######## design 1 ########
**src/rtl/lsu_pkg.sv**
```systemverilog
// lsu_pkg: shared types and constants for the data-memory load/store unit.
//   lsu_state_t : control states of dmem_lsu.
//   F3_*        : RV32I load/store funct3 encodings.
//   req_fault() : flags a misaligned access or an illegal funct3 for a request.
package lsu_pkg;

  typedef enum logic [1:0] {
    ST_IDLE   = 2'd0,
    ST_ACCESS = 2'd1,
    ST_WRITE  = 2'd2,
    ST_RESP   = 2'd3
  } lsu_state_t;

  localparam logic [2:0] F3_B  = 3'b000;
  localparam logic [2:0] F3_H  = 3'b001;
  localparam logic [2:0] F3_W  = 3'b010;
  localparam logic [2:0] F3_BU = 3'b100;
  localparam logic [2:0] F3_HU = 3'b101;

  // Unsigned variants exist only for loads, so for stores they are illegal.
  function automatic logic req_fault(input logic       we,
                                     input logic [2:0] f3,
                                     input logic [1:0] a);
    logic f;
    f = 1'b0;
    case (f3)
      F3_B:    f = 1'b0;
      F3_H:    f = a[0];
      F3_W:    f = (a != 2'b00);
      F3_BU:   f = we;
      F3_HU:   f = we | a[0];
      default: f = 1'b1;
    endcase
    return f;
  endfunction

endpackage

```
**src/rtl/lsu_align.sv**
```systemverilog
// lsu_align: combinational byte-lane logic for dmem_lsu.
//   funct3    in  RV32I funct3 of the access
//   addr      in  byte offset within the word (addr[1:0])
//   word      in  word read from data memory
//   wdata     in  low halfword of the store data
//   load_data out sign/zero-extended load result (0 for illegal funct3)
//   merged    out word with the store byte/halfword inserted; other bytes kept
module lsu_align
  import lsu_pkg::*;
(
  input  logic [2:0]  funct3,
  input  logic [1:0]  addr,
  input  logic [31:0] word,
  input  logic [15:0] wdata,
  output logic [31:0] load_data,
  output logic [31:0] merged
);

  logic [7:0]  lane_b;
  logic [15:0] lane_h;

  always_comb begin
    lane_b = word[7:0];
    case (addr)
      2'd0: lane_b = word[7:0];
      2'd1: lane_b = word[15:8];
      2'd2: lane_b = word[23:16];
      2'd3: lane_b = word[31:24];
      default: lane_b = word[7:0];
    endcase
    lane_h = addr[1] ? word[31:16] : word[15:0];

    load_data = '0;
    case (funct3)
      F3_B:    load_data = {{24{lane_b[7]}}, lane_b};
      F3_H:    load_data = {{16{lane_h[15]}}, lane_h};
      F3_W:    load_data = word;
      F3_BU:   load_data = {24'd0, lane_b};
      F3_HU:   load_data = {16'd0, lane_h};
      default: load_data = '0;
    endcase

    merged = word;
    case (funct3)
      F3_B: begin
        case (addr)
          2'd0: merged[7:0]   = wdata[7:0];
          2'd1: merged[15:8]  = wdata[7:0];
          2'd2: merged[23:16] = wdata[7:0];
          2'd3: merged[31:24] = wdata[7:0];
          default: merged = word;
        endcase
      end
      F3_H: begin
        if (addr[1]) merged[31:16] = wdata;
        else         merged[15:0]  = wdata;
      end
      default: merged = word;
    endcase
  end

endmodule

```
**src/rtl/dmem_lsu.sv**
```systemverilog
// dmem_lsu: RV32I load/store unit in front of a word-wide data memory.
//   clk, rst_n      clock (rising edge), asynchronous active-low reset
//   req_*           core request handshake: we, funct3, byte addr, store data
//   rsp_*           response handshake: extended load data, error flag
//   mem_addr        word index (byte address >> 2)
//   mem_wdata       word to write
//   mem_we          single-cycle write strobe
//   mem_rdata       combinational read data for mem_addr
// Sub-word stores read the word in ACCESS and write the merged word in WRITE.
module dmem_lsu
  import lsu_pkg::*;
#(
  parameter int d_width = 32,
  parameter int a_width = 32
) (
  input  logic               clk,
  input  logic               rst_n,
  input  logic               req_valid,
  output logic               req_ready,
  input  logic               req_we,
  input  logic [2:0]         req_funct3,
  input  logic [a_width-1:0] req_addr,
  input  logic [d_width-1:0] req_wdata,
  output logic               rsp_valid,
  input  logic               rsp_ready,
  output logic [d_width-1:0] rsp_rdata,
  output logic               rsp_err,
  output logic [a_width-1:0] mem_addr,
  output logic [d_width-1:0] mem_wdata,
  output logic               mem_we,
  input  logic [d_width-1:0] mem_rdata
);

  lsu_state_t   state, state_nx;

  logic         we_q;
  logic [2:0]   f3_q;
  logic [1:0]   addr_lo_q;
  logic [15:0]  wdata_lo_q;
  logic [d_width-1:0] rdata_q;
  logic         err_q;
  logic [a_width-1:0] mem_addr_q;
  logic [d_width-1:0] mem_wdata_q;

  logic         fault;
  logic [d_width-1:0] load_data;
  logic [d_width-1:0] merged;

  assign fault = req_fault(req_we, req_funct3, req_addr[1:0]);

  lsu_align u_align (
    .funct3    (f3_q),
    .addr      (addr_lo_q),
    .word      (mem_rdata),
    .wdata     (wdata_lo_q),
    .load_data (load_data),
    .merged    (merged)
  );

  always_ff @(posedge clk or negedge rst_n) begin
    if (!rst_n) state <= ST_IDLE;
    else        state <= state_nx;
  end

  // mem_we is decoded from state so the asynchronous reset drops it at once.
  always_comb begin
    state_nx  = state;
    req_ready = 1'b0;
    rsp_valid = 1'b0;
    mem_we    = 1'b0;
    case (state)
      ST_IDLE: begin
        req_ready = 1'b1;
        if (req_valid) state_nx = fault ? ST_RESP : ST_ACCESS;
      end
      ST_ACCESS: begin
        if (we_q && f3_q == F3_W) mem_we = 1'b1;
        state_nx = (we_q && f3_q != F3_W) ? ST_WRITE : ST_RESP;
      end
      ST_WRITE: begin
        mem_we   = 1'b1;
        state_nx = ST_RESP;
      end
      ST_RESP: begin
        rsp_valid = 1'b1;
        if (rsp_ready) state_nx = ST_IDLE;
      end
      default: state_nx = ST_IDLE;
    endcase
  end

  // mem_addr/mem_wdata are loaded at accept only when memory will be touched,
  // so faulting requests leave the memory port untouched.
  always_ff @(posedge clk or negedge rst_n) begin
    if (!rst_n) begin
      we_q        <= 1'b0;
      f3_q        <= '0;
      addr_lo_q   <= '0;
      wdata_lo_q  <= '0;
      rdata_q     <= '0;
      err_q       <= 1'b0;
      mem_addr_q  <= '0;
      mem_wdata_q <= '0;
    end else begin
      case (state)
        ST_IDLE: begin
          if (req_valid) begin
            we_q       <= req_we;
            f3_q       <= req_funct3;
            addr_lo_q  <= req_addr[1:0];
            wdata_lo_q <= req_wdata[15:0];
            rdata_q    <= '0;
            err_q      <= fault;
            if (!fault) begin
              mem_addr_q <= {2'b00, req_addr[a_width-1:2]};
              if (req_we && req_funct3 == F3_W) mem_wdata_q <= req_wdata;
            end
          end
        end
        ST_ACCESS: begin
          if (!we_q)              rdata_q     <= load_data;
          else if (f3_q != F3_W)  mem_wdata_q <= merged;
        end
        default: ;
      endcase
    end
  end

  assign rsp_rdata = rdata_q;
  assign rsp_err   = err_q;
  assign mem_addr  = mem_addr_q;
  assign mem_wdata = mem_wdata_q;

endmodule

```
**config.mk**
```make
export PLATFORM = sky130hd
export DESIGN_NAME = dmem_lsu
export DESIGN_NICKNAME = d
export VERILOG_FILES = /design/src/rtl/lsu_pkg.sv /design/src/rtl/lsu_align.sv /design/src/rtl/dmem_lsu.sv
export SDC_FILE = /design/constraint.sdc
export NUM_CORES = 1
export LEC_CHECK = 0
export CORE_UTILIZATION = 25
export DETAILED_ROUTE_END_ITERATION = 6
export PLACE_DENSITY = 0.45
export SLEW_MARGIN = 20
export SYNTH_ARGS = -nofsm -noshare
export SYNTH_HDL_FRONTEND = slang
export SYNTH_HIERARCHICAL = 1
export SYNTH_SLANG_ARGS = --single-unit
```
**constraint.sdc**
```tcl
create_clock -name clk -period 3.2 [get_ports clk]
set_clock_uncertainty 0.1 [all_clocks]
set_input_delay 0.64 -clock clk [delete_from_list [all_inputs] [get_ports clk]]
set_output_delay 0.64 -clock clk [all_outputs]
set_load 0.01 [all_outputs]
```
design_1/util_map.png
The die is cut into 16 by 16 equal tiles; black is low, pale yellow is high, 0 to 100% covered.
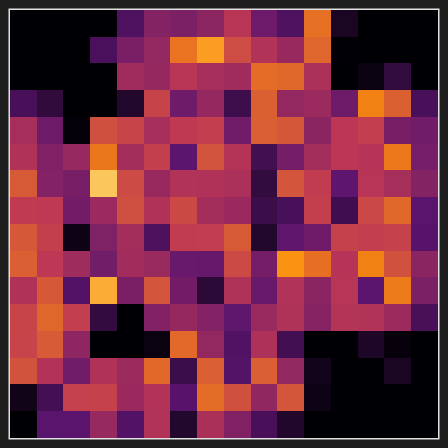
The mean over all tiles is 34%. 17% of the tiles are nearly empty. The fullest tile reaches 88%. The emptiest ninth of the die: bottom right. 1.6% of the tiles are over 75% full.
core box area: 25100 um^2
fp_density: 25.4%

==> changes_impl.md <==
### Metrics

- Max-cap viol count: 0
- Most numerous cell in the Yosys netlist: dfrtp_1
- Relative slew slack: 51.0%
- Core Util, Final: 37.2%
- FILL cells: 2513
- Most used DFF post-synth: dfrtp_1
- Log Warnings: 29
- Slowest-stage cell, CP: or3b_2
- Status: completed
- Avg Inst Size Synth: 11.7 um^2
- Die width: 162 um
- Clock buffer cells: 17
- Yosys warning total: 6
- ANT nets after route: 0
- Internal power: 6.10 mW
- Reg area: 2980 um^2
- Worst VDD drop: 0.380 mV
- Post-DP HPWL: 16400 um
- Total track usage: 16.9%
[per-layer routing]
layer / vias up / GRT usage (%) / routed length [um]
met5: - / 0 / 0
met4: 0 / 5.79 / 382
met3: 29 / 4.98 / 1790
met2: 243 / 27.2 / 10200
met1: 2635 / 21.7 / 9110
li1: 2410 / - / -
[registers in the layout, summed over array words and instances, names as in the netlist]
register / cells
wdata_lo_q: 16
rsp_err: 1
state: 2
rsp_rdata: 32
we_q: 1
mem_wdata: 32
addr_lo_q: 2
mem_addr: 30
f3_q: 3

######## design 2 ########
`src/rtl/shift_arbiter.sv`:
```
// -----------------------------------------------------------------------------
// shift_arbiter
//   Shares one combinational 16-bit logical-left barrel shifter (lshift16)
//   between two requesters: port 0 (execute-stage ALU) and port 1 (multicycle
//   multiply/CSR unit). At most one request is granted per cycle. The granted
//   operand/amount drive the shifter, and the result is captured in a
//   one-entry output register. That register holds its value until the
//   consumer takes it.
//
// Parameters
//   RR_INIT : requester favoured by round-robin after reset (0 or 1)
//   CNT_W   : width of the saturating per-requester grant counters
//
// Ports
//   clk            : system clock, all flops on posedge
//   rst            : synchronous active-high reset
//   req0/src0/amt0 : requester 0 request, operand, shift amount
//   gnt0           : combinational accept for requester 0
//   req1/src1/amt1 : requester 1 request, operand, shift amount
//   gnt1           : combinational accept for requester 1
//   res_vld        : output register holds a valid result
//   res_id         : requester that owns res
//   res            : src << amt, zero fill
//   res_rdy        : consumer takes res this cycle when res_vld=1
//   gcnt0/gcnt1    : saturating grant counts since reset
//
// Configuration macro
//   SHIFT_ARB_FIXED_PRI_EN : when defined, port 0 always wins on contention.
//                            The round-robin pointer flop is removed and
//                            RR_INIT is ignored.
// -----------------------------------------------------------------------------

module lshift16 (
    input  logic [15:0] src_i,
    input  logic [3:0]  amt_i,
    output logic [15:0] res_o
);
    assign res_o = src_i << amt_i;
endmodule

module shift_arbiter #(
    parameter logic        RR_INIT = 1'b0,
    parameter int unsigned CNT_W   = 8
) (
    input  logic             clk,
    input  logic             rst,
    input  logic             req0,
    input  logic [15:0]      src0,
    input  logic [3:0]       amt0,
    output logic             gnt0,
    input  logic             req1,
    input  logic [15:0]      src1,
    input  logic [3:0]       amt1,
    output logic             gnt1,
    output logic             res_vld,
    output logic             res_id,
    output logic [15:0]      res,
    input  logic             res_rdy,
    output logic [CNT_W-1:0] gcnt0,
    output logic [CNT_W-1:0] gcnt1
);

    typedef enum logic {
        ST_EMPTY = 1'b0,
        ST_FULL  = 1'b1
    } state_t;

    state_t            state_q, state_d;
    logic [15:0]       res_q, res_d;
    logic              res_id_q, res_id_d;
    logic [CNT_W-1:0]  gcnt0_q, gcnt0_d;
    logic [CNT_W-1:0]  gcnt1_q, gcnt1_d;
    logic              can_accept_s;
    logic              gnt0_s, gnt1_s;
    logic [15:0]       sh_src_s;
    logic [3:0]        sh_amt_s;
    logic [15:0]       sh_res_s;

`ifndef SHIFT_ARB_FIXED_PRI_EN
    logic              ptr_q, ptr_d;
`endif

    // Saturating increment: the counter holds once it reaches all-ones.
    function automatic logic [CNT_W-1:0] sat_inc(input logic [CNT_W-1:0] v);
        logic [CNT_W-1:0] r;
        if (v == {CNT_W{1'b1}}) begin
            r = v;
        end else begin
            r = v + {{(CNT_W-1){1'b0}}, 1'b1};
        end
        return r;
    endfunction

    // A new result can be accepted when the register is empty or being drained.
    assign can_accept_s = (state_q == ST_EMPTY) | res_rdy;

    // Arbitration: lone requests win outright; contention resolved by pointer
    // (or fixed priority in the macro build). Nothing is granted in reset.
    always_comb begin
        gnt0_s = 1'b0;
        gnt1_s = 1'b0;
        if (rst) begin
            gnt0_s = 1'b0;
            gnt1_s = 1'b0;
        end else if (can_accept_s) begin
            case ({req1, req0})
                2'b01: gnt0_s = 1'b1;
                2'b10: gnt1_s = 1'b1;
                2'b11: begin
`ifdef SHIFT_ARB_FIXED_PRI_EN
                    gnt0_s = 1'b1;
`else
                    if (ptr_q) begin
                        gnt1_s = 1'b1;
                    end else begin
                        gnt0_s = 1'b1;
                    end
`endif
                end
                default: begin
                    gnt0_s = 1'b0;
                    gnt1_s = 1'b0;
                end
            endcase
        end else begin
            gnt0_s = 1'b0;
            gnt1_s = 1'b0;
        end
    end

    // Shifter operand mux: port 1 operands only when port 1 is granted.
    always_comb begin
        sh_src_s = src0;
        sh_amt_s = amt0;
        if (gnt1_s) begin
            sh_src_s = src1;
            sh_amt_s = amt1;
        end else begin
            sh_src_s = src0;
            sh_amt_s = amt0;
        end
    end

    lshift16 u_lshift16 (
        .src_i (sh_src_s),
        .amt_i (sh_amt_s),
        .res_o (sh_res_s)
    );

    // Next-state: output register capture, FSM, counters and RR pointer.
    always_comb begin
        state_d  = state_q;
        res_d    = res_q;
        res_id_d = res_id_q;
        gcnt0_d  = gcnt0_q;
        gcnt1_d  = gcnt1_q;
`ifndef SHIFT_ARB_FIXED_PRI_EN
        ptr_d    = ptr_q;
        // Only a contended grant moves the pointer, always to the other port.
        if (req0 && req1 && (gnt0_s || gnt1_s)) begin
            ptr_d = gnt0_s;
        end else begin
            ptr_d = ptr_q;
        end
`endif
        if (gnt0_s || gnt1_s) begin
            state_d  = ST_FULL;
            res_d    = sh_res_s;
            res_id_d = gnt1_s;
        end else if ((state_q == ST_FULL) && res_rdy) begin
            state_d  = ST_EMPTY;
        end else begin
            state_d  = state_q;
        end
        if (gnt0_s) begin
            gcnt0_d = sat_inc(gcnt0_q);
        end else begin
            gcnt0_d = gcnt0_q;
        end
        if (gnt1_s) begin
            gcnt1_d = sat_inc(gcnt1_q);
        end else begin
            gcnt1_d = gcnt1_q;
        end
    end

    // State and datapath registers with synchronous reset.
    always_ff @(posedge clk) begin
        if (rst) begin
            state_q  <= ST_EMPTY;
            res_q    <= 16'h0000;
            res_id_q <= 1'b0;
            gcnt0_q  <= {CNT_W{1'b0}};
            gcnt1_q  <= {CNT_W{1'b0}};
`ifndef SHIFT_ARB_FIXED_PRI_EN
            ptr_q    <= RR_INIT;
`endif
        end else begin
            state_q  <= state_d;
            res_q    <= res_d;
            res_id_q <= res_id_d;
            gcnt0_q  <= gcnt0_d;
            gcnt1_q  <= gcnt1_d;
`ifndef SHIFT_ARB_FIXED_PRI_EN
            ptr_q    <= ptr_d;
`endif
        end
    end

    assign gnt0    = gnt0_s;
    assign gnt1    = gnt1_s;
    assign res_vld = (state_q == ST_FULL);
    assign res_id  = res_id_q;
    assign res     = res_q;
    assign gcnt0   = gcnt0_q;
    assign gcnt1   = gcnt1_q;

endmodule

```
`config.mk`:
```
export PLATFORM = sky130hd
export DESIGN_NAME = shift_arbiter
export DESIGN_NICKNAME = d
export VERILOG_FILES = /design/src/rtl/shift_arbiter.sv
export SDC_FILE = /design/constraint.sdc
export NUM_CORES = 1
export LEC_CHECK = 0
export ABC_CLOCK_PERIOD_IN_PS = 2900
export CORE_MARGIN = 2
export CORE_UTILIZATION = 35
export DETAILED_ROUTE_END_ITERATION = 8
export GPL_TIMING_DRIVEN = 0
export SETUP_SLACK_MARGIN = 0.3
export SLEW_MARGIN = 20
export SYNTH_ARGS = -nofsm -noshare
export SYNTH_HDL_FRONTEND = slang
export SYNTH_SLANG_ARGS = --single-unit
```
`constraint.sdc`:
```
create_clock -name clk -period 2.9 [get_ports clk]
set_input_delay 0.58 -clock clk [delete_from_list [all_inputs] [get_ports clk]]
set_output_delay 0.58 -clock clk [all_outputs]
set_load 0.02 [all_outputs]
```
==> changes_impl.md <==
### Metrics

- Worst path most repeated cell: buf_12
- Die Size: 9020 um^2
- Top-area cell share: 24.2%
- Post-route cell area: 3980 um^2
- Max-cap viol count: 0
- Reg2reg setup slack: 720 ps
- Yosys warning total: 0
- TritonCTS clock tree: built
- Sw frac: 29.9%
- Critical path buffers and inverters: 6
- Most instantiated logic cell after routing: clkdlybuf4s50_1
- # resized after CTS: 11
- Clk sinks: 35
- CP peak stage delay: 540 ps
- Largest logic family: multiplexers
- Status: completed
- Layout cells sized above 1: 18.4%
- Reg area: 701 um^2
- Avg Inst Size Synth: 9.56 um^2
- Max frequency: 0.398 GHz
- Clk tree area frac: 2.96%
- Worst r2r path cells: 8
- Reg-to-Reg End: gcnt1[7]$_SDFFE_PP0P_
- HP Start: res[1]$_SDFFE_PP0P_
[sequential cells by signal, indices dropped and copies added (netlist names)]
name,cells
res,16
gcnt0,8
gcnt1,8
ptr_q,1
res_id,1
res_vld,1
[metrics by stage]
step	std cells	setup TNS [ps]	power [mW]	utilization [%]	hold WS, ps
final	496	0	1.45	48.9	460
after floorplan	303	0	0.798	-	496
after CTS	493	0	1.45	48.2	467
after global placement	485	-746	0.988	46.7	458
after global routing	496	0	1.51	48.9	479
after detailed placement	485	-784	0.991	46.7	449
design_2/ff_map.png
The bar under the picture is 20 um long. Other sequential cells in the stronger grey, the rest of the logic in the fainter grey.
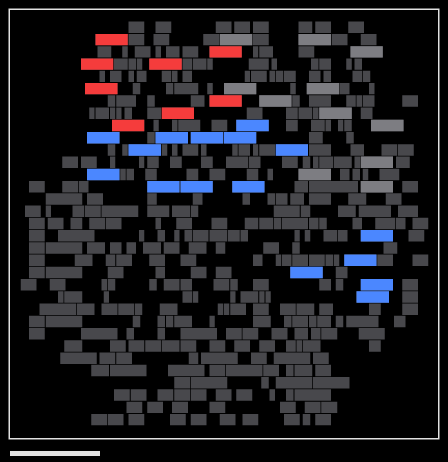
Key: gcnt1 = red [flops 8]; res = blue [flops 16]
Another 11 sequential cells are not coloured.
sequential fraction of total cell area: 17.6%
Core Util, Final: 48.9%
sequential power: 0.518 mW

design_2/layers.png
The bar under the picture is 20 um long. Two of the layers only.
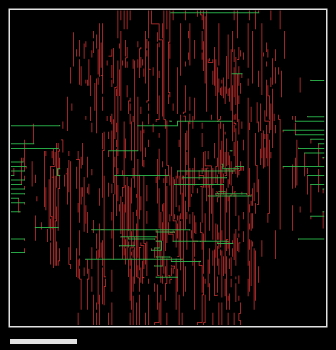
Key: M3 = green [wire length 479 um]; M2 = red [wire length 4100 um]
total track usage: 19.7%
DR WL/cell: 17.8 um
vias: 2796
Post-Route WL: 8840 um


######## design 3 ########
design_3/layers.png
The bar under the picture is 20 um long. Two of the layers only.
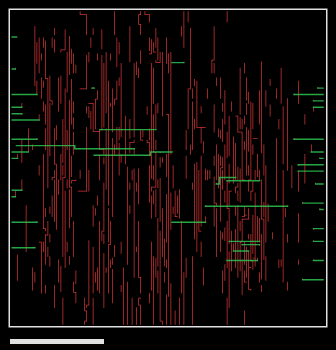
## config.mk

```make
export PLATFORM = sky130hd
export DESIGN_NAME = par_stream_gen
export DESIGN_NICKNAME = d
export VERILOG_FILES = /design/src/rtl/par_stream_gen.sv
export SDC_FILE = /design/constraint.sdc
export NUM_CORES = 1
export LEC_CHECK = 0
export CORE_UTILIZATION = 48
export DETAILED_ROUTE_END_ITERATION = 6
export PLACE_DENSITY_LB_ADDON = 0.25
export SLEW_MARGIN = 15
export SYNTH_ARGS = -nofsm -noshare
export SYNTH_HDL_FRONTEND = slang
export SYNTH_SLANG_ARGS = --single-unit
```

## constraint.sdc

```tcl
create_clock -name clk -period 2.2 [get_ports clk]
set_input_delay 0.44 -clock clk [delete_from_list [all_inputs] [get_ports clk]]
set_output_delay 0.44 -clock clk [all_outputs]
set_load 0.05 [all_outputs]
```

## src/rtl/par_stream_gen.sv

```systemverilog
// Streaming row-parity generator/checker with per-frame column parity (BCC)
// and a saturating parity-error counter. One output register, 1-cycle latency.
module par_stream_gen #(
  parameter int DATA_W = 8,
  parameter int CNT_W  = 16
) (
  input  logic              clk,
  input  logic              rst,
  input  logic              odd_mode,
  input  logic              chk_en,
  input  logic              cnt_clr,
  input  logic              in_valid,
  output logic              in_ready,
  input  logic [DATA_W-1:0] in_data,
  input  logic              in_par,
  input  logic              in_last,
  output logic              out_valid,
  input  logic              out_ready,
  output logic [DATA_W-1:0] out_data,
  output logic              out_par,
  output logic              out_err,
  output logic              out_last,
  output logic [DATA_W-1:0] out_bcc,
  output logic [CNT_W-1:0]  err_cnt
);

  typedef enum logic {IDLE, IN_FRAME} state_t;

  state_t            state, state_nxt;
  logic [DATA_W-1:0] acc;
  logic [DATA_W-1:0] col_par;
  logic              row_par;
  logic              accept;
  logic              handshake;

  assign in_ready  = !rst && (!out_valid || out_ready);
  assign accept    = in_valid && in_ready;
  assign handshake = out_valid && out_ready;
  assign row_par   = ^in_data;
  assign col_par   = (state == IDLE) ? in_data : (acc ^ in_data);

  always_comb begin
    state_nxt = state;
    if (accept) begin
      state_nxt = in_last ? IDLE : IN_FRAME;
    end
  end

  always_ff @(posedge clk) begin
    if (rst) begin
      state <= IDLE;
    end else begin
      state <= state_nxt;
    end
  end

  always_ff @(posedge clk) begin
    if (rst) begin
      acc       <= '0;
      out_valid <= 1'b0;
      out_data  <= '0;
      out_par   <= 1'b0;
      out_err   <= 1'b0;
      out_last  <= 1'b0;
      out_bcc   <= '0;
    end else if (accept) begin
      acc       <= in_last ? '0 : col_par;
      out_valid <= 1'b1;
      out_data  <= in_data;
      out_par   <= chk_en ? in_par : (row_par ^ odd_mode);
      out_err   <= chk_en && ((row_par ^ in_par) != odd_mode);
      out_last  <= in_last;
      out_bcc   <= in_last ? col_par : '0;
    end else if (handshake) begin
      out_valid <= 1'b0;
    end
  end

  // Counted on the output handshake so a stalled error beat is counted once.
  always_ff @(posedge clk) begin
    if (rst || cnt_clr) begin
      err_cnt <= '0;
    end else if (handshake && out_err && (err_cnt != '1)) begin
      err_cnt <= err_cnt + 1'b1;
    end
  end

endmodule

```

==> changes_impl.md <==
### Metrics

- Vias: 1864
- FILL cells: 334
- Core box area: 4060 um^2
- Hold Crit Depth: 2
- # hold bufs at CTS: 0
- Final hold violations: 0
- Fin worst setup slack: 145 ps
- Layout cells sized above 1: 7.59%
- Seq share, synth: 44.0%
- # H-tree levels: 2
- Clk latency late pin: 300 ps
- WS Path Type: flip-flop to output pin
- Relative slew slack: 55.9%
- M2 GR Usage: 35.8%
- # DRC: 0
- NumNets Final: 320
- Reg2reg start: err_cnt[0]$_SDFFE_PP0P_
- Hold Path End: out_data[7]$_SDFFE_PP0P_
- Status: completed
- Fp_density: 50.4%
- Clk pwr share: 35.6%
- Global Route met3 Usage: 3.72%
- Slew Viols, Final: 0
- CTS root buf: clkbuf_8
- ANT nets after route: 0
About design_3/layers.png:
Key: M2 = red [wire length 2260 um]; M3 = green [wire length 203 um]
total track usage: 20.7%
Post-Route WL: 4470 um

area by class of cell:
cell class | count | share of cell area, %
clock inverters | 1 | 1.08
multi-input cells | 186 | 38.9
inverters | 3 | 0.404
clock buffers | 7 | 3.09
repair buffers | 61 | 22.0
well taps | 50 | 2.24
flip-flops and latches | 45 | 32.3
cell families after synthesis:
group                    after synthesis  share of synthesized area [%]
AND-OR/OR-AND                         28                           8.43
XOR/XNOR                              29                           13.1
adder cells (fa/ha/maj)                1                          0.611
buffers and inverters                 16                           2.93
flip-flops                            45                           44.0
multiplexers                           1                          0.489
AND/OR/NAND/NOR                      127                           30.4

######## design 4 ########
design_4/class_map.png
The bar under the picture is 20 um long. Fill, decap, tap and diode cells in grey.
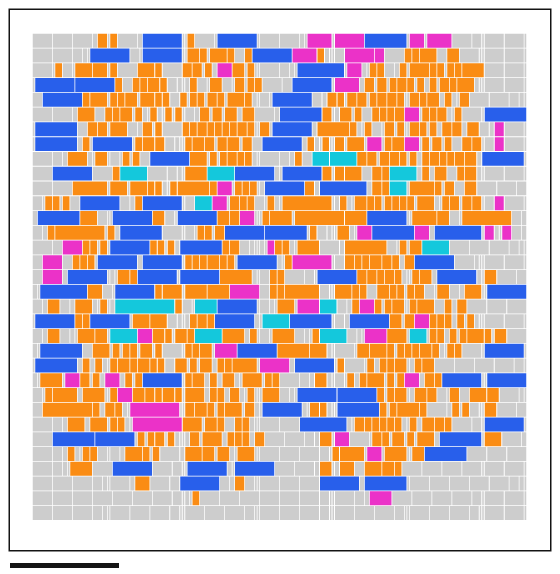
===== src/rtl/updown_led_counter.sv =====
// Button-driven up/down LED counter: per-button synchroniser, debouncer and rising-edge pulse,
// then a wrap/saturate counter. Define AUTO_REPEAT_EN to build hold-to-repeat timers on add/sub.

module updown_led_counter_btn #(
  parameter int DEBOUNCE_CYCLES = 1000000
`ifdef AUTO_REPEAT_EN
  ,
  parameter int HOLD_CYCLES     = 50000000,
  parameter int REPEAT_CYCLES   = 10000000,
  parameter bit REPEAT_EN       = 1'b1
`endif
) (
  input  logic clk,
  input  logic reset_n,
  input  logic raw,
  output logic pulse
);

  localparam int CW = $clog2(DEBOUNCE_CYCLES + 1);
  localparam logic [CW-1:0] CNT_LAST = CW'(DEBOUNCE_CYCLES - 1);

  logic          sync_1;
  logic          sync_2;
  logic          db;
  logic          db_q;
  logic [CW-1:0] cnt;
  logic          press;

  always_ff @(posedge clk) begin
    if (!reset_n) begin
      sync_1 <= 1'b0;
      sync_2 <= 1'b0;
      db     <= 1'b0;
      db_q   <= 1'b0;
      cnt    <= '0;
    end else begin
      sync_1 <= raw;
      sync_2 <= sync_1;
      db_q   <= db;
      // Any sample agreeing with the debounced level restarts the qualification window.
      if (sync_2 == db) begin
        cnt <= '0;
      end else if (cnt == CNT_LAST) begin
        db  <= ~db;
        cnt <= '0;
      end else begin
        cnt <= cnt + CW'(1);
      end
    end
  end

  assign press = db & ~db_q;

`ifdef AUTO_REPEAT_EN
  if (REPEAT_EN) begin : g_rpt
    localparam int TMAX = (HOLD_CYCLES > REPEAT_CYCLES) ? HOLD_CYCLES : REPEAT_CYCLES;
    localparam int TW   = $clog2(TMAX + 1);
    localparam logic [TW-1:0] HOLD_LD = TW'(HOLD_CYCLES - 1);
    localparam logic [TW-1:0] REP_LD  = TW'(REPEAT_CYCLES - 1);

    logic          armed;
    logic [TW-1:0] tmr;
    logic          rpt;

    // Down-counter reloaded at each terminal count; armed only after the initial press pulse.
    always_ff @(posedge clk) begin
      if (!reset_n || !db) begin
        armed <= 1'b0;
        tmr   <= '0;
      end else if (press) begin
        armed <= 1'b1;
        tmr   <= HOLD_LD;
      end else if (armed) begin
        if (tmr == '0) begin
          tmr <= REP_LD;
        end else begin
          tmr <= tmr - TW'(1);
        end
      end
    end

    assign rpt   = db & armed & (tmr == '0);
    assign pulse = press | rpt;
  end else begin : g_norpt
    assign pulse = press;
  end
`else
  assign pulse = press;
`endif

endmodule

module updown_led_counter #(
  parameter int B               = 8,
  parameter int DEBOUNCE_CYCLES = 1000000,
  parameter int SATURATE        = 0,
  parameter int HOLD_CYCLES     = 50000000,
  parameter int REPEAT_CYCLES   = 10000000
) (
  input  logic         clk,
  input  logic         reset_n,
  input  logic         add_button,
  input  logic         sub_button,
  input  logic         clr_button,
  output logic [B-1:0] LED,
  output logic         at_max,
  output logic         at_min,
  output logic         wrapped
);

  localparam bit PARAMS_OK = (B >= 1) && (B <= 16) && (DEBOUNCE_CYCLES >= 1) &&
                             (SATURATE >= 0) && (SATURATE <= 1) &&
                             (HOLD_CYCLES >= 1) && (REPEAT_CYCLES >= 1);
  localparam bit SAT = (SATURATE != 0);
  localparam logic [B-1:0] LED_MAX = '1;

  if (!PARAMS_OK) begin : g_bad_params
    $error("updown_led_counter: parameter out of range");
  end

  logic add_ev;
  logic sub_ev;
  logic clr_ev;

`ifdef AUTO_REPEAT_EN
  updown_led_counter_btn #(
    .DEBOUNCE_CYCLES(DEBOUNCE_CYCLES), .HOLD_CYCLES(HOLD_CYCLES),
    .REPEAT_CYCLES(REPEAT_CYCLES), .REPEAT_EN(1'b1)
  ) u_add (.clk(clk), .reset_n(reset_n), .raw(add_button), .pulse(add_ev));

  updown_led_counter_btn #(
    .DEBOUNCE_CYCLES(DEBOUNCE_CYCLES), .HOLD_CYCLES(HOLD_CYCLES),
    .REPEAT_CYCLES(REPEAT_CYCLES), .REPEAT_EN(1'b1)
  ) u_sub (.clk(clk), .reset_n(reset_n), .raw(sub_button), .pulse(sub_ev));

  updown_led_counter_btn #(
    .DEBOUNCE_CYCLES(DEBOUNCE_CYCLES), .HOLD_CYCLES(HOLD_CYCLES),
    .REPEAT_CYCLES(REPEAT_CYCLES), .REPEAT_EN(1'b0)
  ) u_clr (.clk(clk), .reset_n(reset_n), .raw(clr_button), .pulse(clr_ev));
`else
  updown_led_counter_btn #(.DEBOUNCE_CYCLES(DEBOUNCE_CYCLES)) u_add (
    .clk(clk), .reset_n(reset_n), .raw(add_button), .pulse(add_ev)
  );

  updown_led_counter_btn #(.DEBOUNCE_CYCLES(DEBOUNCE_CYCLES)) u_sub (
    .clk(clk), .reset_n(reset_n), .raw(sub_button), .pulse(sub_ev)
  );

  updown_led_counter_btn #(.DEBOUNCE_CYCLES(DEBOUNCE_CYCLES)) u_clr (
    .clk(clk), .reset_n(reset_n), .raw(clr_button), .pulse(clr_ev)
  );
`endif

  always_ff @(posedge clk) begin
    if (!reset_n) begin
      LED     <= '0;
      wrapped <= 1'b0;
    end else begin
      wrapped <= 1'b0;
      // Clear dominates; simultaneous add and sub cancel out.
      if (clr_ev) begin
        LED <= '0;
      end else if (add_ev && !sub_ev) begin
        if (LED == LED_MAX) begin
          if (!SAT) begin
            LED     <= '0;
            wrapped <= 1'b1;
          end
        end else begin
          LED <= LED + B'(1);
        end
      end else if (sub_ev && !add_ev) begin
        if (LED == '0) begin
          if (!SAT) begin
            LED     <= LED_MAX;
            wrapped <= 1'b1;
          end
        end else begin
          LED <= LED - B'(1);
        end
      end
    end
  end

  assign at_max = (LED == LED_MAX);
  assign at_min = (LED == '0);

endmodule


===== config.mk =====
export PLATFORM = sky130hd
export DESIGN_NAME = updown_led_counter
export DESIGN_NICKNAME = d
export VERILOG_FILES = /design/src/rtl/updown_led_counter.sv
export SDC_FILE = /design/constraint.sdc
export NUM_CORES = 1
export LEC_CHECK = 0
export ABC_AREA = 1
export CORE_MARGIN = 4
export CORE_UTILIZATION = 50
export DETAILED_ROUTE_END_ITERATION = 7
export GPL_ROUTABILITY_DRIVEN = 1
export GPL_TIMING_DRIVEN = 0
export PLACE_DENSITY = 0.71
export SKIP_CTS_REPAIR_TIMING = 1
export SLEW_MARGIN = 10
export SYNTH_ARGS = -nofsm -noshare
export SYNTH_HDL_FRONTEND = slang
export SYNTH_SLANG_ARGS = --single-unit

===== constraint.sdc =====
create_clock -name clk -period 1.46 [get_ports clk]
set_input_delay 0.292 -clock clk [delete_from_list [all_inputs] [get_ports clk]]
set_output_delay 0.292 -clock clk [all_outputs]
set_load 0.05 [all_outputs]

==> changes_impl.md <==
### Metrics

- Status: complete, but fails checks
- Failing checks: setup timing
- Final hold violations: 0
- Leading power group: registers
- Placed insts: 726
- Top cells excl fill/tap: nand2_1 (128), nor2_1 (76), inv_1 (60)
- Clock network power: 1.75 mW
- Crit path to: at_min
- Fin worst setup slack: -316 ps
- Met3 routed WL: 545 um
- Comb gates: 438
- Reg area: 1660 um^2
- Most numerous cell in the Yosys netlist: nand2_1
- GR Util met1: 24.7%
- Post-DP HPWL: 6250 um
- Lkg Pwr: 2.00 nW
- Final period util: 122%
- CTS root buf: clkbuf_8
- Asr flop ratio synth: 0%
- Final setup violating endpoints: 23
- Top Usage Layer GRT: met2
Notes on design_4/class_map.png above:
Key: remaining logic cells = orange [cells 515]; clock drivers and dummy loads = cyan [cells 16]; registers = blue [cells 81]; remaining buffers and delay cells = magenta [cells 45]
post-route cell area: 5280 um^2
Std-Cell Rows: 33

## worst max-delay path: cells and delay by family, from the launching register on
| family | cells | cell delay, ps |
|---|---|---|
| simple gates | 2 | 270 |
| flops | 1 | 380 |
| fa+ha+maj | 1 | 130 |
| buf+inv | 4 | 340 |
## cell families (layout without fill, tap and decap cells)
logic type | count (synthesis) | count (layout)
simple gates | 342 | 342
xor+xnor | 31 | 31
flops | 81 | 81
buf+inv | 87 | 138
fa+ha+maj | 8 | 8
compound gates | 57 | 57
## registers in the layout, summed over array words and instances (netlist names), 8 cells and up
signal	flops
u_clr.cnt	20
u_add.cnt	20
u_sub.cnt	20
LED	8

######## design 5 ########
design_5/congestion_map.png
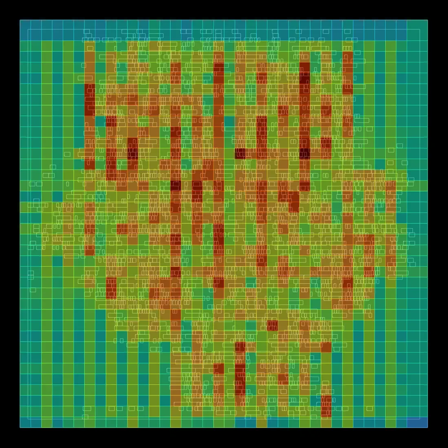
File: config.mk
export PLATFORM = sky130hd
export DESIGN_NAME = tx_fire_controller
export DESIGN_NICKNAME = d
export VERILOG_FILES = /design/src/rtl/tx_fire_controller.sv
export SDC_FILE = /design/constraint.sdc
export NUM_CORES = 1
export LEC_CHECK = 0
export ABC_AREA = 1
export CAP_MARGIN = 20
export CORE_MARGIN = 5
export CORE_UTILIZATION = 25
export CTS_CLUSTER_DIAMETER = 60
export CTS_CLUSTER_SIZE = 25
export DETAILED_ROUTE_END_ITERATION = 16
export PLACE_DENSITY = 0.47
export REMOVE_ABC_BUFFERS = 1
export SYNTH_ARGS = -nofsm -noshare
export SYNTH_HDL_FRONTEND = slang
export SYNTH_SLANG_ARGS = --single-unit
File: constraint.sdc
create_clock -name txCLK -period 2.7 [get_ports txCLK]
set_clock_uncertainty 0.05 [all_clocks]
set_input_delay 0.27 -clock txCLK [delete_from_list [all_inputs] [get_ports txCLK]]
set_output_delay 0.27 -clock txCLK [all_outputs]
set_load 0.02 [all_outputs]
File: src/rtl/tx_fire_controller.sv
// tx_fire_controller: multi-channel transducer fire sequencer.
// A FIRE command sampled in IDLE latches the per-channel configuration and starts
// a shot. Each channel waits its delay, then emits P pulses of CT cycles. In
// parallel, an ADC trigger request is raised and closed by an ack or a timeout.
module tx_fire_controller #(
    parameter int N_CH    = 4,
    parameter int CT_W    = 9,
    parameter int DLY_W   = 14,
    parameter int DLY_DIV = 1,
    parameter int PER_W   = 16,
    parameter int ACK_TO  = 1023
) (
    input  logic                    txCLK,
    input  logic                    txRSTn,
    input  logic [7:0]              itxControlComms,
    input  logic [N_CH*CT_W-1:0]    iChargeTime,
    input  logic [N_CH*DLY_W-1:0]   iFireDelay,
    input  logic [N_CH-1:0]         iChanEnable,
    input  logic [7:0]              iPulseCount,
    input  logic [PER_W-1:0]        iPulsePeriod,
    input  logic                    itxADCTriggerAck,
    output logic                    otxADCTriggerLine,
    output logic [N_CH-1:0]         otxTransducerOutput,
    output logic                    otxBusy,
    output logic                    otxDone,
    output logic                    otxAckTimeout
);

    // One counter per channel serves delay, high time and inter-pulse gap,
    // so it is sized for the widest of the three.
    localparam int DCW   = DLY_W + DLY_DIV;
    localparam int GPW   = ((PER_W > CT_W) ? PER_W : CT_W) + 1;
    localparam int CNT_W = (DCW > GPW) ? DCW : GPW;
    localparam int AW    = $clog2(ACK_TO + 1);
    localparam logic [AW-1:0] ACK_LAST = AW'(ACK_TO - 1);
    localparam logic [7:0]    CMD_FIRE = 8'h01;

    typedef enum logic [1:0] {
        TOP_IDLE = 2'd0,
        TOP_RUN  = 2'd1,
        TOP_DONE = 2'd2
    } top_state_e;

    typedef enum logic [2:0] {
        CH_IDLE = 3'd0,
        CH_WAIT = 3'd1,
        CH_HIGH = 3'd2,
        CH_LOW  = 3'd3,
        CH_FIN  = 3'd4
    } ch_state_e;

    // Low-gap length after a pulse: spacing is max(period, ct+1) rise-to-rise,
    // the pulse itself occupies ct cycles and the rising edge one more.
    function automatic logic [CNT_W-1:0] gap_len(input logic [PER_W-1:0] per,
                                                 input logic [CT_W-1:0]  ct);
        logic [CNT_W-1:0] per_x;
        logic [CNT_W-1:0] ct1_x;
        per_x = CNT_W'(per);
        ct1_x = CNT_W'(ct) + CNT_W'(1);
        if (per_x > ct1_x) begin
            gap_len = per_x - ct1_x;
        end else begin
            gap_len = {CNT_W{1'b0}};
        end
    endfunction

    top_state_e        top_q, top_d;
    ch_state_e         ch_st_q   [N_CH];
    ch_state_e         ch_st_d   [N_CH];
    logic [CNT_W-1:0]  ch_cnt_q  [N_CH];
    logic [CNT_W-1:0]  ch_cnt_d  [N_CH];
    logic [CT_W-1:0]   ch_ct_q   [N_CH];
    logic [CT_W-1:0]   ch_ct_d   [N_CH];
    logic [7:0]        ch_left_q [N_CH];
    logic [7:0]        ch_left_d [N_CH];
    logic [PER_W-1:0]  per_q, per_d;
    logic [AW-1:0]     ack_cnt_q, ack_cnt_d;
    logic              line_q, line_d;
    logic              busy_q, busy_d;
    logic              done_q, done_d;
    logic              tmo_q, tmo_d;
    logic [N_CH-1:0]   out_q, out_d;
    logic              fire_s;
    logic              all_fin_s;

    assign fire_s = (itxControlComms == CMD_FIRE);

    // Next-state logic for the shot FSM, the ADC handshake and every channel FSM.
    always_comb begin
        top_d     = top_q;
        line_d    = line_q;
        busy_d    = busy_q;
        done_d    = done_q;
        tmo_d     = tmo_q;
        ack_cnt_d = ack_cnt_q;
        per_d     = per_q;
        all_fin_s = 1'b1;
        for (int c = 0; c < N_CH; c++) begin
            ch_st_d[c]   = ch_st_q[c];
            ch_cnt_d[c]  = ch_cnt_q[c];
            ch_ct_d[c]   = ch_ct_q[c];
            ch_left_d[c] = ch_left_q[c];
            all_fin_s    = all_fin_s & (ch_st_q[c] == CH_FIN);
        end

        case (top_q)
            TOP_IDLE: begin
                if (fire_s) begin
                    top_d     = TOP_RUN;
                    line_d    = 1'b1;
                    busy_d    = 1'b1;
                    done_d    = 1'b0;
                    tmo_d     = 1'b0;
                    ack_cnt_d = {AW{1'b0}};
                    per_d     = iPulsePeriod;
                    for (int c = 0; c < N_CH; c++) begin
                        ch_ct_d[c]   = iChargeTime[c*CT_W +: CT_W];
                        ch_left_d[c] = (iPulseCount == 8'd0) ? 8'd1 : iPulseCount;
                        if (!iChanEnable[c] || (iChargeTime[c*CT_W +: CT_W] == {CT_W{1'b0}})) begin
                            ch_st_d[c]  = CH_FIN;
                            ch_cnt_d[c] = {CNT_W{1'b0}};
                        end else begin
                            ch_st_d[c]  = CH_WAIT;
                            ch_cnt_d[c] = CNT_W'(iFireDelay[c*DLY_W +: DLY_W]) << DLY_DIV;
                        end
                    end
                end else begin
                    top_d = TOP_IDLE;
                end
            end

            TOP_RUN: begin
                if (!fire_s) begin
                    // Abort: everything drops at this edge; the timeout flag survives.
                    top_d     = TOP_IDLE;
                    line_d    = 1'b0;
                    busy_d    = 1'b0;
                    done_d    = 1'b0;
                    ack_cnt_d = {AW{1'b0}};
                    for (int c = 0; c < N_CH; c++) begin
                        ch_st_d[c]   = CH_IDLE;
                        ch_cnt_d[c]  = {CNT_W{1'b0}};
                        ch_left_d[c] = 8'd0;
                    end
                end else begin
                    if (all_fin_s && !line_q) begin
                        top_d  = TOP_DONE;
                        busy_d = 1'b0;
                        done_d = 1'b1;
                    end else begin
                        top_d = TOP_RUN;
                    end

                    if (line_q) begin
                        if (itxADCTriggerAck) begin
                            line_d = 1'b0;
                        end else if (ack_cnt_q == ACK_LAST) begin
                            line_d = 1'b0;
                            tmo_d  = 1'b1;
                        end else begin
                            ack_cnt_d = ack_cnt_q + AW'(1);
                        end
                    end else begin
                        line_d = 1'b0;
                    end

                    for (int c = 0; c < N_CH; c++) begin
                        case (ch_st_q[c])
                            CH_WAIT, CH_LOW: begin
                                if (ch_cnt_q[c] == {CNT_W{1'b0}}) begin
                                    ch_st_d[c]  = CH_HIGH;
                                    ch_cnt_d[c] = CNT_W'(ch_ct_q[c]) - CNT_W'(1);
                                end else begin
                                    ch_cnt_d[c] = ch_cnt_q[c] - CNT_W'(1);
                                end
                            end
                            CH_HIGH: begin
                                if (ch_cnt_q[c] != {CNT_W{1'b0}}) begin
                                    ch_cnt_d[c] = ch_cnt_q[c] - CNT_W'(1);
                                end else if (ch_left_q[c] <= 8'd1) begin
                                    ch_st_d[c]   = CH_FIN;
                                    ch_left_d[c] = 8'd0;
                                end else begin
                                    ch_st_d[c]   = CH_LOW;
                                    ch_cnt_d[c]  = gap_len(per_q, ch_ct_q[c]);
                                    ch_left_d[c] = ch_left_q[c] - 8'd1;
                                end
                            end
                            default: begin
                                ch_st_d[c] = ch_st_q[c];
                            end
                        endcase
                    end
                end
            end

            TOP_DONE: begin
                if (!fire_s) begin
                    top_d  = TOP_IDLE;
                    done_d = 1'b0;
                    for (int c = 0; c < N_CH; c++) begin
                        ch_st_d[c]  = CH_IDLE;
                        ch_cnt_d[c] = {CNT_W{1'b0}};
                    end
                end else begin
                    top_d = TOP_DONE;
                end
            end

            default: begin
                top_d  = TOP_IDLE;
                line_d = 1'b0;
                busy_d = 1'b0;
                done_d = 1'b0;
            end
        endcase

        for (int c = 0; c < N_CH; c++) begin
            out_d[c] = (ch_st_d[c] == CH_HIGH);
        end
    end

    // State and output registers; reset clears everything asynchronously.
    always_ff @(posedge txCLK or negedge txRSTn) begin
        if (!txRSTn) begin
            top_q     <= TOP_IDLE;
            per_q     <= {PER_W{1'b0}};
            ack_cnt_q <= {AW{1'b0}};
            line_q    <= 1'b0;
            busy_q    <= 1'b0;
            done_q    <= 1'b0;
            tmo_q     <= 1'b0;
            out_q     <= {N_CH{1'b0}};
            for (int c = 0; c < N_CH; c++) begin
                ch_st_q[c]   <= CH_IDLE;
                ch_cnt_q[c]  <= {CNT_W{1'b0}};
                ch_ct_q[c]   <= {CT_W{1'b0}};
                ch_left_q[c] <= 8'd0;
            end
        end else begin
            top_q     <= top_d;
            per_q     <= per_d;
            ack_cnt_q <= ack_cnt_d;
            line_q    <= line_d;
            busy_q    <= busy_d;
            done_q    <= done_d;
            tmo_q     <= tmo_d;
            out_q     <= out_d;
            for (int c = 0; c < N_CH; c++) begin
                ch_st_q[c]   <= ch_st_d[c];
                ch_cnt_q[c]  <= ch_cnt_d[c];
                ch_ct_q[c]   <= ch_ct_d[c];
                ch_left_q[c] <= ch_left_d[c];
            end
        end
    end

    assign otxADCTriggerLine   = line_q;
    assign otxTransducerOutput = out_q;
    assign otxBusy             = busy_q;
    assign otxDone             = done_q;
    assign otxAckTimeout       = tmo_q;

endmodule

==> changes_impl.md <==
### Metrics

- # resized after CTS: 101
- Gate Count Post-Synth: 2472
- Largest logic family: simple AND/OR/NAND/NOR gates
- Worst VDD drop: 0.391 mV
- First-pass DRT Iterations: 7
- M2 GR Usage: 29.9%
- Std-Cell Rows: 92
- Failing checks: setup timing
- Fin worst setup slack: -71.9 ps
- GRT overflow: 0
- Clk latency late pin: 500 ps
- Ant diodes: 0
- Clk sinks: 184
- Post-Route WL: 62100 um
- Post-DP HPWL: 48900 um
- Fp_density: 25.2%
- Final setup violating endpoints: 15
- Sequential fraction of total cell area: 21.3%
- Delay-heaviest family, CP: simple AND/OR/NAND/NOR gates
- Placed Area: 19700 um^2
- Final hold violations: 0
- Worst Path Required: 3080 ps
- Inverters: 289
- WHS: 258 ps
- Max reg flops: 68
- Slew Viols, Final: 0
- Largest reg by FF count: ch_cnt_q
- RSZ-0062 raised after global routing: yes
- Lkg Pwr: 9.77 nW
- Status: complete, but fails checks
Notes on design_5/congestion_map.png above:
Top Usage Layer GRT: met2
DR WL/cell: 17.0 um
Core Util, Final: 34.3%

## layout by cell type, fill, tap and decap left out, types with 29 or more instances in the layout
cell and instances:
o21ai_2 29, nor2_1 319, o21ai_0 149, xnor2_1 45
nor3_1 44, clkdlybuf4s50_1 137, a21oi_1 152, nand4_1 48
o21ai_1 32, dfrtp_1 184, xor2_1 79, nand2_2 63
buf_4 197, nand2_1 601, nand3_1 109, ha_1 59
inv_1 264, a21oi_2 38
## report_power, final
group          total (mW)  switching [mW]  internal, mW
logic                5.56            3.20          2.36
registers            3.72           0.512          3.21
clock network        2.71            1.27          1.44

######## design 6 ########
[config.mk]
export PLATFORM = sky130hd
export DESIGN_NAME = fdc_spi_bridge
export DESIGN_NICKNAME = d
export VERILOG_FILES = /design/src/rtl/fdc_pkg.sv /design/src/rtl/spi_slave_byte.sv /design/src/rtl/fdc_spi_bridge.sv
export SDC_FILE = /design/constraint.sdc
export NUM_CORES = 1
export LEC_CHECK = 0
export ABC_AREA = 1
export CAP_MARGIN = 15
export CORE_AREA = 2 2 116 118
export DETAILED_ROUTE_END_ITERATION = 10
export DIE_AREA = 0 0 118 120
export PLACE_DENSITY = 0.79
export SLEW_MARGIN = 20
export SYNTH_ARGS = -nofsm -noshare
export SYNTH_HDL_FRONTEND = slang
export SYNTH_SLANG_ARGS = --single-unit
[constraint.sdc]
create_clock -name clk -period 2.31 [get_ports clk]
set_clock_uncertainty 0.05 [all_clocks]
set_input_delay 0.3465 -clock clk [delete_from_list [all_inputs] [get_ports clk]]
set_output_delay 0.3465 -clock clk [all_outputs]
set_load 0.05 [all_outputs]
[src/rtl/fdc_pkg.sv]
// Shared definitions for the FDC host link: opcodes, framing bytes,
// request/completion bit positions and the bridge state encoding.
package fdc_pkg;

    localparam logic [7:0] OP_STAT   = 8'h01;
    localparam logic [7:0] OP_CTRL   = 8'h02;
    localparam logic [7:0] OP_RDAT   = 8'h03;
    localparam logic [7:0] OP_WDAT   = 8'h04;

    localparam logic [7:0] SYNC_BYTE = 8'h5A;
    localparam logic [7:0] PAD_BYTE  = 8'hFF;

    localparam int ACK_BIT   = 16;
    localparam int DONE_BIT  = 4;
    localparam int ERR_BIT   = 3;
    localparam int SEEK0_BIT = 7;
    localparam int SEEK1_BIT = 8;

    localparam int CNT_W = 10;

    typedef enum logic [2:0] {
        ST_IDLE,
        ST_CMD,
        ST_STAT,
        ST_CTRL,
        ST_RDAT,
        ST_WDAT,
        ST_SINK
    } fdc_state_e;

    // Completion bits the FDC acknowledges by raising its ACK request bit.
    function automatic logic [31:0] ack_clear_mask();
        logic [31:0] m;
        m            = '0;
        m[DONE_BIT]  = 1'b1;
        m[ERR_BIT]   = 1'b1;
        m[SEEK0_BIT] = 1'b1;
        m[SEEK1_BIT] = 1'b1;
        return m;
    endfunction

endpackage

[src/rtl/spi_slave_byte.sv]
// Mode-0 SPI slave byte engine: synchronises the pins, detects sck edges and
// shifts whole bytes in on sck rise and out on sck fall.
module spi_slave_byte
    import fdc_pkg::*;
(
    input  logic       clk,
    input  logic       rst,
    input  logic       spi_sck,
    input  logic       spi_ss_n,
    input  logic       spi_mosi,
    input  logic [7:0] tx_byte,
    output logic       spi_miso,
    output logic [7:0] rx_byte,
    output logic       rx_valid,
    output logic       tx_load,
    output logic       ss_active
);

    logic       sck_meta, sck_sync, sck_prev;
    logic       ss_meta, ss_sync, ss_prev;
    logic       mosi_meta, mosi_sync;
    logic [2:0] bit_cnt;
    logic [6:0] rx_sr;
    logic [7:0] tx_sr;

    logic sck_rise, sck_fall, ss_fall;

    assign sck_rise  = sck_sync & ~sck_prev;
    assign sck_fall  = ~sck_sync & sck_prev;
    assign ss_fall   = ~ss_sync & ss_prev;
    assign ss_active = ~ss_sync;
    assign spi_miso  = tx_sr[7];

    // Select syncs reset to "asserted" so a select held low across reset
    // produces no falling edge: the MCU has to deselect before retrying.
    always_ff @(posedge clk) begin
        if (rst) begin
            sck_meta  <= 1'b0;
            sck_sync  <= 1'b0;
            sck_prev  <= 1'b0;
            ss_meta   <= 1'b0;
            ss_sync   <= 1'b0;
            ss_prev   <= 1'b0;
            mosi_meta <= 1'b0;
            mosi_sync <= 1'b0;
            bit_cnt   <= '0;
            rx_sr     <= '0;
            tx_sr     <= '0;
            rx_byte   <= '0;
            rx_valid  <= 1'b0;
            tx_load   <= 1'b0;
        end else begin
            sck_meta  <= spi_sck;
            sck_sync  <= sck_meta;
            sck_prev  <= sck_sync;
            ss_meta   <= spi_ss_n;
            ss_sync   <= ss_meta;
            ss_prev   <= ss_sync;
            mosi_meta <= spi_mosi;
            mosi_sync <= mosi_meta;
            rx_valid  <= 1'b0;
            tx_load   <= 1'b0;

            if (ss_fall) begin
                bit_cnt <= '0;
                tx_sr   <= SYNC_BYTE;
            end else if (ss_active) begin
                if (sck_rise) begin
                    rx_sr   <= {rx_sr[5:0], mosi_sync};
                    bit_cnt <= bit_cnt + 3'd1;
                    if (bit_cnt == 3'd7) begin
                        rx_byte  <= {rx_sr, mosi_sync};
                        rx_valid <= 1'b1;
                    end
                end
                // The fall after the 8th rise opens the next byte: take its MSB now.
                if (sck_fall) begin
                    if (bit_cnt == 3'd0) begin
                        tx_sr   <= tx_byte;
                        tx_load <= 1'b1;
                    end else begin
                        tx_sr <= {tx_sr[6:0], 1'b0};
                    end
                end
            end
        end
    end

endmodule

[src/rtl/fdc_spi_bridge.sv]
// Host-side SPI link for the floppy controller: the MCU reads the request
// word, writes the completion word and streams sector bytes to/from the FDC FIFOs.
module fdc_spi_bridge
    import fdc_pkg::*;
#(
    parameter int SECTOR_BYTES = 512,
    parameter bit AUTO_ACK     = 1'b1
) (
    input  logic        clk,
    input  logic        rst,
    input  logic        spi_sck,
    input  logic        spi_ss_n,
    input  logic        spi_mosi,
    output logic        spi_miso,
    input  logic [31:0] fdc_sr,
    output logic [31:0] fdc_cr,
    output logic [7:0]  fdc_wdata,
    output logic        fdc_wstb,
    input  logic [7:0]  fdc_rdata,
    output logic        fdc_rstb,
    output fdc_state_e  dbg_state
);

    localparam logic [CNT_W-1:0] SECTOR_MAX = CNT_W'(SECTOR_BYTES);

    fdc_state_e       state_q, state_d;
    logic [7:0]       rx_byte, tx_byte;
    logic             rx_valid, tx_load, ss_active, ss_act_q;
    logic             ss_fall, ss_rise, live;
    logic [CNT_W-1:0] byte_cnt;
    logic [31:0]      sr_snap;
    logic [23:0]      shadow;
    logic [7:0]       rd_buf;
    logic             wstb_pend, sr_ack_q, ack_rise, ctrl_commit;

    spi_slave_byte u_spi (
        .clk       (clk),
        .rst       (rst),
        .spi_sck   (spi_sck),
        .spi_ss_n  (spi_ss_n),
        .spi_mosi  (spi_mosi),
        .tx_byte   (tx_byte),
        .spi_miso  (spi_miso),
        .rx_byte   (rx_byte),
        .rx_valid  (rx_valid),
        .tx_load   (tx_load),
        .ss_active (ss_active)
    );

    assign ss_fall     = ss_active & ~ss_act_q;
    assign ss_rise     = ~ss_active & ss_act_q;
    assign live        = ~ss_fall & ~ss_rise;
    assign ack_rise    = fdc_sr[ACK_BIT] & ~sr_ack_q;
    assign ctrl_commit = live && (state_q == ST_CTRL) && rx_valid && (byte_cnt == CNT_W'(3));
    assign dbg_state   = state_q;

    always_ff @(posedge clk) begin
        if (rst) begin
            state_q  <= ST_IDLE;
            ss_act_q <= 1'b1;
        end else begin
            state_q  <= state_d;
            ss_act_q <= ss_active;
        end
    end

    always_comb begin
        state_d = state_q;
        if (ss_rise) begin
            state_d = ST_IDLE;
        end else if (ss_fall) begin
            state_d = ST_CMD;
        end else if (state_q == ST_CMD && rx_valid) begin
            case (rx_byte)
                OP_STAT: state_d = ST_STAT;
                OP_CTRL: state_d = ST_CTRL;
                OP_RDAT: state_d = ST_RDAT;
                OP_WDAT: state_d = ST_WDAT;
                default: state_d = ST_SINK;
            endcase
        end
    end

    // Byte the slave picks up at the next byte boundary.
    always_comb begin
        tx_byte = PAD_BYTE;
        case (state_q)
            ST_STAT: tx_byte = sr_snap[31:24];
            ST_RDAT: tx_byte = rd_buf;
            default: tx_byte = PAD_BYTE;
        endcase
    end

    always_ff @(posedge clk) begin
        if (rst) begin
            byte_cnt  <= '0;
            sr_snap   <= '0;
            shadow    <= '0;
            rd_buf    <= '0;
            wstb_pend <= 1'b0;
            sr_ack_q  <= 1'b0;
            fdc_cr    <= '0;
            fdc_wdata <= '0;
            fdc_wstb  <= 1'b0;
            fdc_rstb  <= 1'b0;
        end else begin
            fdc_rstb  <= 1'b0;
            wstb_pend <= 1'b0;
            fdc_wstb  <= wstb_pend && (state_q == ST_WDAT);
            sr_ack_q  <= fdc_sr[ACK_BIT];

            if (ss_fall) begin
                byte_cnt <= '0;
            end else if (live) begin
                case (state_q)
                    ST_CMD: begin
                        if (rx_valid) begin
                            if (rx_byte == OP_STAT) begin
                                sr_snap <= fdc_sr;
                            end else if (rx_byte == OP_RDAT) begin
                                rd_buf   <= fdc_rdata;
                                fdc_rstb <= 1'b1;
                                byte_cnt <= CNT_W'(1);
                            end
                        end
                    end
                    ST_STAT: begin
                        if (tx_load) begin
                            sr_snap <= {sr_snap[23:0], PAD_BYTE};
                        end
                    end
                    ST_CTRL: begin
                        if (rx_valid && byte_cnt < CNT_W'(4)) begin
                            shadow   <= {shadow[15:0], rx_byte};
                            byte_cnt <= byte_cnt + CNT_W'(1);
                        end
                    end
                    ST_RDAT: begin
                        if (tx_load) begin
                            if (byte_cnt < SECTOR_MAX) begin
                                rd_buf   <= fdc_rdata;
                                fdc_rstb <= 1'b1;
                                byte_cnt <= byte_cnt + CNT_W'(1);
                            end else begin
                                rd_buf <= PAD_BYTE;
                            end
                        end
                    end
                    ST_WDAT: begin
                        if (rx_valid && byte_cnt < SECTOR_MAX) begin
                            fdc_wdata <= rx_byte;
                            wstb_pend <= 1'b1;
                            byte_cnt  <= byte_cnt + CNT_W'(1);
                        end
                    end
                    default: ;
                endcase
            end

            // A CTRL commit outranks an acknowledge landing on the same clock.
            if (ctrl_commit) begin
                fdc_cr <= {shadow, rx_byte};
            end else if (AUTO_ACK && ack_rise) begin
                fdc_cr <= fdc_cr & ~ack_clear_mask();
            end
        end
    end

endmodule
design_6/class_map.png
The bar under the picture is 20 um long. Fill, decap, tap and diode cells in grey.
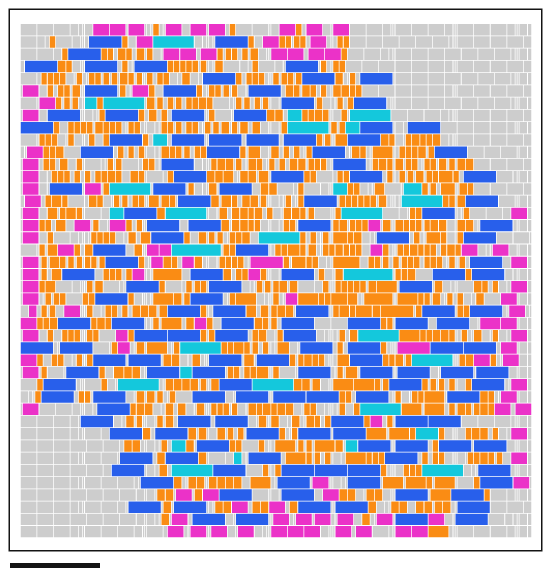
Key: remaining buffers and delay cells = magenta [cells 105]; registers = blue [cells 158]; clock drivers and dummy loads = cyan [cells 31]; remaining logic cells = orange [cells 768]
sequential fraction of total cell area: 37.0%
core box area: 13000 um^2
Core Util, Final: 65.8%
Std-Cell Rows: 42

design_6/congestion_map.png
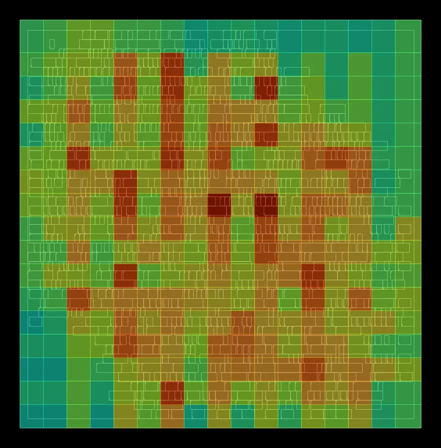
GR Util met1: 27.7%
M2 GR Usage: 39.0%
Top Usage Layer GRT: met2
Global Route met3 Usage: 5.42%
DR WL/cell: 12.3 um

==> changes_impl.md <==
### Metrics

- Status: completed
- Crit-path cells: clkdlybuf4s50_1
- Routed met1 length: 6960 um
- Met3 routed WL: 678 um
- Leading power group: clock
- Top flop regs: fdc_cr (32), sr_snap (32), shadow (24)
- Simple Share, Synth: 25.9%
- Pin count of the biggest net entering global routing: 56
- Combinational share of power: 4.5%
- Cell taking the most area after synthesis: dfxtp_1
- Largest class: sequential cells
- Delay-heaviest family, CP: buffers and inverters
- Global-route wire length before repair: 26100 um
- Most numerous cell in the Yosys netlist: nand2_1
- FILL cells: 1129
- Area Growth Syn to Fin: 23.6%
- Most used DFF post-synth: dfxtp_1
- Post-DP HPWL: 10500 um
- Die Size: 14200 um^2
- CTS Buffer Depth: 2
- Placed Area: 7950 um^2
- WP data arrival: 1850 ps
- Slowest-stage cell, CP: clkdlybuf4s50_1
- Initial antenna violation count: 0
- Critical path buffers and inverters: 1
- NumNets Final: 1101
- Fin worst setup slack: 59.6 ps
- Cell area leaders: dfxtp_1 (46%), nand2_1 (12%), nor2_1 (8.6%)
- DR top layer: met4
- # DRC: 0
- Synth Net Count: 1021
- CTS clk-pin slew, worst paths: 60 ps
==> path summary, 6_finish.rpt <==
kind / from / cells after the start / to / slack [ps]
max: dbg_state[1]$_SDFFE_PP0P_ / 1 / dbg_state[1] / 60
min: rst / 2 / u_spi.mosi_meta$_SDFF_PP0_ / 220
max reg2reg: u_spi.ss_sync$_SDFF_PP0_ / 8 / fdc_cr[13]$_SDFFE_PP0P_ / 280
min reg2reg: u_spi.mosi_meta$_SDFF_PP0_ / 2 / u_spi.mosi_sync$_SDFF_PP0_ / 350
==> timing repair <==
action / CTS / global route
gates resized: 0 / 1
setup endpoints to repair: 0 / 1
hold buffers: 0 / 0

######## design 7 ########
[src/rtl/dmem_arbiter.sv]
// dmem_arbiter: shares the single-port data memory between the CPU load/store port and a DMA port.
// CPU has default priority; DMA wins on starvation or while a locked burst is within its beat budget.
module dmem_arbiter #(
  parameter int ADDR_W       = 32,
  parameter int DATA_W       = 32,
  parameter int STARVE_LIMIT = 4,
  parameter int MAX_BURST    = 8,
  parameter int CNT_W        = 16
) (
  input  logic              clk,
  input  logic              rst_n,
  input  logic              cpu_req,
  input  logic              cpu_we,
  input  logic [ADDR_W-1:0] cpu_addr,
  input  logic [DATA_W-1:0] cpu_wdata,
  input  logic [1:0]        cpu_size,
  output logic              cpu_gnt,
  output logic              cpu_stall,
  output logic [DATA_W-1:0] cpu_rdata,
  input  logic              dma_req,
  input  logic              dma_we,
  input  logic              dma_lock,
  input  logic [ADDR_W-1:0] dma_addr,
  input  logic [DATA_W-1:0] dma_wdata,
  input  logic [1:0]        dma_size,
  output logic              dma_gnt,
  output logic [DATA_W-1:0] dma_rdata,
  output logic [ADDR_W-1:0] mem_addr,
  output logic [DATA_W-1:0] mem_wdata,
  output logic [1:0]        mem_size,
  output logic              mem_we,
  output logic              mem_re,
  input  logic [DATA_W-1:0] mem_rdata,
  output logic [CNT_W-1:0]  cpu_stall_cnt
);
  localparam int SW = $clog2(STARVE_LIMIT + 1);
  localparam int BW = $clog2(MAX_BURST + 1);
  localparam logic [SW-1:0] S_MAX = SW'(STARVE_LIMIT);
  localparam logic [BW-1:0] B_MAX = BW'(MAX_BURST);

  typedef enum logic {OWN_CPU, OWN_DMA} owner_e;

  owner_e            owner_q, owner_d;
  logic [SW-1:0]     starve_q, starve_d;
  logic [BW-1:0]     burst_q, burst_d;
  logic [CNT_W-1:0]  stall_q, stall_d;
  logic              dma_win;

  assign cpu_rdata     = mem_rdata;
  assign dma_rdata     = mem_rdata;
  assign cpu_stall_cnt = stall_q;

  always_comb begin
    dma_win   = dma_req & (~cpu_req | (starve_q == S_MAX) |
                           ((owner_q == OWN_DMA) & dma_lock & (burst_q < B_MAX)));
    dma_gnt   = rst_n & dma_win;
    cpu_gnt   = rst_n & cpu_req & ~dma_win;
    cpu_stall = rst_n & cpu_req & ~cpu_gnt;
    mem_addr  = dma_gnt ? dma_addr : cpu_addr;
    mem_wdata = dma_gnt ? dma_wdata : cpu_wdata;
    mem_size  = dma_gnt ? dma_size : cpu_size;
    mem_we    = (cpu_gnt & cpu_we) | (dma_gnt & dma_we);
    mem_re    = (cpu_gnt & ~cpu_we) | (dma_gnt & ~dma_we);
    owner_d   = dma_gnt ? OWN_DMA : OWN_CPU;
    starve_d  = (dma_req & ~dma_gnt) ? ((starve_q == S_MAX) ? S_MAX : starve_q + 1'b1) : '0;
    burst_d   = dma_gnt ? ((owner_q == OWN_DMA) ? ((burst_q == B_MAX) ? B_MAX : burst_q + 1'b1)
                                                : BW'(1)) : '0;
    stall_d   = stall_q + CNT_W'(cpu_stall & ~&stall_q);
  end

  always_ff @(posedge clk or negedge rst_n) begin
    if (!rst_n) begin
      owner_q  <= OWN_CPU;
      starve_q <= '0;
      burst_q  <= '0;
      stall_q  <= '0;
    end else begin
      owner_q  <= owner_d;
      starve_q <= starve_d;
      burst_q  <= burst_d;
      stall_q  <= stall_d;
    end
  end
endmodule

[config.mk]
export PLATFORM = sky130hd
export DESIGN_NAME = dmem_arbiter
export DESIGN_NICKNAME = d
export VERILOG_FILES = /design/src/rtl/dmem_arbiter.sv
export SDC_FILE = /design/constraint.sdc
export NUM_CORES = 1
export LEC_CHECK = 0
export CAP_MARGIN = 40
export CORE_AREA = 2 2 124 126
export DETAILED_ROUTE_END_ITERATION = 10
export DIE_AREA = 0 0 126 128
export PLACE_DENSITY = 0.56
export SYNTH_ARGS = -nofsm -noshare
export SYNTH_HDL_FRONTEND = slang
export SYNTH_SLANG_ARGS = --single-unit
[constraint.sdc]
create_clock -name clk -period 3.1 [get_ports clk]
set_clock_uncertainty 0.05 [all_clocks]
set_input_delay 0.62 -clock clk [delete_from_list [all_inputs] [get_ports clk]]
set_output_delay 0.62 -clock clk [all_outputs]
set_load 0.05 [all_outputs]
design_7/congestion_map.png
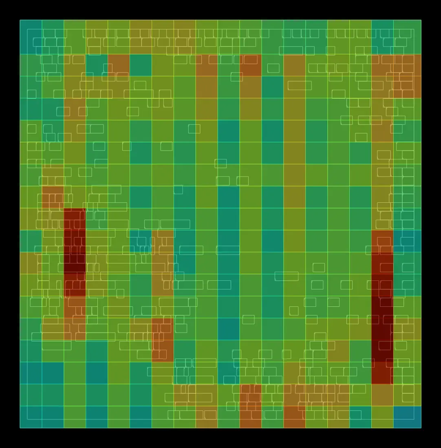
Top Usage Layer GRT: met2
GR Util met1: 18.6%
DR WL/cell: 21.9 um

design_7/layers.png
The bar under the picture is 50 um long. Two of the layers only.
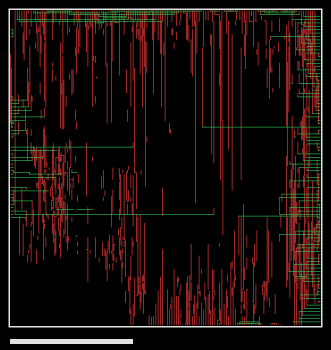
Key: M3 = green [wire length 1330 um]; M2 = red [wire length 6290 um]
Post-Route WL: 13200 um
vias: 2483
total track usage: 15.0%

design_7/class_map.png
The bar under the picture is 50 um long. Fill, decap, tap and diode cells in grey.
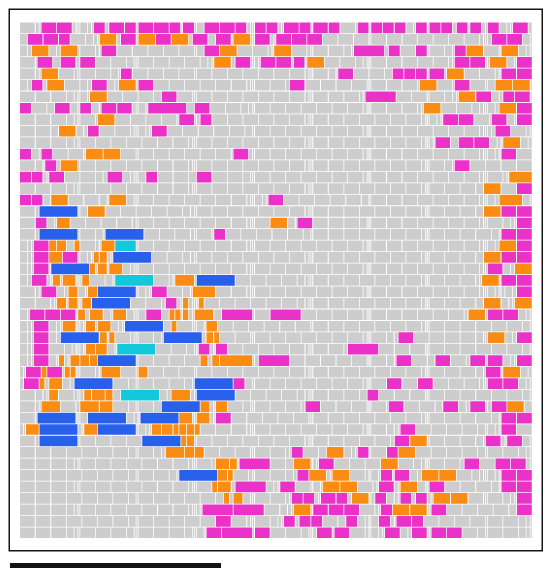
Key: clock drivers and dummy loads = cyan [cells 4]; registers = blue [cells 24]; remaining buffers and delay cells = magenta [cells 233]; remaining logic cells = orange [cells 154]
Core Util, Final: 30.7%
core box area: 14900 um^2
sequential fraction of total cell area: 13.2%

==> changes_impl.md <==
### Metrics

- Power, Total: 1.58 mW
- Reg power frac: 24.8%
- Most numerous cell in the Yosys netlist: buf_4
- Largest logic family: multiplexers
- Max-cap viol count: 0
- WS Path Type: input port to output pin
- Final hold violations: 0
- Top-area cell share: 26.3%
- WP data arrival: 2370 ps
- # resized after CTS: 1
- TritonCTS clock tree: built
- Final setup violating endpoints: 0
- DR iter-0 viols: 34
- Yosys cell count: 250
- Critical path buffers and inverters: 4
- # H-tree levels: 1
- Number of flops mapped to enable cells by yosys: 0
- Gate Count Post-Synth: 250
- Net Switching: 0.654 mW
- Met2 Routed Length: 6290 um
- Post-DP HPWL: 11300 um
- Pin count of the biggest net entering global routing: 44
- Worst path most repeated cell: buf_12
- Asr flop ratio synth: 100%
- Combinational gate power: 0.885 mW
- Routability congestion estimate: 0.820
- Met3 routed WL: 1330 um
- Status: completed
- Worst Path Required: 2430 ps
- Fp_density: 16.7%
- Simple Share, Synth: 10.7%
- Worst VDD drop: 0.382 mV
- CP endpoint kind: output pin
- Most used DFF post-synth: dfrtp_1
- Worst slew pin tran: 511 ps
- Clock network power: 0.301 mW
==> through the flow <==
stage	std cells	setup WS, ps	hold WS [ps]	setup TNS (ps)
global placement	597	-28.1	425	-58.0
detailed placement	597	-36.8	435	-181
CTS	601	-41.5	444	-296
global route	605	0.826	460	0
floorplan	250	467	274	0
finish	605	57.6	440	0
==> cell type report <==
cell class                      count  area (um^2)  area share [%]
Sequential cell                    24          601            13.2
Tap cell                          188          235            5.15
Clock buffer                        4         88.8            1.95
Multi-Input combinational cell    147         1320            28.9
Inverter                            7         26.3           0.576
Timing Repair Buffer              233         2290            50.2
Antenna cell                        2         5.00           0.110

######## design 8 ########
## src/rtl/control_sequencer.sv

```systemverilog
// Hardwired control sequencer for the fetch / ALU / branch / halt datapath.
// Optional build macro MEM_WAIT_EN: T1 stalls on Mem_rdy; otherwise T1 is one cycle.
module control_sequencer (
  input  logic        Clock,
  input  logic        Resetn,
  input  logic [31:0] IR,
  input  logic        CON_FF,
  input  logic        Stop,
  input  logic        Mem_rdy,
  output logic        PCout,
  output logic        Zlowout,
  output logic        Zhighout,
  output logic        MDRout,
  output logic        Cout,
  output logic        BAout,
  output logic        MARin,
  output logic        Zin,
  output logic        PCin,
  output logic        MDRin,
  output logic        IRin,
  output logic        Yin,
  output logic        Rin,
  output logic        CONin,
  output logic        Gra,
  output logic        Grb,
  output logic        Grc,
  output logic        Rout,
  output logic        IncPC,
  output logic        Read,
  output logic        Write,
  output logic [4:0]  ALU_op,
  output logic        Run
);

  localparam logic [4:0] OP_ADD  = 5'b00011;
  localparam logic [4:0] OP_SUB  = 5'b00100;
  localparam logic [4:0] OP_BR   = 5'b10010;
  localparam logic [4:0] OP_HALT = 5'b11011;

  // RST is the T0-pending encoding held while Resetn is low.
  typedef enum logic [3:0] {
    T0   = 4'd0,
    T1   = 4'd1,
    T2   = 4'd2,
    T3   = 4'd3,
    T4   = 4'd4,
    T5   = 4'd5,
    T6   = 4'd6,
    HALT = 4'd7,
    RST  = 4'd15
  } state_e;

  typedef struct packed {
    logic       pc_out;
    logic       zlo_out;
    logic       zhi_out;
    logic       mdr_out;
    logic       c_out;
    logic       ba_out;
    logic       mar_in;
    logic       z_in;
    logic       pc_in;
    logic       mdr_in;
    logic       ir_in;
    logic       y_in;
    logic       r_in;
    logic       con_in;
    logic       gra;
    logic       grb;
    logic       grc;
    logic       r_out;
    logic       inc_pc;
    logic       read;
    logic       write;
    logic       run;
    logic [4:0] alu_op;
  } ctl_t;

  state_e     state_q, state_d;
  ctl_t       ctl_q, ctl_d;
  logic [4:0] opcode;
  logic       is_alu, is_br;
  logic       unused_ok;

  assign opcode    = IR[31:27];
  assign is_alu    = (opcode == OP_ADD) || (opcode == OP_SUB);
  assign is_br     = (opcode == OP_BR);
  assign unused_ok = ^{IR[26:0], Mem_rdy};

  always_comb begin
    state_d = state_q;
    case (state_q)
      RST:  state_d = T0;
      T0:   state_d = Stop ? HALT : T1;
`ifdef MEM_WAIT_EN
      T1:   state_d = Mem_rdy ? T2 : T1;
`else
      T1:   state_d = T2;
`endif
      T2: begin
        if (is_alu || is_br)        state_d = T3;
        else if (opcode == OP_HALT) state_d = HALT;
        else                        state_d = T0;
      end
      T3:   state_d = T4;
      T4:   state_d = T5;
      T5:   state_d = is_br ? T6 : T0;
      T6:   state_d = T0;
      HALT: state_d = HALT;
      default: state_d = T0;
    endcase
  end

  // Outputs are decoded from the state being entered so they appear registered
  // for exactly the cycle spent in that state.
  always_comb begin
    ctl_d     = '0;
    ctl_d.run = (state_d != HALT);
    case (state_d)
      T0: begin
        ctl_d.pc_out = 1'b1;
        ctl_d.mar_in = 1'b1;
        ctl_d.inc_pc = 1'b1;
        ctl_d.z_in   = 1'b1;
        ctl_d.alu_op = OP_ADD;
      end
      T1: begin
        ctl_d.read   = 1'b1;
        ctl_d.mdr_in = 1'b1;
        // PC update only once, even if T1 stalls on memory.
        if (state_q != T1) begin
          ctl_d.zlo_out = 1'b1;
          ctl_d.pc_in   = 1'b1;
        end
      end
      T2: begin
        ctl_d.mdr_out = 1'b1;
        ctl_d.ir_in   = 1'b1;
      end
      T3: begin
        ctl_d.r_out = 1'b1;
        if (is_br) begin
          ctl_d.gra    = 1'b1;
          ctl_d.con_in = 1'b1;
        end else begin
          ctl_d.grb  = 1'b1;
          ctl_d.y_in = 1'b1;
        end
      end
      T4: begin
        if (is_br) begin
          ctl_d.pc_out = 1'b1;
          ctl_d.y_in   = 1'b1;
        end else begin
          ctl_d.grc    = 1'b1;
          ctl_d.r_out  = 1'b1;
          ctl_d.z_in   = 1'b1;
          ctl_d.alu_op = opcode;
        end
      end
      T5: begin
        if (is_br) begin
          ctl_d.c_out  = 1'b1;
          ctl_d.z_in   = 1'b1;
          ctl_d.alu_op = OP_ADD;
        end else begin
          ctl_d.zlo_out = 1'b1;
          ctl_d.gra     = 1'b1;
          ctl_d.r_in    = 1'b1;
        end
      end
      T6: begin
        ctl_d.zlo_out = 1'b1;
        ctl_d.pc_in   = CON_FF;
      end
      default: ctl_d = '0;
    endcase
  end

  always_ff @(posedge Clock or negedge Resetn) begin
    if (!Resetn) begin
      state_q <= RST;
      ctl_q   <= '0;
    end else begin
      state_q <= state_d;
      ctl_q   <= ctl_d;
    end
  end

  assign PCout    = ctl_q.pc_out;
  assign Zlowout  = ctl_q.zlo_out;
  assign Zhighout = ctl_q.zhi_out;
  assign MDRout   = ctl_q.mdr_out;
  assign Cout     = ctl_q.c_out;
  assign BAout    = ctl_q.ba_out;
  assign MARin    = ctl_q.mar_in;
  assign Zin      = ctl_q.z_in;
  assign PCin     = ctl_q.pc_in;
  assign MDRin    = ctl_q.mdr_in;
  assign IRin     = ctl_q.ir_in;
  assign Yin      = ctl_q.y_in;
  assign Rin      = ctl_q.r_in;
  assign CONin    = ctl_q.con_in;
  assign Gra      = ctl_q.gra;
  assign Grb      = ctl_q.grb;
  assign Grc      = ctl_q.grc;
  assign Rout     = ctl_q.r_out;
  assign IncPC    = ctl_q.inc_pc;
  assign Read     = ctl_q.read;
  assign Write    = ctl_q.write;
  assign ALU_op   = ctl_q.alu_op;
  assign Run      = ctl_q.run;

  a_bus_onehot: assert property (@(posedge Clock) disable iff (!Resetn)
    $onehot0({PCout, Zlowout, Zhighout, MDRout, Cout, BAout}));

endmodule

```

## config.mk

```make
export PLATFORM = sky130hd
export DESIGN_NAME = control_sequencer
export DESIGN_NICKNAME = d
export VERILOG_FILES = /design/src/rtl/control_sequencer.sv
export SDC_FILE = /design/constraint.sdc
export NUM_CORES = 1
export LEC_CHECK = 0
export CAP_MARGIN = 30
export CORE_MARGIN = 2
export CORE_UTILIZATION = 40
export CTS_CLUSTER_SIZE = 12
export DETAILED_ROUTE_END_ITERATION = 16
export PLACE_DENSITY = 0.83
export SLEW_MARGIN = 20
export SYNTH_ARGS = -nofsm -noshare
export SYNTH_HDL_FRONTEND = slang
export SYNTH_SLANG_ARGS = --single-unit
```

## constraint.sdc

```tcl
create_clock -name Clock -period 4.8 [get_ports Clock]
set_input_delay 0.72 -clock Clock [delete_from_list [all_inputs] [get_ports Clock]]
set_output_delay 0.72 -clock Clock [all_outputs]
set_load 0.02 [all_outputs]
```

design_8/ff_map.png
The bar under the picture is 20 um long. Other sequential cells in the stronger grey, the rest of the logic in the fainter grey.
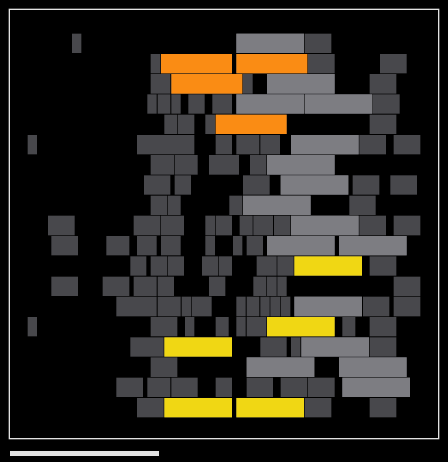
Key: ALU_op = yellow [flops 5]; state_q = orange [flops 4, where top middle]
sequential power: 0.327 mW
sequential fraction of total cell area: 42.8%
Core Util, Final: 53.9%
Reg area: 631 um^2

design_8/layers.png
The bar under the picture is 20 um long. Two of the layers only.
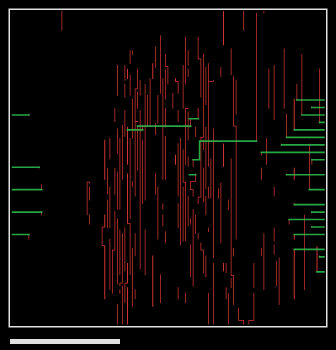
Key: M2 = red [wire length 1090 um]; M3 = green [wire length 135 um]
total track usage: 13.7%
vias: 838

design_8/class_map.png
The bar under the picture is 20 um long. Fill, decap, tap and diode cells in grey.
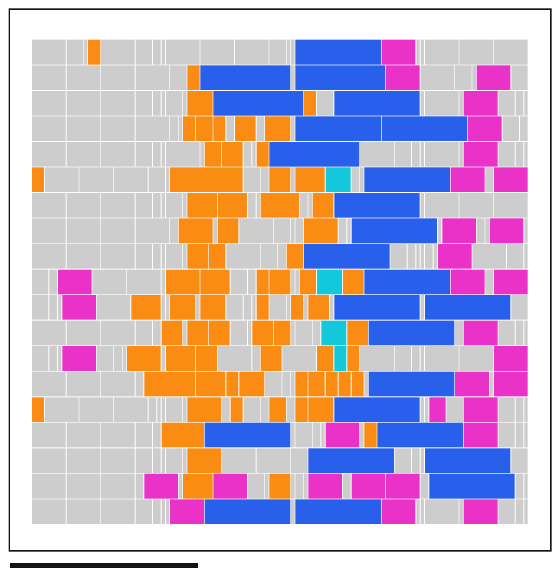
Key: clock drivers and dummy loads = cyan [cells 4]; registers = blue [cells 25]; remaining buffers and delay cells = magenta [cells 32]; remaining logic cells = orange [cells 70]
Std-Cell Rows: 19
core box area: 2730 um^2
post-route cell area: 1470 um^2

[power by group through the flow]
stage	Clock [mW]	Combinational [mW]	Sequential, mW
global placement	0	0.340	0.325
finish	0.0854	0.346	0.327
global route	0.0954	0.369	0.338
CTS	0.0880	0.348	0.326
floorplan	0	0.176	0.363
detailed placement	0	0.347	0.330
[cells by family (layout without fill, tap and decap cells)]
logic type | count (synthesis) | count (layout) | share of synthesized area, %
compound gates | 18 | 18 | 11.9
simple gates | 44 | 44 | 25.3
flops | 25 | 25 | 55.0
other cells | 1 | 4 | 0.327
buf+inv | 14 | 39 | 6.66
xor+xnor | 1 | 1 | 0.764
==> changes_impl.md <==
### Metrics

- Status: completed
- Final period util: 53.6%
- Synthesized cell area: 1150 um^2
- Vias in the first global route: 790
- Postcts setup bufs: 0
- Place WS: 1920 ps
- NumNets Final: 169
- Lkg Pwr: 0.662 nW
- Startpoint Class: input port
- Slowest-stage cell, CP: clkdlybuf4s50_1
- Logic area: 450 um^2
- Routability congestion estimate: 0.867
- Global-route wire length before repair: 3550 um
- Logic share of the area: 30.6%
- Die Size: 3310 um^2
- Max frequency: 0.388 GHz
- Inverters: 3

######## design 9 ########
design_9/class_map.png
The bar under the picture is 20 um long. Fill, decap, tap and diode cells in grey.
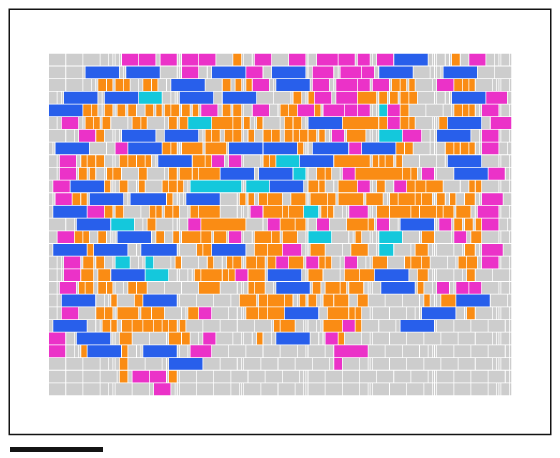
design_9/layers.png
The bar under the picture is 20 um long. Two of the layers only.
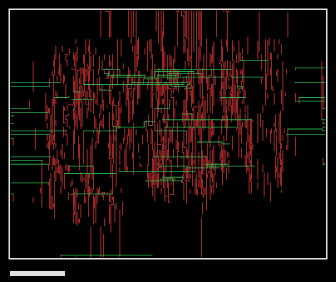
[config.mk]
export PLATFORM = sky130hd
export DESIGN_NAME = imem_loader
export DESIGN_NICKNAME = d
export VERILOG_FILES = /design/src/rtl/imem_loader.sv
export SDC_FILE = /design/constraint.sdc
export NUM_CORES = 1
export LEC_CHECK = 0
export CORE_ASPECT_RATIO = 0.75
export CORE_MARGIN = 8
export CORE_UTILIZATION = 40
export CTS_CLUSTER_SIZE = 10
export DETAILED_ROUTE_END_ITERATION = 10
export PLACE_DENSITY = 0.69
export SKIP_CTS_REPAIR_TIMING = 1
export SLEW_MARGIN = 20
export SYNTH_ARGS = -nofsm -noshare
export SYNTH_HDL_FRONTEND = slang
export SYNTH_SLANG_ARGS = --single-unit
[constraint.sdc]
create_clock -name clk -period 2.05 [get_ports clk]
set_input_delay 0.41 -clock clk [delete_from_list [all_inputs] [get_ports clk]]
set_output_delay 0.41 -clock clk [all_outputs]
set_load 0.02 [all_outputs]
[src/rtl/imem_loader.sv]
// ============================================================================
// imem_loader : streams a length-prefixed byte image into instruction memory
//               and holds the core in reset until the image is complete.
// Optional    : IMEM_LOADER_CHECKSUM_EN adds a trailing mod-256 checksum byte.
// Revision    : 1.0
// ============================================================================
`default_nettype none

module imem_loader #(
  parameter int ADDR_WIDTH = 8
) (
  input  logic                  clk,
  input  logic                  rst,
  input  logic                  start,
  input  logic [7:0]            byte_in,
  input  logic                  byte_valid,
  output logic                  byte_ready,
  output logic                  imem_we,
  output logic [ADDR_WIDTH-1:0] imem_addr,
  output logic [31:0]           imem_wdata,
  output logic                  cpu_rst,
  output logic                  done,
  output logic                  error
);

  localparam logic [31:0] CAPACITY = 32'd1 << ADDR_WIDTH;

  typedef enum logic [2:0] {
    S_IDLE   = 3'd0,
    S_LEN_LO = 3'd1,
    S_LEN_HI = 3'd2,
    S_DATA   = 3'd3,
    S_WRITE  = 3'd4,
    S_DONE   = 3'd6,
`ifdef IMEM_LOADER_CHECKSUM_EN
    S_CHECK  = 3'd5,
`endif
    S_ERR    = 3'd7
  } state_e;

  state_e                state_q, state_d;
  logic [7:0]            len_lo_q, len_lo_d;
  logic [ADDR_WIDTH:0]   words_rem_q, words_rem_d;
  logic [1:0]            idx_q, idx_d;
  logic [ADDR_WIDTH-1:0] addr_q, addr_d;
  logic [31:0]           wdata_q, wdata_d;
  logic [15:0]           len_full;

`ifdef IMEM_LOADER_CHECKSUM_EN
  logic [7:0]            sum_q, sum_d;
  logic [7:0]            sum_next;
  assign sum_next = sum_q + byte_in;
`endif

  assign len_full   = {byte_in, len_lo_q};
  assign imem_addr  = addr_q;
  assign imem_wdata = wdata_q;

  always_comb begin
    state_d     = state_q;
    len_lo_d    = len_lo_q;
    words_rem_d = words_rem_q;
    idx_d       = idx_q;
    addr_d      = addr_q;
    wdata_d     = wdata_q;
`ifdef IMEM_LOADER_CHECKSUM_EN
    sum_d       = sum_q;
`endif
    byte_ready  = 1'b0;
    imem_we     = 1'b0;
    cpu_rst     = 1'b1;
    done        = 1'b0;
    error       = 1'b0;

    case (state_q)
      S_IDLE, S_DONE, S_ERR: begin
        done    = (state_q == S_DONE);
        cpu_rst = (state_q != S_DONE);
        error   = (state_q == S_ERR);
        if (start) begin
          state_d = S_LEN_LO;
          addr_d  = '0;
          idx_d   = 2'd0;
`ifdef IMEM_LOADER_CHECKSUM_EN
          sum_d   = 8'h00;
`endif
        end
      end

      S_LEN_LO: begin
        byte_ready = 1'b1;
        if (byte_valid) begin
          len_lo_d = byte_in;
          state_d  = S_LEN_HI;
        end
      end

      S_LEN_HI: begin
        byte_ready = 1'b1;
        if (byte_valid) begin
          if (len_full == 16'd0) begin
            state_d = S_DONE;
          end else if ({16'd0, len_full} > CAPACITY) begin
            state_d = S_ERR;
          end else begin
            words_rem_d = (ADDR_WIDTH+1)'(len_full);
            state_d     = S_DATA;
          end
        end
      end

      S_DATA: begin
        byte_ready = 1'b1;
        if (byte_valid) begin
          case (idx_q)
            2'd0:    wdata_d[7:0]   = byte_in;
            2'd1:    wdata_d[15:8]  = byte_in;
            2'd2:    wdata_d[23:16] = byte_in;
            default: wdata_d[31:24] = byte_in;
          endcase
          idx_d = idx_q + 2'd1;
`ifdef IMEM_LOADER_CHECKSUM_EN
          sum_d = sum_next;
`endif
          if (idx_q == 2'd3) begin
            state_d = S_WRITE;
          end
        end
      end

      S_WRITE: begin
        imem_we     = 1'b1;
        addr_d      = addr_q + ADDR_WIDTH'(1);
        words_rem_d = words_rem_q - (ADDR_WIDTH+1)'(1);
        // idx has already wrapped to 0 after the fourth byte
        if (words_rem_q == (ADDR_WIDTH+1)'(1)) begin
`ifdef IMEM_LOADER_CHECKSUM_EN
          state_d = S_CHECK;
`else
          state_d = S_DONE;
`endif
        end else begin
          state_d = S_DATA;
        end
      end

`ifdef IMEM_LOADER_CHECKSUM_EN
      S_CHECK: begin
        byte_ready = 1'b1;
        if (byte_valid) begin
          state_d = (sum_next == 8'h00) ? S_DONE : S_ERR;
        end
      end
`endif

      default: begin
        state_d = S_IDLE;
      end
    endcase
  end

  always_ff @(posedge clk) begin
    if (rst) begin
      state_q     <= S_IDLE;
      len_lo_q    <= 8'h00;
      words_rem_q <= '0;
      idx_q       <= 2'd0;
      addr_q      <= '0;
      wdata_q     <= 32'h0;
`ifdef IMEM_LOADER_CHECKSUM_EN
      sum_q       <= 8'h00;
`endif
    end else begin
      state_q     <= state_d;
      len_lo_q    <= len_lo_d;
      words_rem_q <= words_rem_d;
      idx_q       <= idx_d;
      addr_q      <= addr_d;
      wdata_q     <= wdata_d;
`ifdef IMEM_LOADER_CHECKSUM_EN
      sum_q       <= sum_d;
`endif
    end
  end

endmodule

`default_nettype wire

==> changes_impl.md <==
### Metrics

- Worst Hold Class: flip-flop to flip-flop
- Fin worst setup slack: -5.26 ps
- Placed insts: 550
- Status: complete, but fails checks
- Yosys chip area: 2990 um^2
- Sequential power: 1.37 mW
- Ant diodes: 0
- Pwr/cell area: 898 nW/um^2
- CP endpoint kind: flip-flop
- Layout cells sized above 1: 18.3%
- Number of flops mapped to enable cells by yosys: 0
- Yosys reg bits: 62
- Global Route met3 Usage: 4.94%
- FA/HA/MAJ Cells, Area Fraction: 2.93%
- Failing checks: setup timing
- CTS clk-pin slew, worst paths: 70 ps
- Top cells excl fill/tap: nand2_1 (69), dfxtp_1 (59), a21oi_1 (58)
- CTS Buffer Depth: 2
- DIE HEIGHT: 90.9 um
- Worst-path maximum fanout: 4
- Clk sinks: 62
- Net Switching: 1.35 mW
- Post-Synth AOI/OAI Area: 20.1%
- GRT overflow: 0
- Final setup violating endpoints: 1
- Power, Total: 3.79 mW
- Cell taking the most area after synthesis: dfxtp_1
- Cell area leaders: dfxtp_1 (41%), a21oi_1 (10%), nand2_1 (8.8%)
- Largest logic family: simple AND/OR/NAND/NOR gates
- # DRC: 0
- FILL cells: 665
- Max reg flops: 32
- Core box area: 7300 um^2
- Vias in the first global route: 2854
- Minimum clock period: 2060 ps
Notes on design_9/class_map.png above:
Key: registers = blue [cells 62]; remaining logic cells = orange [cells 296]; clock drivers and dummy loads = cyan [cells 16]; remaining buffers and delay cells = magenta [cells 95]
sequential fraction of total cell area: 29.5%
Core Util, Final: 57.8%

Notes on design_9/layers.png above:
Key: M3 = green [wire length 793 um]; M2 = red [wire length 4100 um]
DR WL/cell: 16.1 um
total track usage: 17.0%
Post-Route WL: 9190 um
vias: 3126

## final cells by class
class | instances | area (um^2) | area share (%)
clock buffer | 9 | 124 | 2.94
clock inverter | 7 | 73.8 | 1.75
inverter | 11 | 41.3 | 0.978
multi-input combinational | 285 | 1710 | 40.5
sequential | 62 | 1240 | 29.5
tap | 101 | 126 | 2.99
timing repair buffer | 95 | 902 | 21.4
## stage by stage
step / hold WS (ps) / setup TNS (ps)
2_1_floorplan: 449 / 0
3_3_place_gp: 444 / -4140
3_5_place_dp: 447 / -4470
4_1_cts: 457 / -1200
5_1_grt: 480 / -112
6_report: 455 / -5.26

######## design 10 ########
design_10/class_map.png
The bar under the picture is 200 um long. Fill, decap, tap and diode cells in grey.
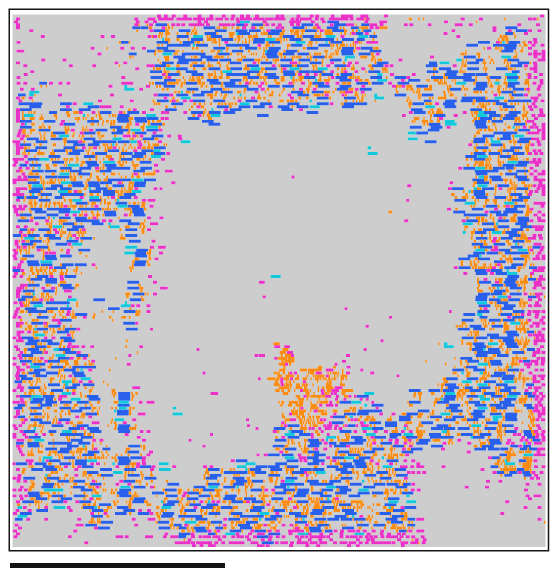
design_10/ff_map.png
The bar under the picture is 200 um long. Other sequential cells in the stronger grey, the rest of the logic in the fainter grey.
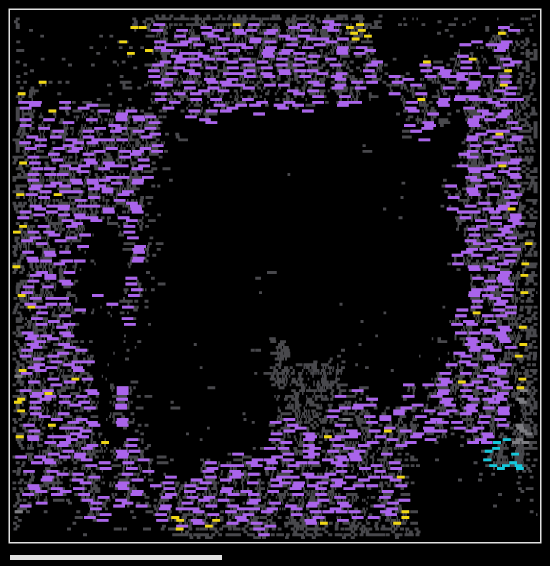
design_10/layers.png
The bar under the picture is 200 um long. Two of the layers only.
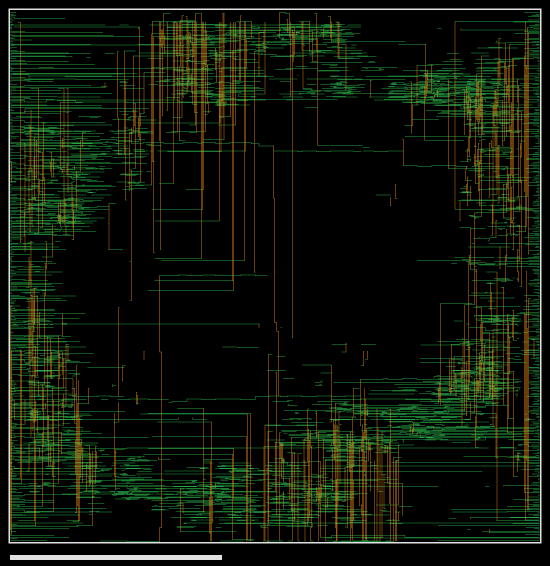
<file path="config.mk">
export PLATFORM = sky130hd
export DESIGN_NAME = aeg_ctl
export DESIGN_NICKNAME = d
export VERILOG_FILES = /design/src/rtl/aeg_ctl_pkg.sv /design/src/rtl/aeg_regfile.sv /design/src/rtl/aeg_ctl.sv
export SDC_FILE = /design/constraint.sdc
export NUM_CORES = 2
export LEC_CHECK = 0
export ABC_AREA = 1
export CORE_AREA = 2 2 498 500
export CTS_CLUSTER_SIZE = 28
export DETAILED_ROUTE_END_ITERATION = 6
export DIE_AREA = 0 0 500 502
export SYNTH_ARGS = -nofsm -noshare
export SYNTH_HDL_FRONTEND = slang
export SYNTH_SLANG_ARGS = --single-unit
</file>
<file path="constraint.sdc">
create_clock -name clk -period 18.8 [get_ports clk]
set_input_delay 1.88 -clock clk [delete_from_list [all_inputs] [get_ports clk]]
set_output_delay 1.88 -clock clk [all_outputs]
set_load 0.05 [all_outputs]
</file>
<file path="src/rtl/aeg_ctl_pkg.sv">
// Shared definitions for the AEG controller slice.
// Contents: datapath widths, exception bit positions and the CAEP dispatch state enum.
package aeg_ctl_pkg;

  localparam int unsigned AEG_W  = 64;
  localparam int unsigned CAEP_W = 5;
  localparam int unsigned EXC_W  = 16;

  // Bit positions in cae_exception; bits above EXC_TIMEOUT are always zero.
  localparam int unsigned EXC_UNIMPL    = 0;
  localparam int unsigned EXC_AEG_RANGE = 1;
  localparam int unsigned EXC_OVERRUN   = 2;
  localparam int unsigned EXC_TIMEOUT   = 3;

  typedef enum logic [1:0] {
    StIdle  = 2'd0,
    StStart = 2'd1,
    StBusy  = 2'd2
  } state_e;

endpackage

</file>
<file path="src/rtl/aeg_regfile.sv">
// AEG register file: NUM_AEG x 64-bit registers.
// Ports:
//   clk, i_reset                 clock, synchronous active-high reset
//   host_wr/host_rd/host_idx     host write/read request and shared index
//   host_data                    host write data
//   pers_wr/pers_idx/pers_data   personality write-back port (lower priority)
//   aeg_q                        flattened contents, reg i at [64*i +: 64]
//   rd_rdy/rd_data               registered read return (1-cycle latency)
module aeg_regfile
  import aeg_ctl_pkg::*;
#(
  parameter int unsigned NUM_AEG = 16
) (
  input  logic                     clk,
  input  logic                     i_reset,
  input  logic                     host_wr,
  input  logic                     host_rd,
  input  logic [17:0]              host_idx,
  input  logic [AEG_W-1:0]         host_data,
  input  logic                     pers_wr,
  input  logic [7:0]               pers_idx,
  input  logic [AEG_W-1:0]         pers_data,
  output logic [NUM_AEG*AEG_W-1:0] aeg_q,
  output logic                     rd_rdy,
  output logic [AEG_W-1:0]         rd_data
);

  logic [AEG_W-1:0] regs_q [NUM_AEG];
  logic [AEG_W-1:0] rd_val;

  // Equality against every implemented index doubles as the range check:
  // an out-of-range index matches nothing, so it neither writes nor reads.
  always_comb begin
    rd_val = '0;
    for (int i = 0; i < NUM_AEG; i++) begin
      if (host_idx == 18'(i)) rd_val = regs_q[i];
    end
  end

  always_ff @(posedge clk) begin
    if (i_reset) begin
      for (int i = 0; i < NUM_AEG; i++) regs_q[i] <= '0;
      rd_rdy  <= 1'b0;
      rd_data <= '0;
    end else begin
      for (int i = 0; i < NUM_AEG; i++) begin
        if (host_wr && host_idx == 18'(i)) begin
          regs_q[i] <= host_data;
        end else if (pers_wr && pers_idx == 8'(i)) begin
          regs_q[i] <= pers_data;
        end
      end
      rd_rdy <= host_rd;
      if (host_rd) rd_data <= rd_val;
    end
  end

  always_comb begin
    aeg_q = '0;
    for (int i = 0; i < NUM_AEG; i++) aeg_q[AEG_W*i +: AEG_W] = regs_q[i];
  end

endmodule

</file>
<file path="src/rtl/aeg_ctl.sv">
// AEG controller: owns the AEG register file, services host AEG reads/writes,
// dispatches CAEP opcodes to the personality via start/done with a watchdog,
// and accumulates sticky exception flags.
// Ports:
//   clk, i_reset                          clock, synchronous active-high reset
//   inst_val/inst_caep                    CAEP dispatch request and opcode
//   inst_aeg_wr/inst_aeg_rd/inst_aeg_idx  host AEG access
//   err_unimpl                            decoder unimplemented-instruction flag
//   cae_data                              host write data
//   pers_aeg_wr/pers_aeg_idx/pers_aeg_data personality write-back
//   caep_done                             personality completion pulse
//   caep_start/caep_op                    start pulse and latched opcode
//   aeg_q                                 flattened AEG contents
//   cae_ret_data_rdy/cae_ret_data         read return
//   cae_idle/cae_stall/cae_exception      status
module aeg_ctl
  import aeg_ctl_pkg::*;
#(
  parameter int unsigned NUM_AEG = 16,
  parameter int unsigned TIMEOUT = 4096
) (
  input  logic                     clk,
  input  logic                     i_reset,
  input  logic                     inst_val,
  input  logic [CAEP_W-1:0]        inst_caep,
  input  logic                     inst_aeg_wr,
  input  logic                     inst_aeg_rd,
  input  logic [17:0]              inst_aeg_idx,
  input  logic                     err_unimpl,
  input  logic [AEG_W-1:0]         cae_data,
  input  logic                     pers_aeg_wr,
  input  logic [7:0]               pers_aeg_idx,
  input  logic [AEG_W-1:0]         pers_aeg_data,
  input  logic                     caep_done,
  output logic                     caep_start,
  output logic [CAEP_W-1:0]        caep_op,
  output logic [NUM_AEG*AEG_W-1:0] aeg_q,
  output logic                     cae_ret_data_rdy,
  output logic [AEG_W-1:0]         cae_ret_data,
  output logic                     cae_idle,
  output logic                     cae_stall,
  output logic [EXC_W-1:0]         cae_exception
);

  localparam int unsigned WD_W = $clog2(TIMEOUT);
  localparam logic [WD_W-1:0] WdMax = WD_W'(TIMEOUT - 1);

  state_e          state_q;
  logic [WD_W-1:0] wdog_q;
  logic [3:0]      exc_q;
  logic [3:0]      exc_set;
  logic            host_oor;
  logic            wd_expire;

  aeg_regfile #(
    .NUM_AEG (NUM_AEG)
  ) u_regfile (
    .clk       (clk),
    .i_reset   (i_reset),
    .host_wr   (inst_aeg_wr),
    .host_rd   (inst_aeg_rd),
    .host_idx  (inst_aeg_idx),
    .host_data (cae_data),
    .pers_wr   (pers_aeg_wr),
    .pers_idx  (pers_aeg_idx),
    .pers_data (pers_aeg_data),
    .aeg_q     (aeg_q),
    .rd_rdy    (cae_ret_data_rdy),
    .rd_data   (cae_ret_data)
  );

  assign host_oor = (inst_aeg_idx >= 18'(NUM_AEG));
  // A done arriving in the same cycle as expiry completes normally.
  assign wd_expire = (state_q == StBusy) && !caep_done && (wdog_q == WdMax);

  always_comb begin
    exc_set                = '0;
    exc_set[EXC_UNIMPL]    = err_unimpl;
    exc_set[EXC_AEG_RANGE] = (inst_aeg_wr || inst_aeg_rd) && host_oor;
    exc_set[EXC_OVERRUN]   = inst_val && (state_q != StIdle);
    exc_set[EXC_TIMEOUT]   = wd_expire;
  end

  always_ff @(posedge clk) begin
    if (i_reset) begin
      state_q    <= StIdle;
      caep_start <= 1'b0;
      caep_op    <= '0;
      wdog_q     <= '0;
      exc_q      <= '0;
    end else begin
      caep_start <= 1'b0;
      exc_q      <= exc_q | exc_set;
      case (state_q)
        StIdle: begin
          if (inst_val) begin
            state_q    <= StStart;
            caep_start <= 1'b1;
            caep_op    <= inst_caep;
          end
        end
        StStart: begin
          wdog_q  <= '0;
          state_q <= caep_done ? StIdle : StBusy;
        end
        StBusy: begin
          if (caep_done || wd_expire) begin
            state_q <= StIdle;
          end else begin
            wdog_q <= wdog_q + WD_W'(1);
          end
        end
        default: state_q <= StIdle;
      endcase
    end
  end

  assign cae_stall     = (state_q != StIdle);
  assign cae_idle      = (state_q == StIdle) && !inst_val && !inst_aeg_wr && !inst_aeg_rd;
  assign cae_exception = {{(EXC_W - 4){1'b0}}, exc_q};

endmodule
</file>
==> changes_impl.md <==
### Metrics

- Critical path buffers and inverters: 5
- Power, Total: 6.86 mW
- Postcts setup bufs: 0
- HP Start: u_regfile.rd_data[31]$_SDFFE_PP0P_
- # resized after CTS: 0
- Max-cap viol count: 0
- Lkg Pwr: 26.2 nW
- Most instantiated logic cell after routing: clkdlybuf4s50_1
- Failing checks: DRC
- Max reg flops: 1024
- Final period util: 33.2%
- WP data arrival: 6900 ps
- Cell taking the most area after synthesis: edfxtp_1
- # DRC: 2
- Count of cell instances traversed by the critical path: 17
- Number of flops mapped to enable cells by yosys: 1024
- Yosys chip area: 54100 um^2
- Worst-path maximum fanout: 37
- Most numerous cell in the Yosys netlist: nand2_1
- Initial antenna violation count: 62
- Worst setup path startpoint: inst_aeg_idx[8]
- Fin cells: 10.2k
- DR iter-0 viols: 9595
- Worst VDD drop: 0.0593 mV
- Seq share, synth: 60.1%
- Reg power frac: 43.8%
- Mux area share: 0%
- Synthesized cell area: 54100 um^2
- Reg2reg start: wdog_q[1]$_SDFFE_PP0P_
- Routability congestion estimate: 0.971
- Status: complete, but fails checks
- Placed insts: 9943
- Reg2reg setup slack: 16380 ps
About design_10/class_map.png:
Key: remaining logic cells = orange [cells 4235]; clock drivers and dummy loads = cyan [cells 247]; remaining buffers and delay cells = magenta [cells 1375]; registers = blue [cells 1113]
core box area: 245000 um^2
Std-Cell Rows: 182
Core Util, Final: 30.3%
post-route cell area: 74300 um^2

About design_10/ff_map.png:
Key: wdog_q = cyan [flops 12, where bottom right]; u_regfile.regs_q = purple [flops 1024, where spread over the die]; u_regfile.rd_data = yellow [flops 64, where spread over the die]
Another 13 sequential cells are not coloured.
Reg area: 32500 um^2
sequential power: 3.01 mW
sequential fraction of total cell area: 43.8%

About design_10/layers.png:
Key: M4 = orange [wire length 26.3 mm]; M3 = green [wire length 53.4 mm]
total track usage: 27.5%
vias: 56.5k
Post-Route WL: 363000 um

## cell type report
class,count,area share (%)
well taps,3220,5.42
flip-flops and latches,1113,43.8
repair buffers,1375,18.3
clock buffers,193,5.06
clock inverters,54,0.756
diodes,24,0.0808
inverters,507,2.58
multi-input cells,3728,24.1
## metrics by stage
stage	hold slack (ps)	setup slack [ps]	utilization, %	area (um^2)
floorplan	452	11120	-	54200
finish	463	12570	30.3	74300
global route	481	12470	30.3	74300
CTS	466	12600	30.3	74300
detailed placement	458	11740	28.5	69900
global placement	454	11830	28.5	69900

######## design 11 ########
==> config.mk <==
export PLATFORM = sky130hd
export DESIGN_NAME = requant_stage
export DESIGN_NICKNAME = d
export VERILOG_FILES = /design/src/rtl/requant_stage.sv
export SDC_FILE = /design/constraint.sdc
export NUM_CORES = 2
export LEC_CHECK = 0
export CORE_ASPECT_RATIO = 1.75
export CORE_MARGIN = 3
export CORE_UTILIZATION = 30
export CTS_BUF_LIST = sky130_fd_sc_hd__clkbuf_16
export DETAILED_ROUTE_END_ITERATION = 6
export GPL_TIMING_DRIVEN = 1
export SLEW_MARGIN = 20
export SYNTH_ARGS = -nofsm -noshare
export SYNTH_HDL_FRONTEND = slang
export SYNTH_SLANG_ARGS = --single-unit
==> constraint.sdc <==
create_clock -name clk -period 22.8 [get_ports clk]
set_clock_uncertainty 0.15 [all_clocks]
set_input_delay 4.56 -clock clk [delete_from_list [all_inputs] [get_ports clk]]
set_output_delay 4.56 -clock clk [all_outputs]
set_load 0.03 [all_outputs]
==> src/rtl/requant_stage.sv <==
`timescale 1ns/1ps
`default_nettype none
// ============================================================================
// Module   : requant_stage
// Brief    : 4-stage multi-channel requantiser (acc -> saturated activation)
// Revision : 1.0 - initial release
// ============================================================================
module requant_stage #(
    parameter int                    PRECISION              = 8,
    parameter int                    ACC_WIDTH              = 32,
    parameter int                    Z_WEIGHTS              = 5,
    parameter int                    M_WIDTH                = 32,
    parameter int                    SHIFT                  = 32,
    parameter int                    OUTPUT_STAGE_PRECISION = 64,
    parameter int                    CHANNELS               = 16,
    parameter logic [M_WIDTH-1:0]    DEFAULT_M              = M_WIDTH'(2094967296)
) (
    input  logic                         clk,
    input  logic                         rst,
    input  logic                         relu_en,
    input  logic                         cfg_we,
    input  logic [$clog2(CHANNELS)-1:0]  cfg_addr,
    input  logic [M_WIDTH-1:0]           cfg_m,
    input  logic                         in_valid,
    output logic                         in_ready,
    input  logic                         in_last,
    input  logic [ACC_WIDTH-1:0]         acc,
    input  logic [ACC_WIDTH-1:0]         ai,
    input  logic [ACC_WIDTH-1:0]         bias,
    output logic                         out_valid,
    input  logic                         out_ready,
    output logic [PRECISION-1:0]         out,
    output logic                         out_last,
    output logic [$clog2(CHANNELS)-1:0]  out_ch
);

    localparam int OW = OUTPUT_STAGE_PRECISION;
    localparam int AW = $clog2(CHANNELS);

    localparam logic signed [OW-1:0] c_zw      = OW'(Z_WEIGHTS);
    localparam logic signed [OW-1:0] c_round   = OW'(1) << (SHIFT - 1);
    localparam logic signed [OW-1:0] c_relu_hi = (OW'(1) << PRECISION) - OW'(1);
    localparam logic signed [OW-1:0] c_sat_hi  = (OW'(1) << (PRECISION - 1)) - OW'(1);
    localparam logic signed [OW-1:0] c_sat_lo  = -(OW'(1) << (PRECISION - 1));
    localparam logic [AW-1:0]        c_ch_max  = AW'(CHANNELS - 1);

    logic [M_WIDTH-1:0]          m_tab_q [CHANNELS];
    logic [AW-1:0]               ch_q, ch_d;
    logic                        w_advance, w_accept, w_cfg_hit;
    logic signed [OW-1:0]        w_acc_x, w_ai_x, w_c, w_p, w_r, w_bias_x;

    logic                        s1_valid_q, s2_valid_q, s3_valid_q;
    logic signed [OW-1:0]        s1_c_q, s2_p_q, s3_r_q;
    logic [M_WIDTH-1:0]          s1_m_q;
    logic [ACC_WIDTH-1:0]        s1_bias_q, s2_bias_q;
    logic [AW-1:0]               s1_ch_q, s2_ch_q, s3_ch_q;
    logic                        s1_last_q, s2_last_q, s3_last_q;

    logic                        out_valid_q, out_last_q;
    logic [PRECISION-1:0]        out_q, out_d;
    logic [AW-1:0]               out_ch_q;

    assign w_advance = !out_valid_q || out_ready;
    assign w_accept  = in_valid && w_advance;
    assign in_ready  = w_advance;
    assign w_cfg_hit = cfg_we && ({1'b0, cfg_addr} < (AW + 1)'(CHANNELS));

    assign w_acc_x  = {{(OW - ACC_WIDTH){acc[ACC_WIDTH-1]}}, acc};
    assign w_ai_x   = {{(OW - ACC_WIDTH){ai[ACC_WIDTH-1]}}, ai};
    assign w_bias_x = {{(OW - ACC_WIDTH){s2_bias_q[ACC_WIDTH-1]}}, s2_bias_q};
    assign w_c      = w_acc_x - c_zw * w_ai_x;
    // Multipliers are positive magnitudes; zero-extension lets 2^31 be used at M_WIDTH=32.
    assign w_p      = s1_c_q * $signed({{(OW - M_WIDTH){1'b0}}, s1_m_q});
    assign w_r      = ((s2_p_q + c_round) >>> SHIFT) + w_bias_x;

    always_comb begin
        ch_d = ch_q;
        if (w_accept) begin
            ch_d = (in_last || ch_q == c_ch_max) ? '0 : ch_q + AW'(1);
        end
    end

    always_comb begin
        out_d = s3_r_q[PRECISION-1:0];
        if (relu_en) begin
            if (s3_r_q[OW-1])              out_d = '0;
            else if (s3_r_q > c_relu_hi)   out_d = '1;
        end else begin
            if (s3_r_q < c_sat_lo)         out_d = {1'b1, {(PRECISION - 1){1'b0}}};
            else if (s3_r_q > c_sat_hi)    out_d = {1'b0, {(PRECISION - 1){1'b1}}};
        end
    end

    // Table read for S1 happens at the same edge as any write, so a colliding beat sees the old entry.
    always_ff @(posedge clk) begin
        if (rst) begin
            for (int i = 0; i < CHANNELS; i++) begin
                m_tab_q[i] <= DEFAULT_M;
            end
        end else if (w_cfg_hit) begin
            m_tab_q[cfg_addr] <= cfg_m;
        end
    end

    always_ff @(posedge clk) begin
        if (rst) begin
            ch_q        <= '0;
            s1_valid_q  <= 1'b0;
            s2_valid_q  <= 1'b0;
            s3_valid_q  <= 1'b0;
            out_valid_q <= 1'b0;
            out_q       <= '0;
            out_last_q  <= 1'b0;
            out_ch_q    <= '0;
        end else begin
            ch_q <= ch_d;
            if (w_advance) begin
                s1_valid_q  <= in_valid;
                s2_valid_q  <= s1_valid_q;
                s3_valid_q  <= s2_valid_q;
                out_valid_q <= s3_valid_q;
                out_q       <= out_d;
                out_last_q  <= s3_last_q;
                out_ch_q    <= s3_ch_q;
            end
        end
    end

    always_ff @(posedge clk) begin
        if (w_advance) begin
            s1_c_q    <= w_c;
            s1_m_q    <= m_tab_q[ch_q];
            s1_bias_q <= bias;
            s1_ch_q   <= ch_q;
            s1_last_q <= in_last;
            s2_p_q    <= w_p;
            s2_bias_q <= s1_bias_q;
            s2_ch_q   <= s1_ch_q;
            s2_last_q <= s1_last_q;
            s3_r_q    <= w_r;
            s3_ch_q   <= s2_ch_q;
            s3_last_q <= s2_last_q;
        end
    end

    assign out_valid = out_valid_q;
    assign out       = out_q;
    assign out_last  = out_last_q;
    assign out_ch    = out_ch_q;

endmodule
`default_nettype wire

design_11/congestion_map.png
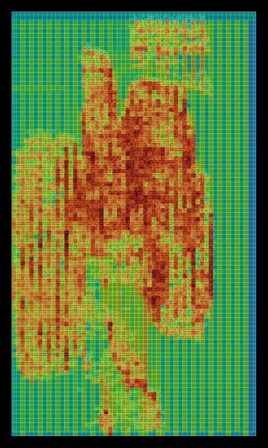
total track usage: 17.3%
DR WL/cell: 21.5 um
GR Util met1: 16.1%
Core Util, Final: 33.2%
Top Usage Layer GRT: met2

design_11/util_map.png
The die is cut into 19 by 33 equal tiles; black is low, pale yellow is high, 0 to 100% covered.
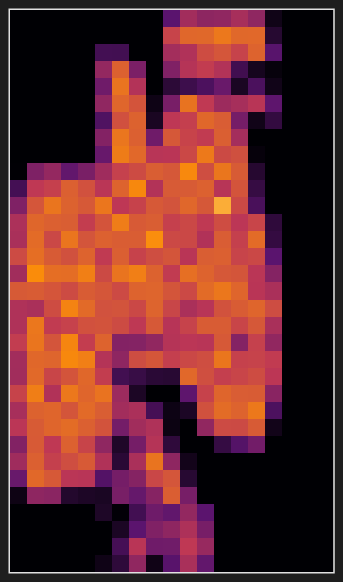
The mean over all tiles is 31%. 36% of the tiles are nearly empty. The emptiest ninth of the die: bottom right. The fullest tile reaches 82%. 0.30% of the tiles are over 75% full.
fp_density: 30.2%
core box area: 249000 um^2

==> changes_impl.md <==
### Metrics

- Reg2reg setup slack: 13900 ps
- Reg area: 22200 um^2
- GRT overflow: 0
- Fin worst setup slack: 11120 ps
- Worst r2r path cells: 26
- Layout cells sized above 1: 5.56%
- Global-route wire length before repair: 333000 um
- Yosys warning total: 0
- Number of flops mapped to enable cells by yosys: 726
- Status: completed
- Die Size: 257000 um^2
- # hold bufs at CTS: 0
- Vias: 49.7k
- Tap cells: 3294
- Gate Count Post-Synth: 6853
- Asr flop ratio synth: 0%
- Clk sinks: 747
- Worst Hold Class: flip-flop to flip-flop
- TritonCTS clock tree: built
- Sequential fraction of total cell area: 26.9%
- Comb gates: 4415
- Hold Path End: s2_bias_q[24]$_DFFE_PN_
- Placed Area: 80400 um^2
- Signal buffers share of area: 2.94%
- HP Start: s1_bias_q[24]$_DFFE_PN_
- Cell taking the most area after synthesis: fa_1
[state kept, by name, summed over array words and instances (netlist names), 4 cells and up]
signal,count
ch_q,4
s2_ch_q,4
s2_bias_q,32
s1_c_q,37
s1_ch_q,4
s3_ch_q,4
s2_p_q,33
m_tab_q,512
out,8
s1_m_q,32
s1_bias_q,32
out_ch,4
s3_r_q,33
[cell families after synthesis]
logic type	after synthesis	synth area share, %
AND-OR/OR-AND	482	4.24
XOR/XNOR	144	1.68
adder cells (fa/ha/maj)	1513	37.1
buffers and inverters	1691	8.44
flip-flops	747	29.5
multiplexers	195	3.72
AND/OR/NAND/NOR	2081	15.3

######## design 12 ########
design_12/ff_map.png
The bar under the picture is 20 um long. Other sequential cells in the stronger grey, the rest of the logic in the fainter grey.
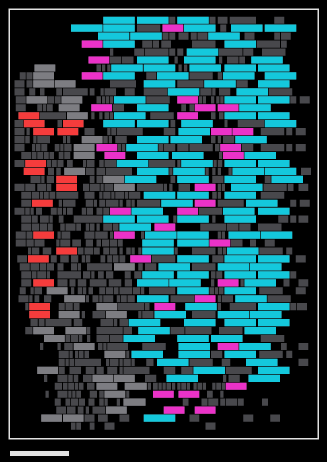
design_12/util_map.png
The die is cut into 11 by 15 equal tiles; black is low, pale yellow is high, 0 to 100% covered.
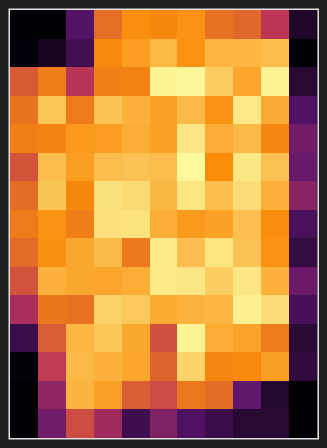
===== config.mk =====
export PLATFORM = sky130hd
export DESIGN_NAME = trng_entropy_collector
export DESIGN_NICKNAME = d
export VERILOG_FILES = /design/src/rtl/trng_entropy_collector.sv
export SDC_FILE = /design/constraint.sdc
export NUM_CORES = 1
export LEC_CHECK = 0
export CAP_MARGIN = 20
export CORE_ASPECT_RATIO = 1.4
export CORE_UTILIZATION = 60
export DETAILED_ROUTE_END_ITERATION = 7
export PLACE_DENSITY = 0.87
export SLEW_MARGIN = 10
export SYNTH_ARGS = -nofsm -noshare
export SYNTH_HDL_FRONTEND = slang
export SYNTH_SLANG_ARGS = --single-unit

===== constraint.sdc =====
create_clock -name clk -period 9.9 [get_ports clk]
set_input_delay 2.97 -clock clk [delete_from_list [all_inputs] [get_ports clk]]
set_output_delay 2.97 -clock clk [all_outputs]
set_load 0.03 [all_outputs]

===== src/rtl/trng_entropy_collector.sv =====
// trng_entropy_collector: XOR-folded ring-oscillator sampler with
// Von Neumann debias, repetition-count health test and word FIFO.
module trng_entropy_collector #(
  parameter int NUM_OSC    = 4,
  parameter int WORD_W     = 32,
  parameter int FIFO_DEPTH = 4,
  parameter int RCT_CUTOFF = 32
) (
  input  logic                          clk,
  input  logic                          rst,
  input  logic [NUM_OSC-1:0]            osc_in,
  input  logic                          enable,
  input  logic                          clear,
  input  logic                          debias_en,
  output logic [WORD_W-1:0]             word_data,
  output logic                          word_valid,
  input  logic                          word_ready,
  output logic [$clog2(FIFO_DEPTH):0]   fifo_level,
  output logic                          health_fail,
  output logic [15:0]                   bits_dropped
);

  localparam int AW = $clog2(FIFO_DEPTH);
  localparam int CW = $clog2(WORD_W) + 1;
  localparam logic [CW-1:0] CNT_FULL = CW'(WORD_W);
  localparam logic [AW:0]   LVL_FULL = (AW+1)'(FIFO_DEPTH);
  localparam logic [7:0]    RCT_CUT  = 8'(RCT_CUTOFF);
  localparam logic          PH_A     = 1'b0;
  localparam logic          PH_B     = 1'b1;

  logic [NUM_OSC-1:0] sync1, sync2;
  logic               raw_bit;
  logic               phase, stored, debias_q, debias_chg;
  logic [7:0]         rct_cnt, rct_next;
  logic               last_bit, fail_rise;
  logic               accept, acc_bit;
  logic [WORD_W-1:0]  acc, acc_n, acc_sh, push_data;
  logic [CW-1:0]      bit_cnt, cnt_n;
  logic               push, pop, drop, full, pending, can_push;
  logic [AW:0]        wr_ptr, rd_ptr;
  logic [WORD_W-1:0]  mem [FIFO_DEPTH];

  assign raw_bit    = ^sync2;
  assign debias_chg = debias_en != debias_q;
  assign fifo_level = wr_ptr - rd_ptr;
  assign full       = fifo_level == LVL_FULL;
  assign word_valid = (fifo_level != '0) && !health_fail;
  assign word_data  = (fifo_level == '0) ? '0 : mem[rd_ptr[AW-1:0]];
  assign pop        = word_valid && word_ready;
  assign can_push   = !full || pop;
  assign pending    = bit_cnt == CNT_FULL;
  assign acc_sh     = {acc[WORD_W-2:0], acc_bit};
  assign fail_rise  = enable && !health_fail && (rct_next >= RCT_CUT);

  // Two-flop synchroniser per oscillator; clear does not stop it
  always_ff @(posedge clk) begin
    if (rst) begin
      sync1 <= '0;
      sync2 <= '0;
    end else begin
      sync1 <= osc_in;
      sync2 <= sync1;
    end
  end

  // Next repetition count on the raw (pre-debias) bit
  always_comb begin
    rct_next = 8'd1;
    if (raw_bit == last_bit)
      rct_next = (rct_cnt == 8'hFF) ? 8'hFF : rct_cnt + 8'd1;
  end

  // Bit acceptance: debias pairs use the first bit of an unequal pair
  always_comb begin
    accept  = 1'b0;
    acc_bit = raw_bit;
    if (enable && !health_fail) begin
      if (debias_en) begin
        accept  = (phase == PH_B) && (stored != raw_bit);
        acc_bit = stored;
      end else begin
        accept = 1'b1;
      end
    end
  end

  // Accumulator and push decision; a full word waits while FIFO is full
  always_comb begin
    push      = 1'b0;
    push_data = acc;
    acc_n     = acc;
    cnt_n     = bit_cnt;
    drop      = 1'b0;
    if (pending) begin
      if (can_push && !health_fail) begin
        push  = 1'b1;
        cnt_n = '0;
        if (accept) begin
          acc_n = acc_sh;
          cnt_n = CW'(1);
        end
      end else if (accept) begin
        drop = 1'b1;
      end
    end else if (accept) begin
      acc_n = acc_sh;
      if (bit_cnt == CNT_FULL - CW'(1)) begin
        if (can_push) begin
          push      = 1'b1;
          push_data = acc_sh;
          cnt_n     = '0;
        end else begin
          cnt_n = CNT_FULL;
        end
      end else begin
        cnt_n = bit_cnt + CW'(1);
      end
    end
  end

  // Debias phase, repetition counter and sticky health flag
  always_ff @(posedge clk) begin
    if (rst || clear) begin
      phase       <= PH_A;
      stored      <= 1'b0;
      debias_q    <= 1'b0;
      rct_cnt     <= '0;
      last_bit    <= 1'b0;
      health_fail <= 1'b0;
    end else begin
      if (!enable || !debias_en || debias_chg)
        phase <= PH_A;
      else
        phase <= (phase == PH_A) ? PH_B : PH_A;
      if (enable && phase == PH_A)
        stored <= raw_bit;
      debias_q <= debias_en;
      if (enable) begin
        rct_cnt  <= rct_next;
        last_bit <= raw_bit;
      end
      if (fail_rise)
        health_fail <= 1'b1;
    end
  end

  // Accumulator state, FIFO pointers and dropped-bit counter
  always_ff @(posedge clk) begin
    if (rst || clear) begin
      acc          <= '0;
      bit_cnt      <= '0;
      wr_ptr       <= '0;
      rd_ptr       <= '0;
      bits_dropped <= '0;
    end else begin
      acc     <= acc_n;
      bit_cnt <= cnt_n;
      if (drop && bits_dropped != 16'hFFFF)
        bits_dropped <= bits_dropped + 16'd1;
      if (fail_rise) begin
        wr_ptr <= '0;
        rd_ptr <= '0;
      end else begin
        if (push)
          wr_ptr <= wr_ptr + (AW+1)'(1);
        if (pop)
          rd_ptr <= rd_ptr + (AW+1)'(1);
      end
    end
  end

  // FIFO storage; contents are only visible through the pointers
  always_ff @(posedge clk) begin
    if (push && !fail_rise && !rst && !clear)
      mem[wr_ptr[AW-1:0]] <= push_data;
  end

endmodule


==> changes_impl.md <==
### Metrics

- Status: completed
- Clock network power: 0.674 mW
- Post-Synth AOI/OAI Area: 6.42%
- M2 GR Usage: 46.3%
- Met2 Routed Length: 10100 um
- Global-route wire length before repair: 29700 um
- Postcts setup bufs: 0
- Routability congestion estimate: 0.845
- NumNets Final: 758
- Synth top cells by count: edfxtp_1 (128), dfxtp_1 (83), nand2_1 (82), nor2b_1 (44), a21oi_1 (43)
- CP endpoint kind: output pin
- GR Util met1: 26.6%
- Clk tree area frac: 5.46%
- Asr flop ratio synth: 0%
- WHS: 453 ps
- Worst slew pin tran: 935 ps
- Post-route cell area: 10300 um^2
- Met3 routed WL: 910 um
- Area Growth Syn to Fin: 15.5%
- Max reg flops: 128
Notes on design_12/ff_map.png above:
Key: mem = cyan [flops 128]; acc = magenta [flops 32]; bits_dropped = red [flops 16]
sequential power: 0.925 mW
Core Util, Final: 71.0%
Reg area: 5510 um^2
sequential fraction of total cell area: 53.4%

Notes on design_12/util_map.png above:
5.5% of the tiles are nearly empty. 54% of the tiles are over 75% full. The mean over all tiles is 66%. The emptiest ninth of the die: bottom right. The fullest tile reaches 98%.
core box area: 14500 um^2
fp_density: 61.5%

-- path summary, 6_finish.rpt --
kind | startpoint | end | depth (start not counted)
min | sync1[2]$_SDFF_PP0_ | sync2[2]$_SDFF_PP0_ | 1
max reg2reg | wr_ptr[0]$_SDFFE_PP0P_ | mem[1][12]$_DFFE_PP_ | 9
min reg2reg | sync1[2]$_SDFF_PP0_ | sync2[2]$_SDFF_PP0_ | 1
max | wr_ptr[0]$_SDFFE_PP0P_ | word_data[27] | 8


## Gallery

Cell density map.
shot_01.png
The die is cut into 9 by 9 equal tiles; black is low, pale yellow is high, 0 to 100% covered.
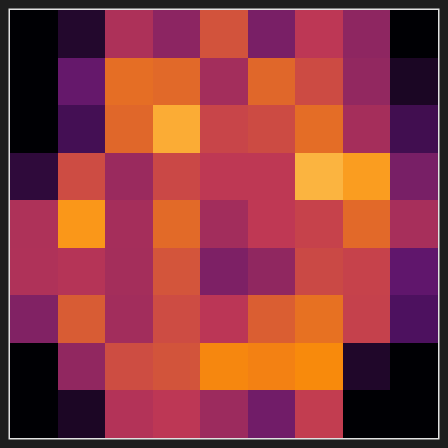
shot_02.png
The die is cut into 7 by 7 equal tiles; black is low, pale yellow is high, 0 to 100% covered.
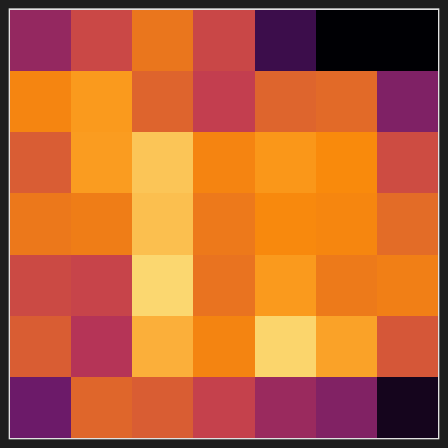
shot_03.png
The die is cut into 25 by 25 equal tiles; black is low, pale yellow is high, 0 to 100% covered.
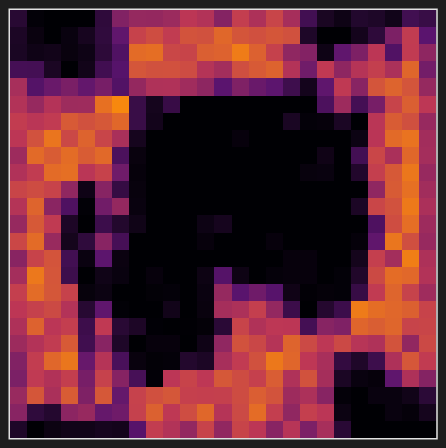
shot_04.png
The die is cut into 13 by 13 equal tiles; black is low, pale yellow is high, 0 to 100% covered.
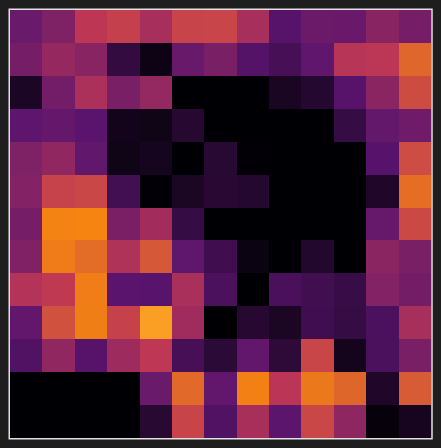
shot_05.png
The die is cut into 12 by 12 equal tiles; black is low, pale yellow is high, 0 to 100% covered.
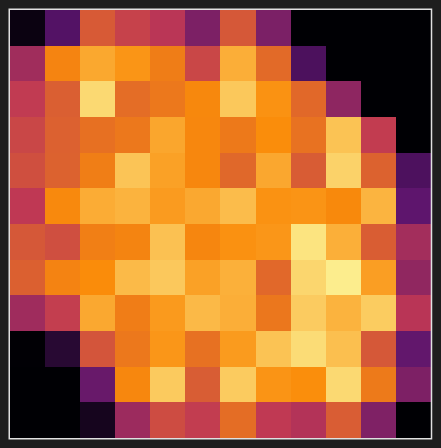
shot_06.png
The die is cut into 10 by 10 equal tiles; black is low, pale yellow is high, 0 to 100% covered.
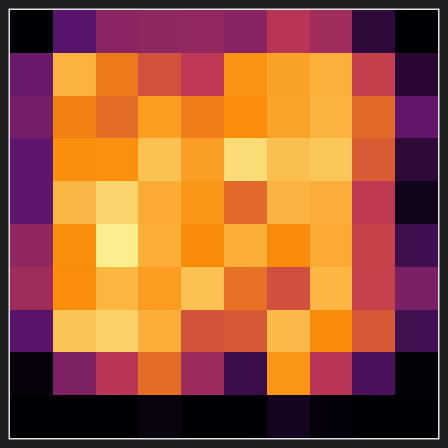
- design 4 = shot_06.png
- design 3 = shot_02.png
- design 10 = shot_03.png
- design 7 = shot_04.png
- design 6 = shot_05.png
- design 2 = shot_01.png


==> layout pictures side by side <==
Placement by cell class.
picture 1
The bar under the picture is 100 um long. Fill, decap, tap and diode cells in grey.
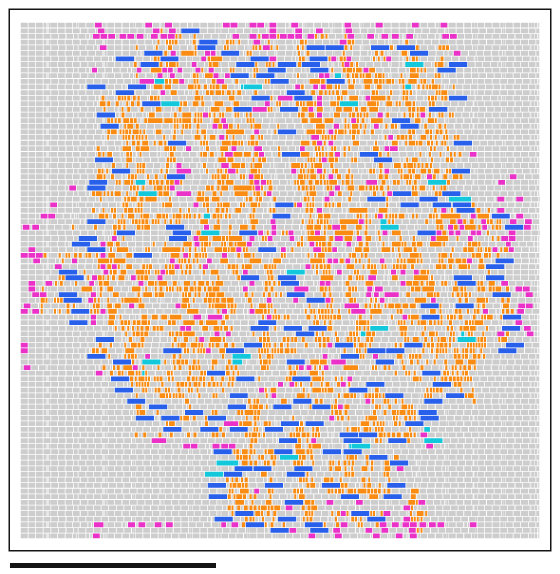
picture 2
The bar under the picture is 100 um long. Fill, decap, tap and diode cells in grey.
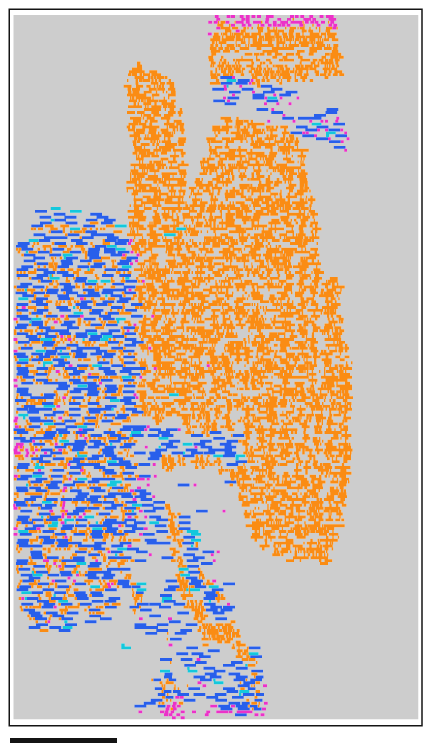
picture 3
The bar under the picture is 20 um long. Fill, decap, tap and diode cells in grey.
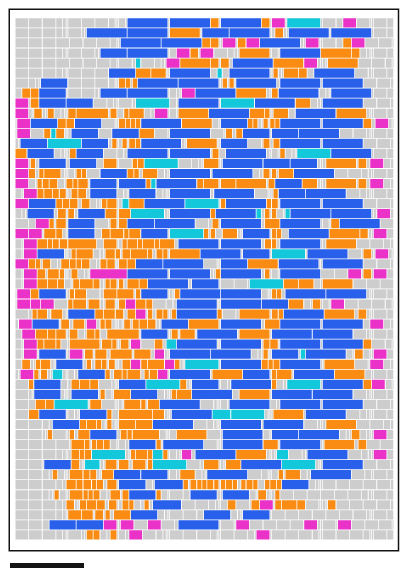
picture 4
The bar under the picture is 20 um long. Fill, decap, tap and diode cells in grey.
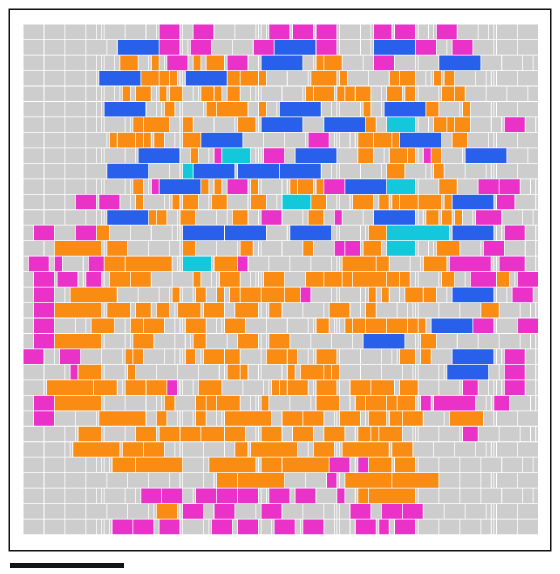
picture 5
The bar under the picture is 50 um long. Fill, decap, tap and diode cells in grey.
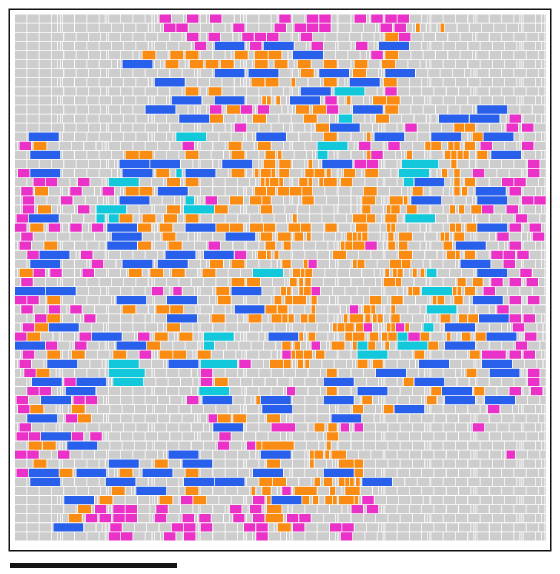
picture 6
The bar under the picture is 20 um long. Fill, decap, tap and diode cells in grey.
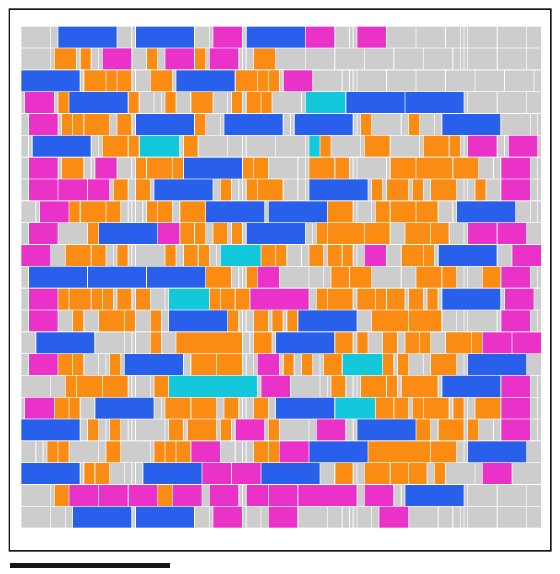
Of these, fewest sequential cells: picture 4
Of these, most cells: picture 2
Design 2 is picture 4.
Design 5 is picture 1.
Design 1 is picture 5.
Design 3 is picture 6.
Design 12 is picture 3.
Design 11 is picture 2.

Key to picture 4:
Key: registers = blue [cells 35]; remaining logic cells = orange [cells 249]; clock drivers and dummy loads = cyan [cells 8]; remaining buffers and delay cells = magenta [cells 99]

Power is estimated from default activity; no workload was simulated.
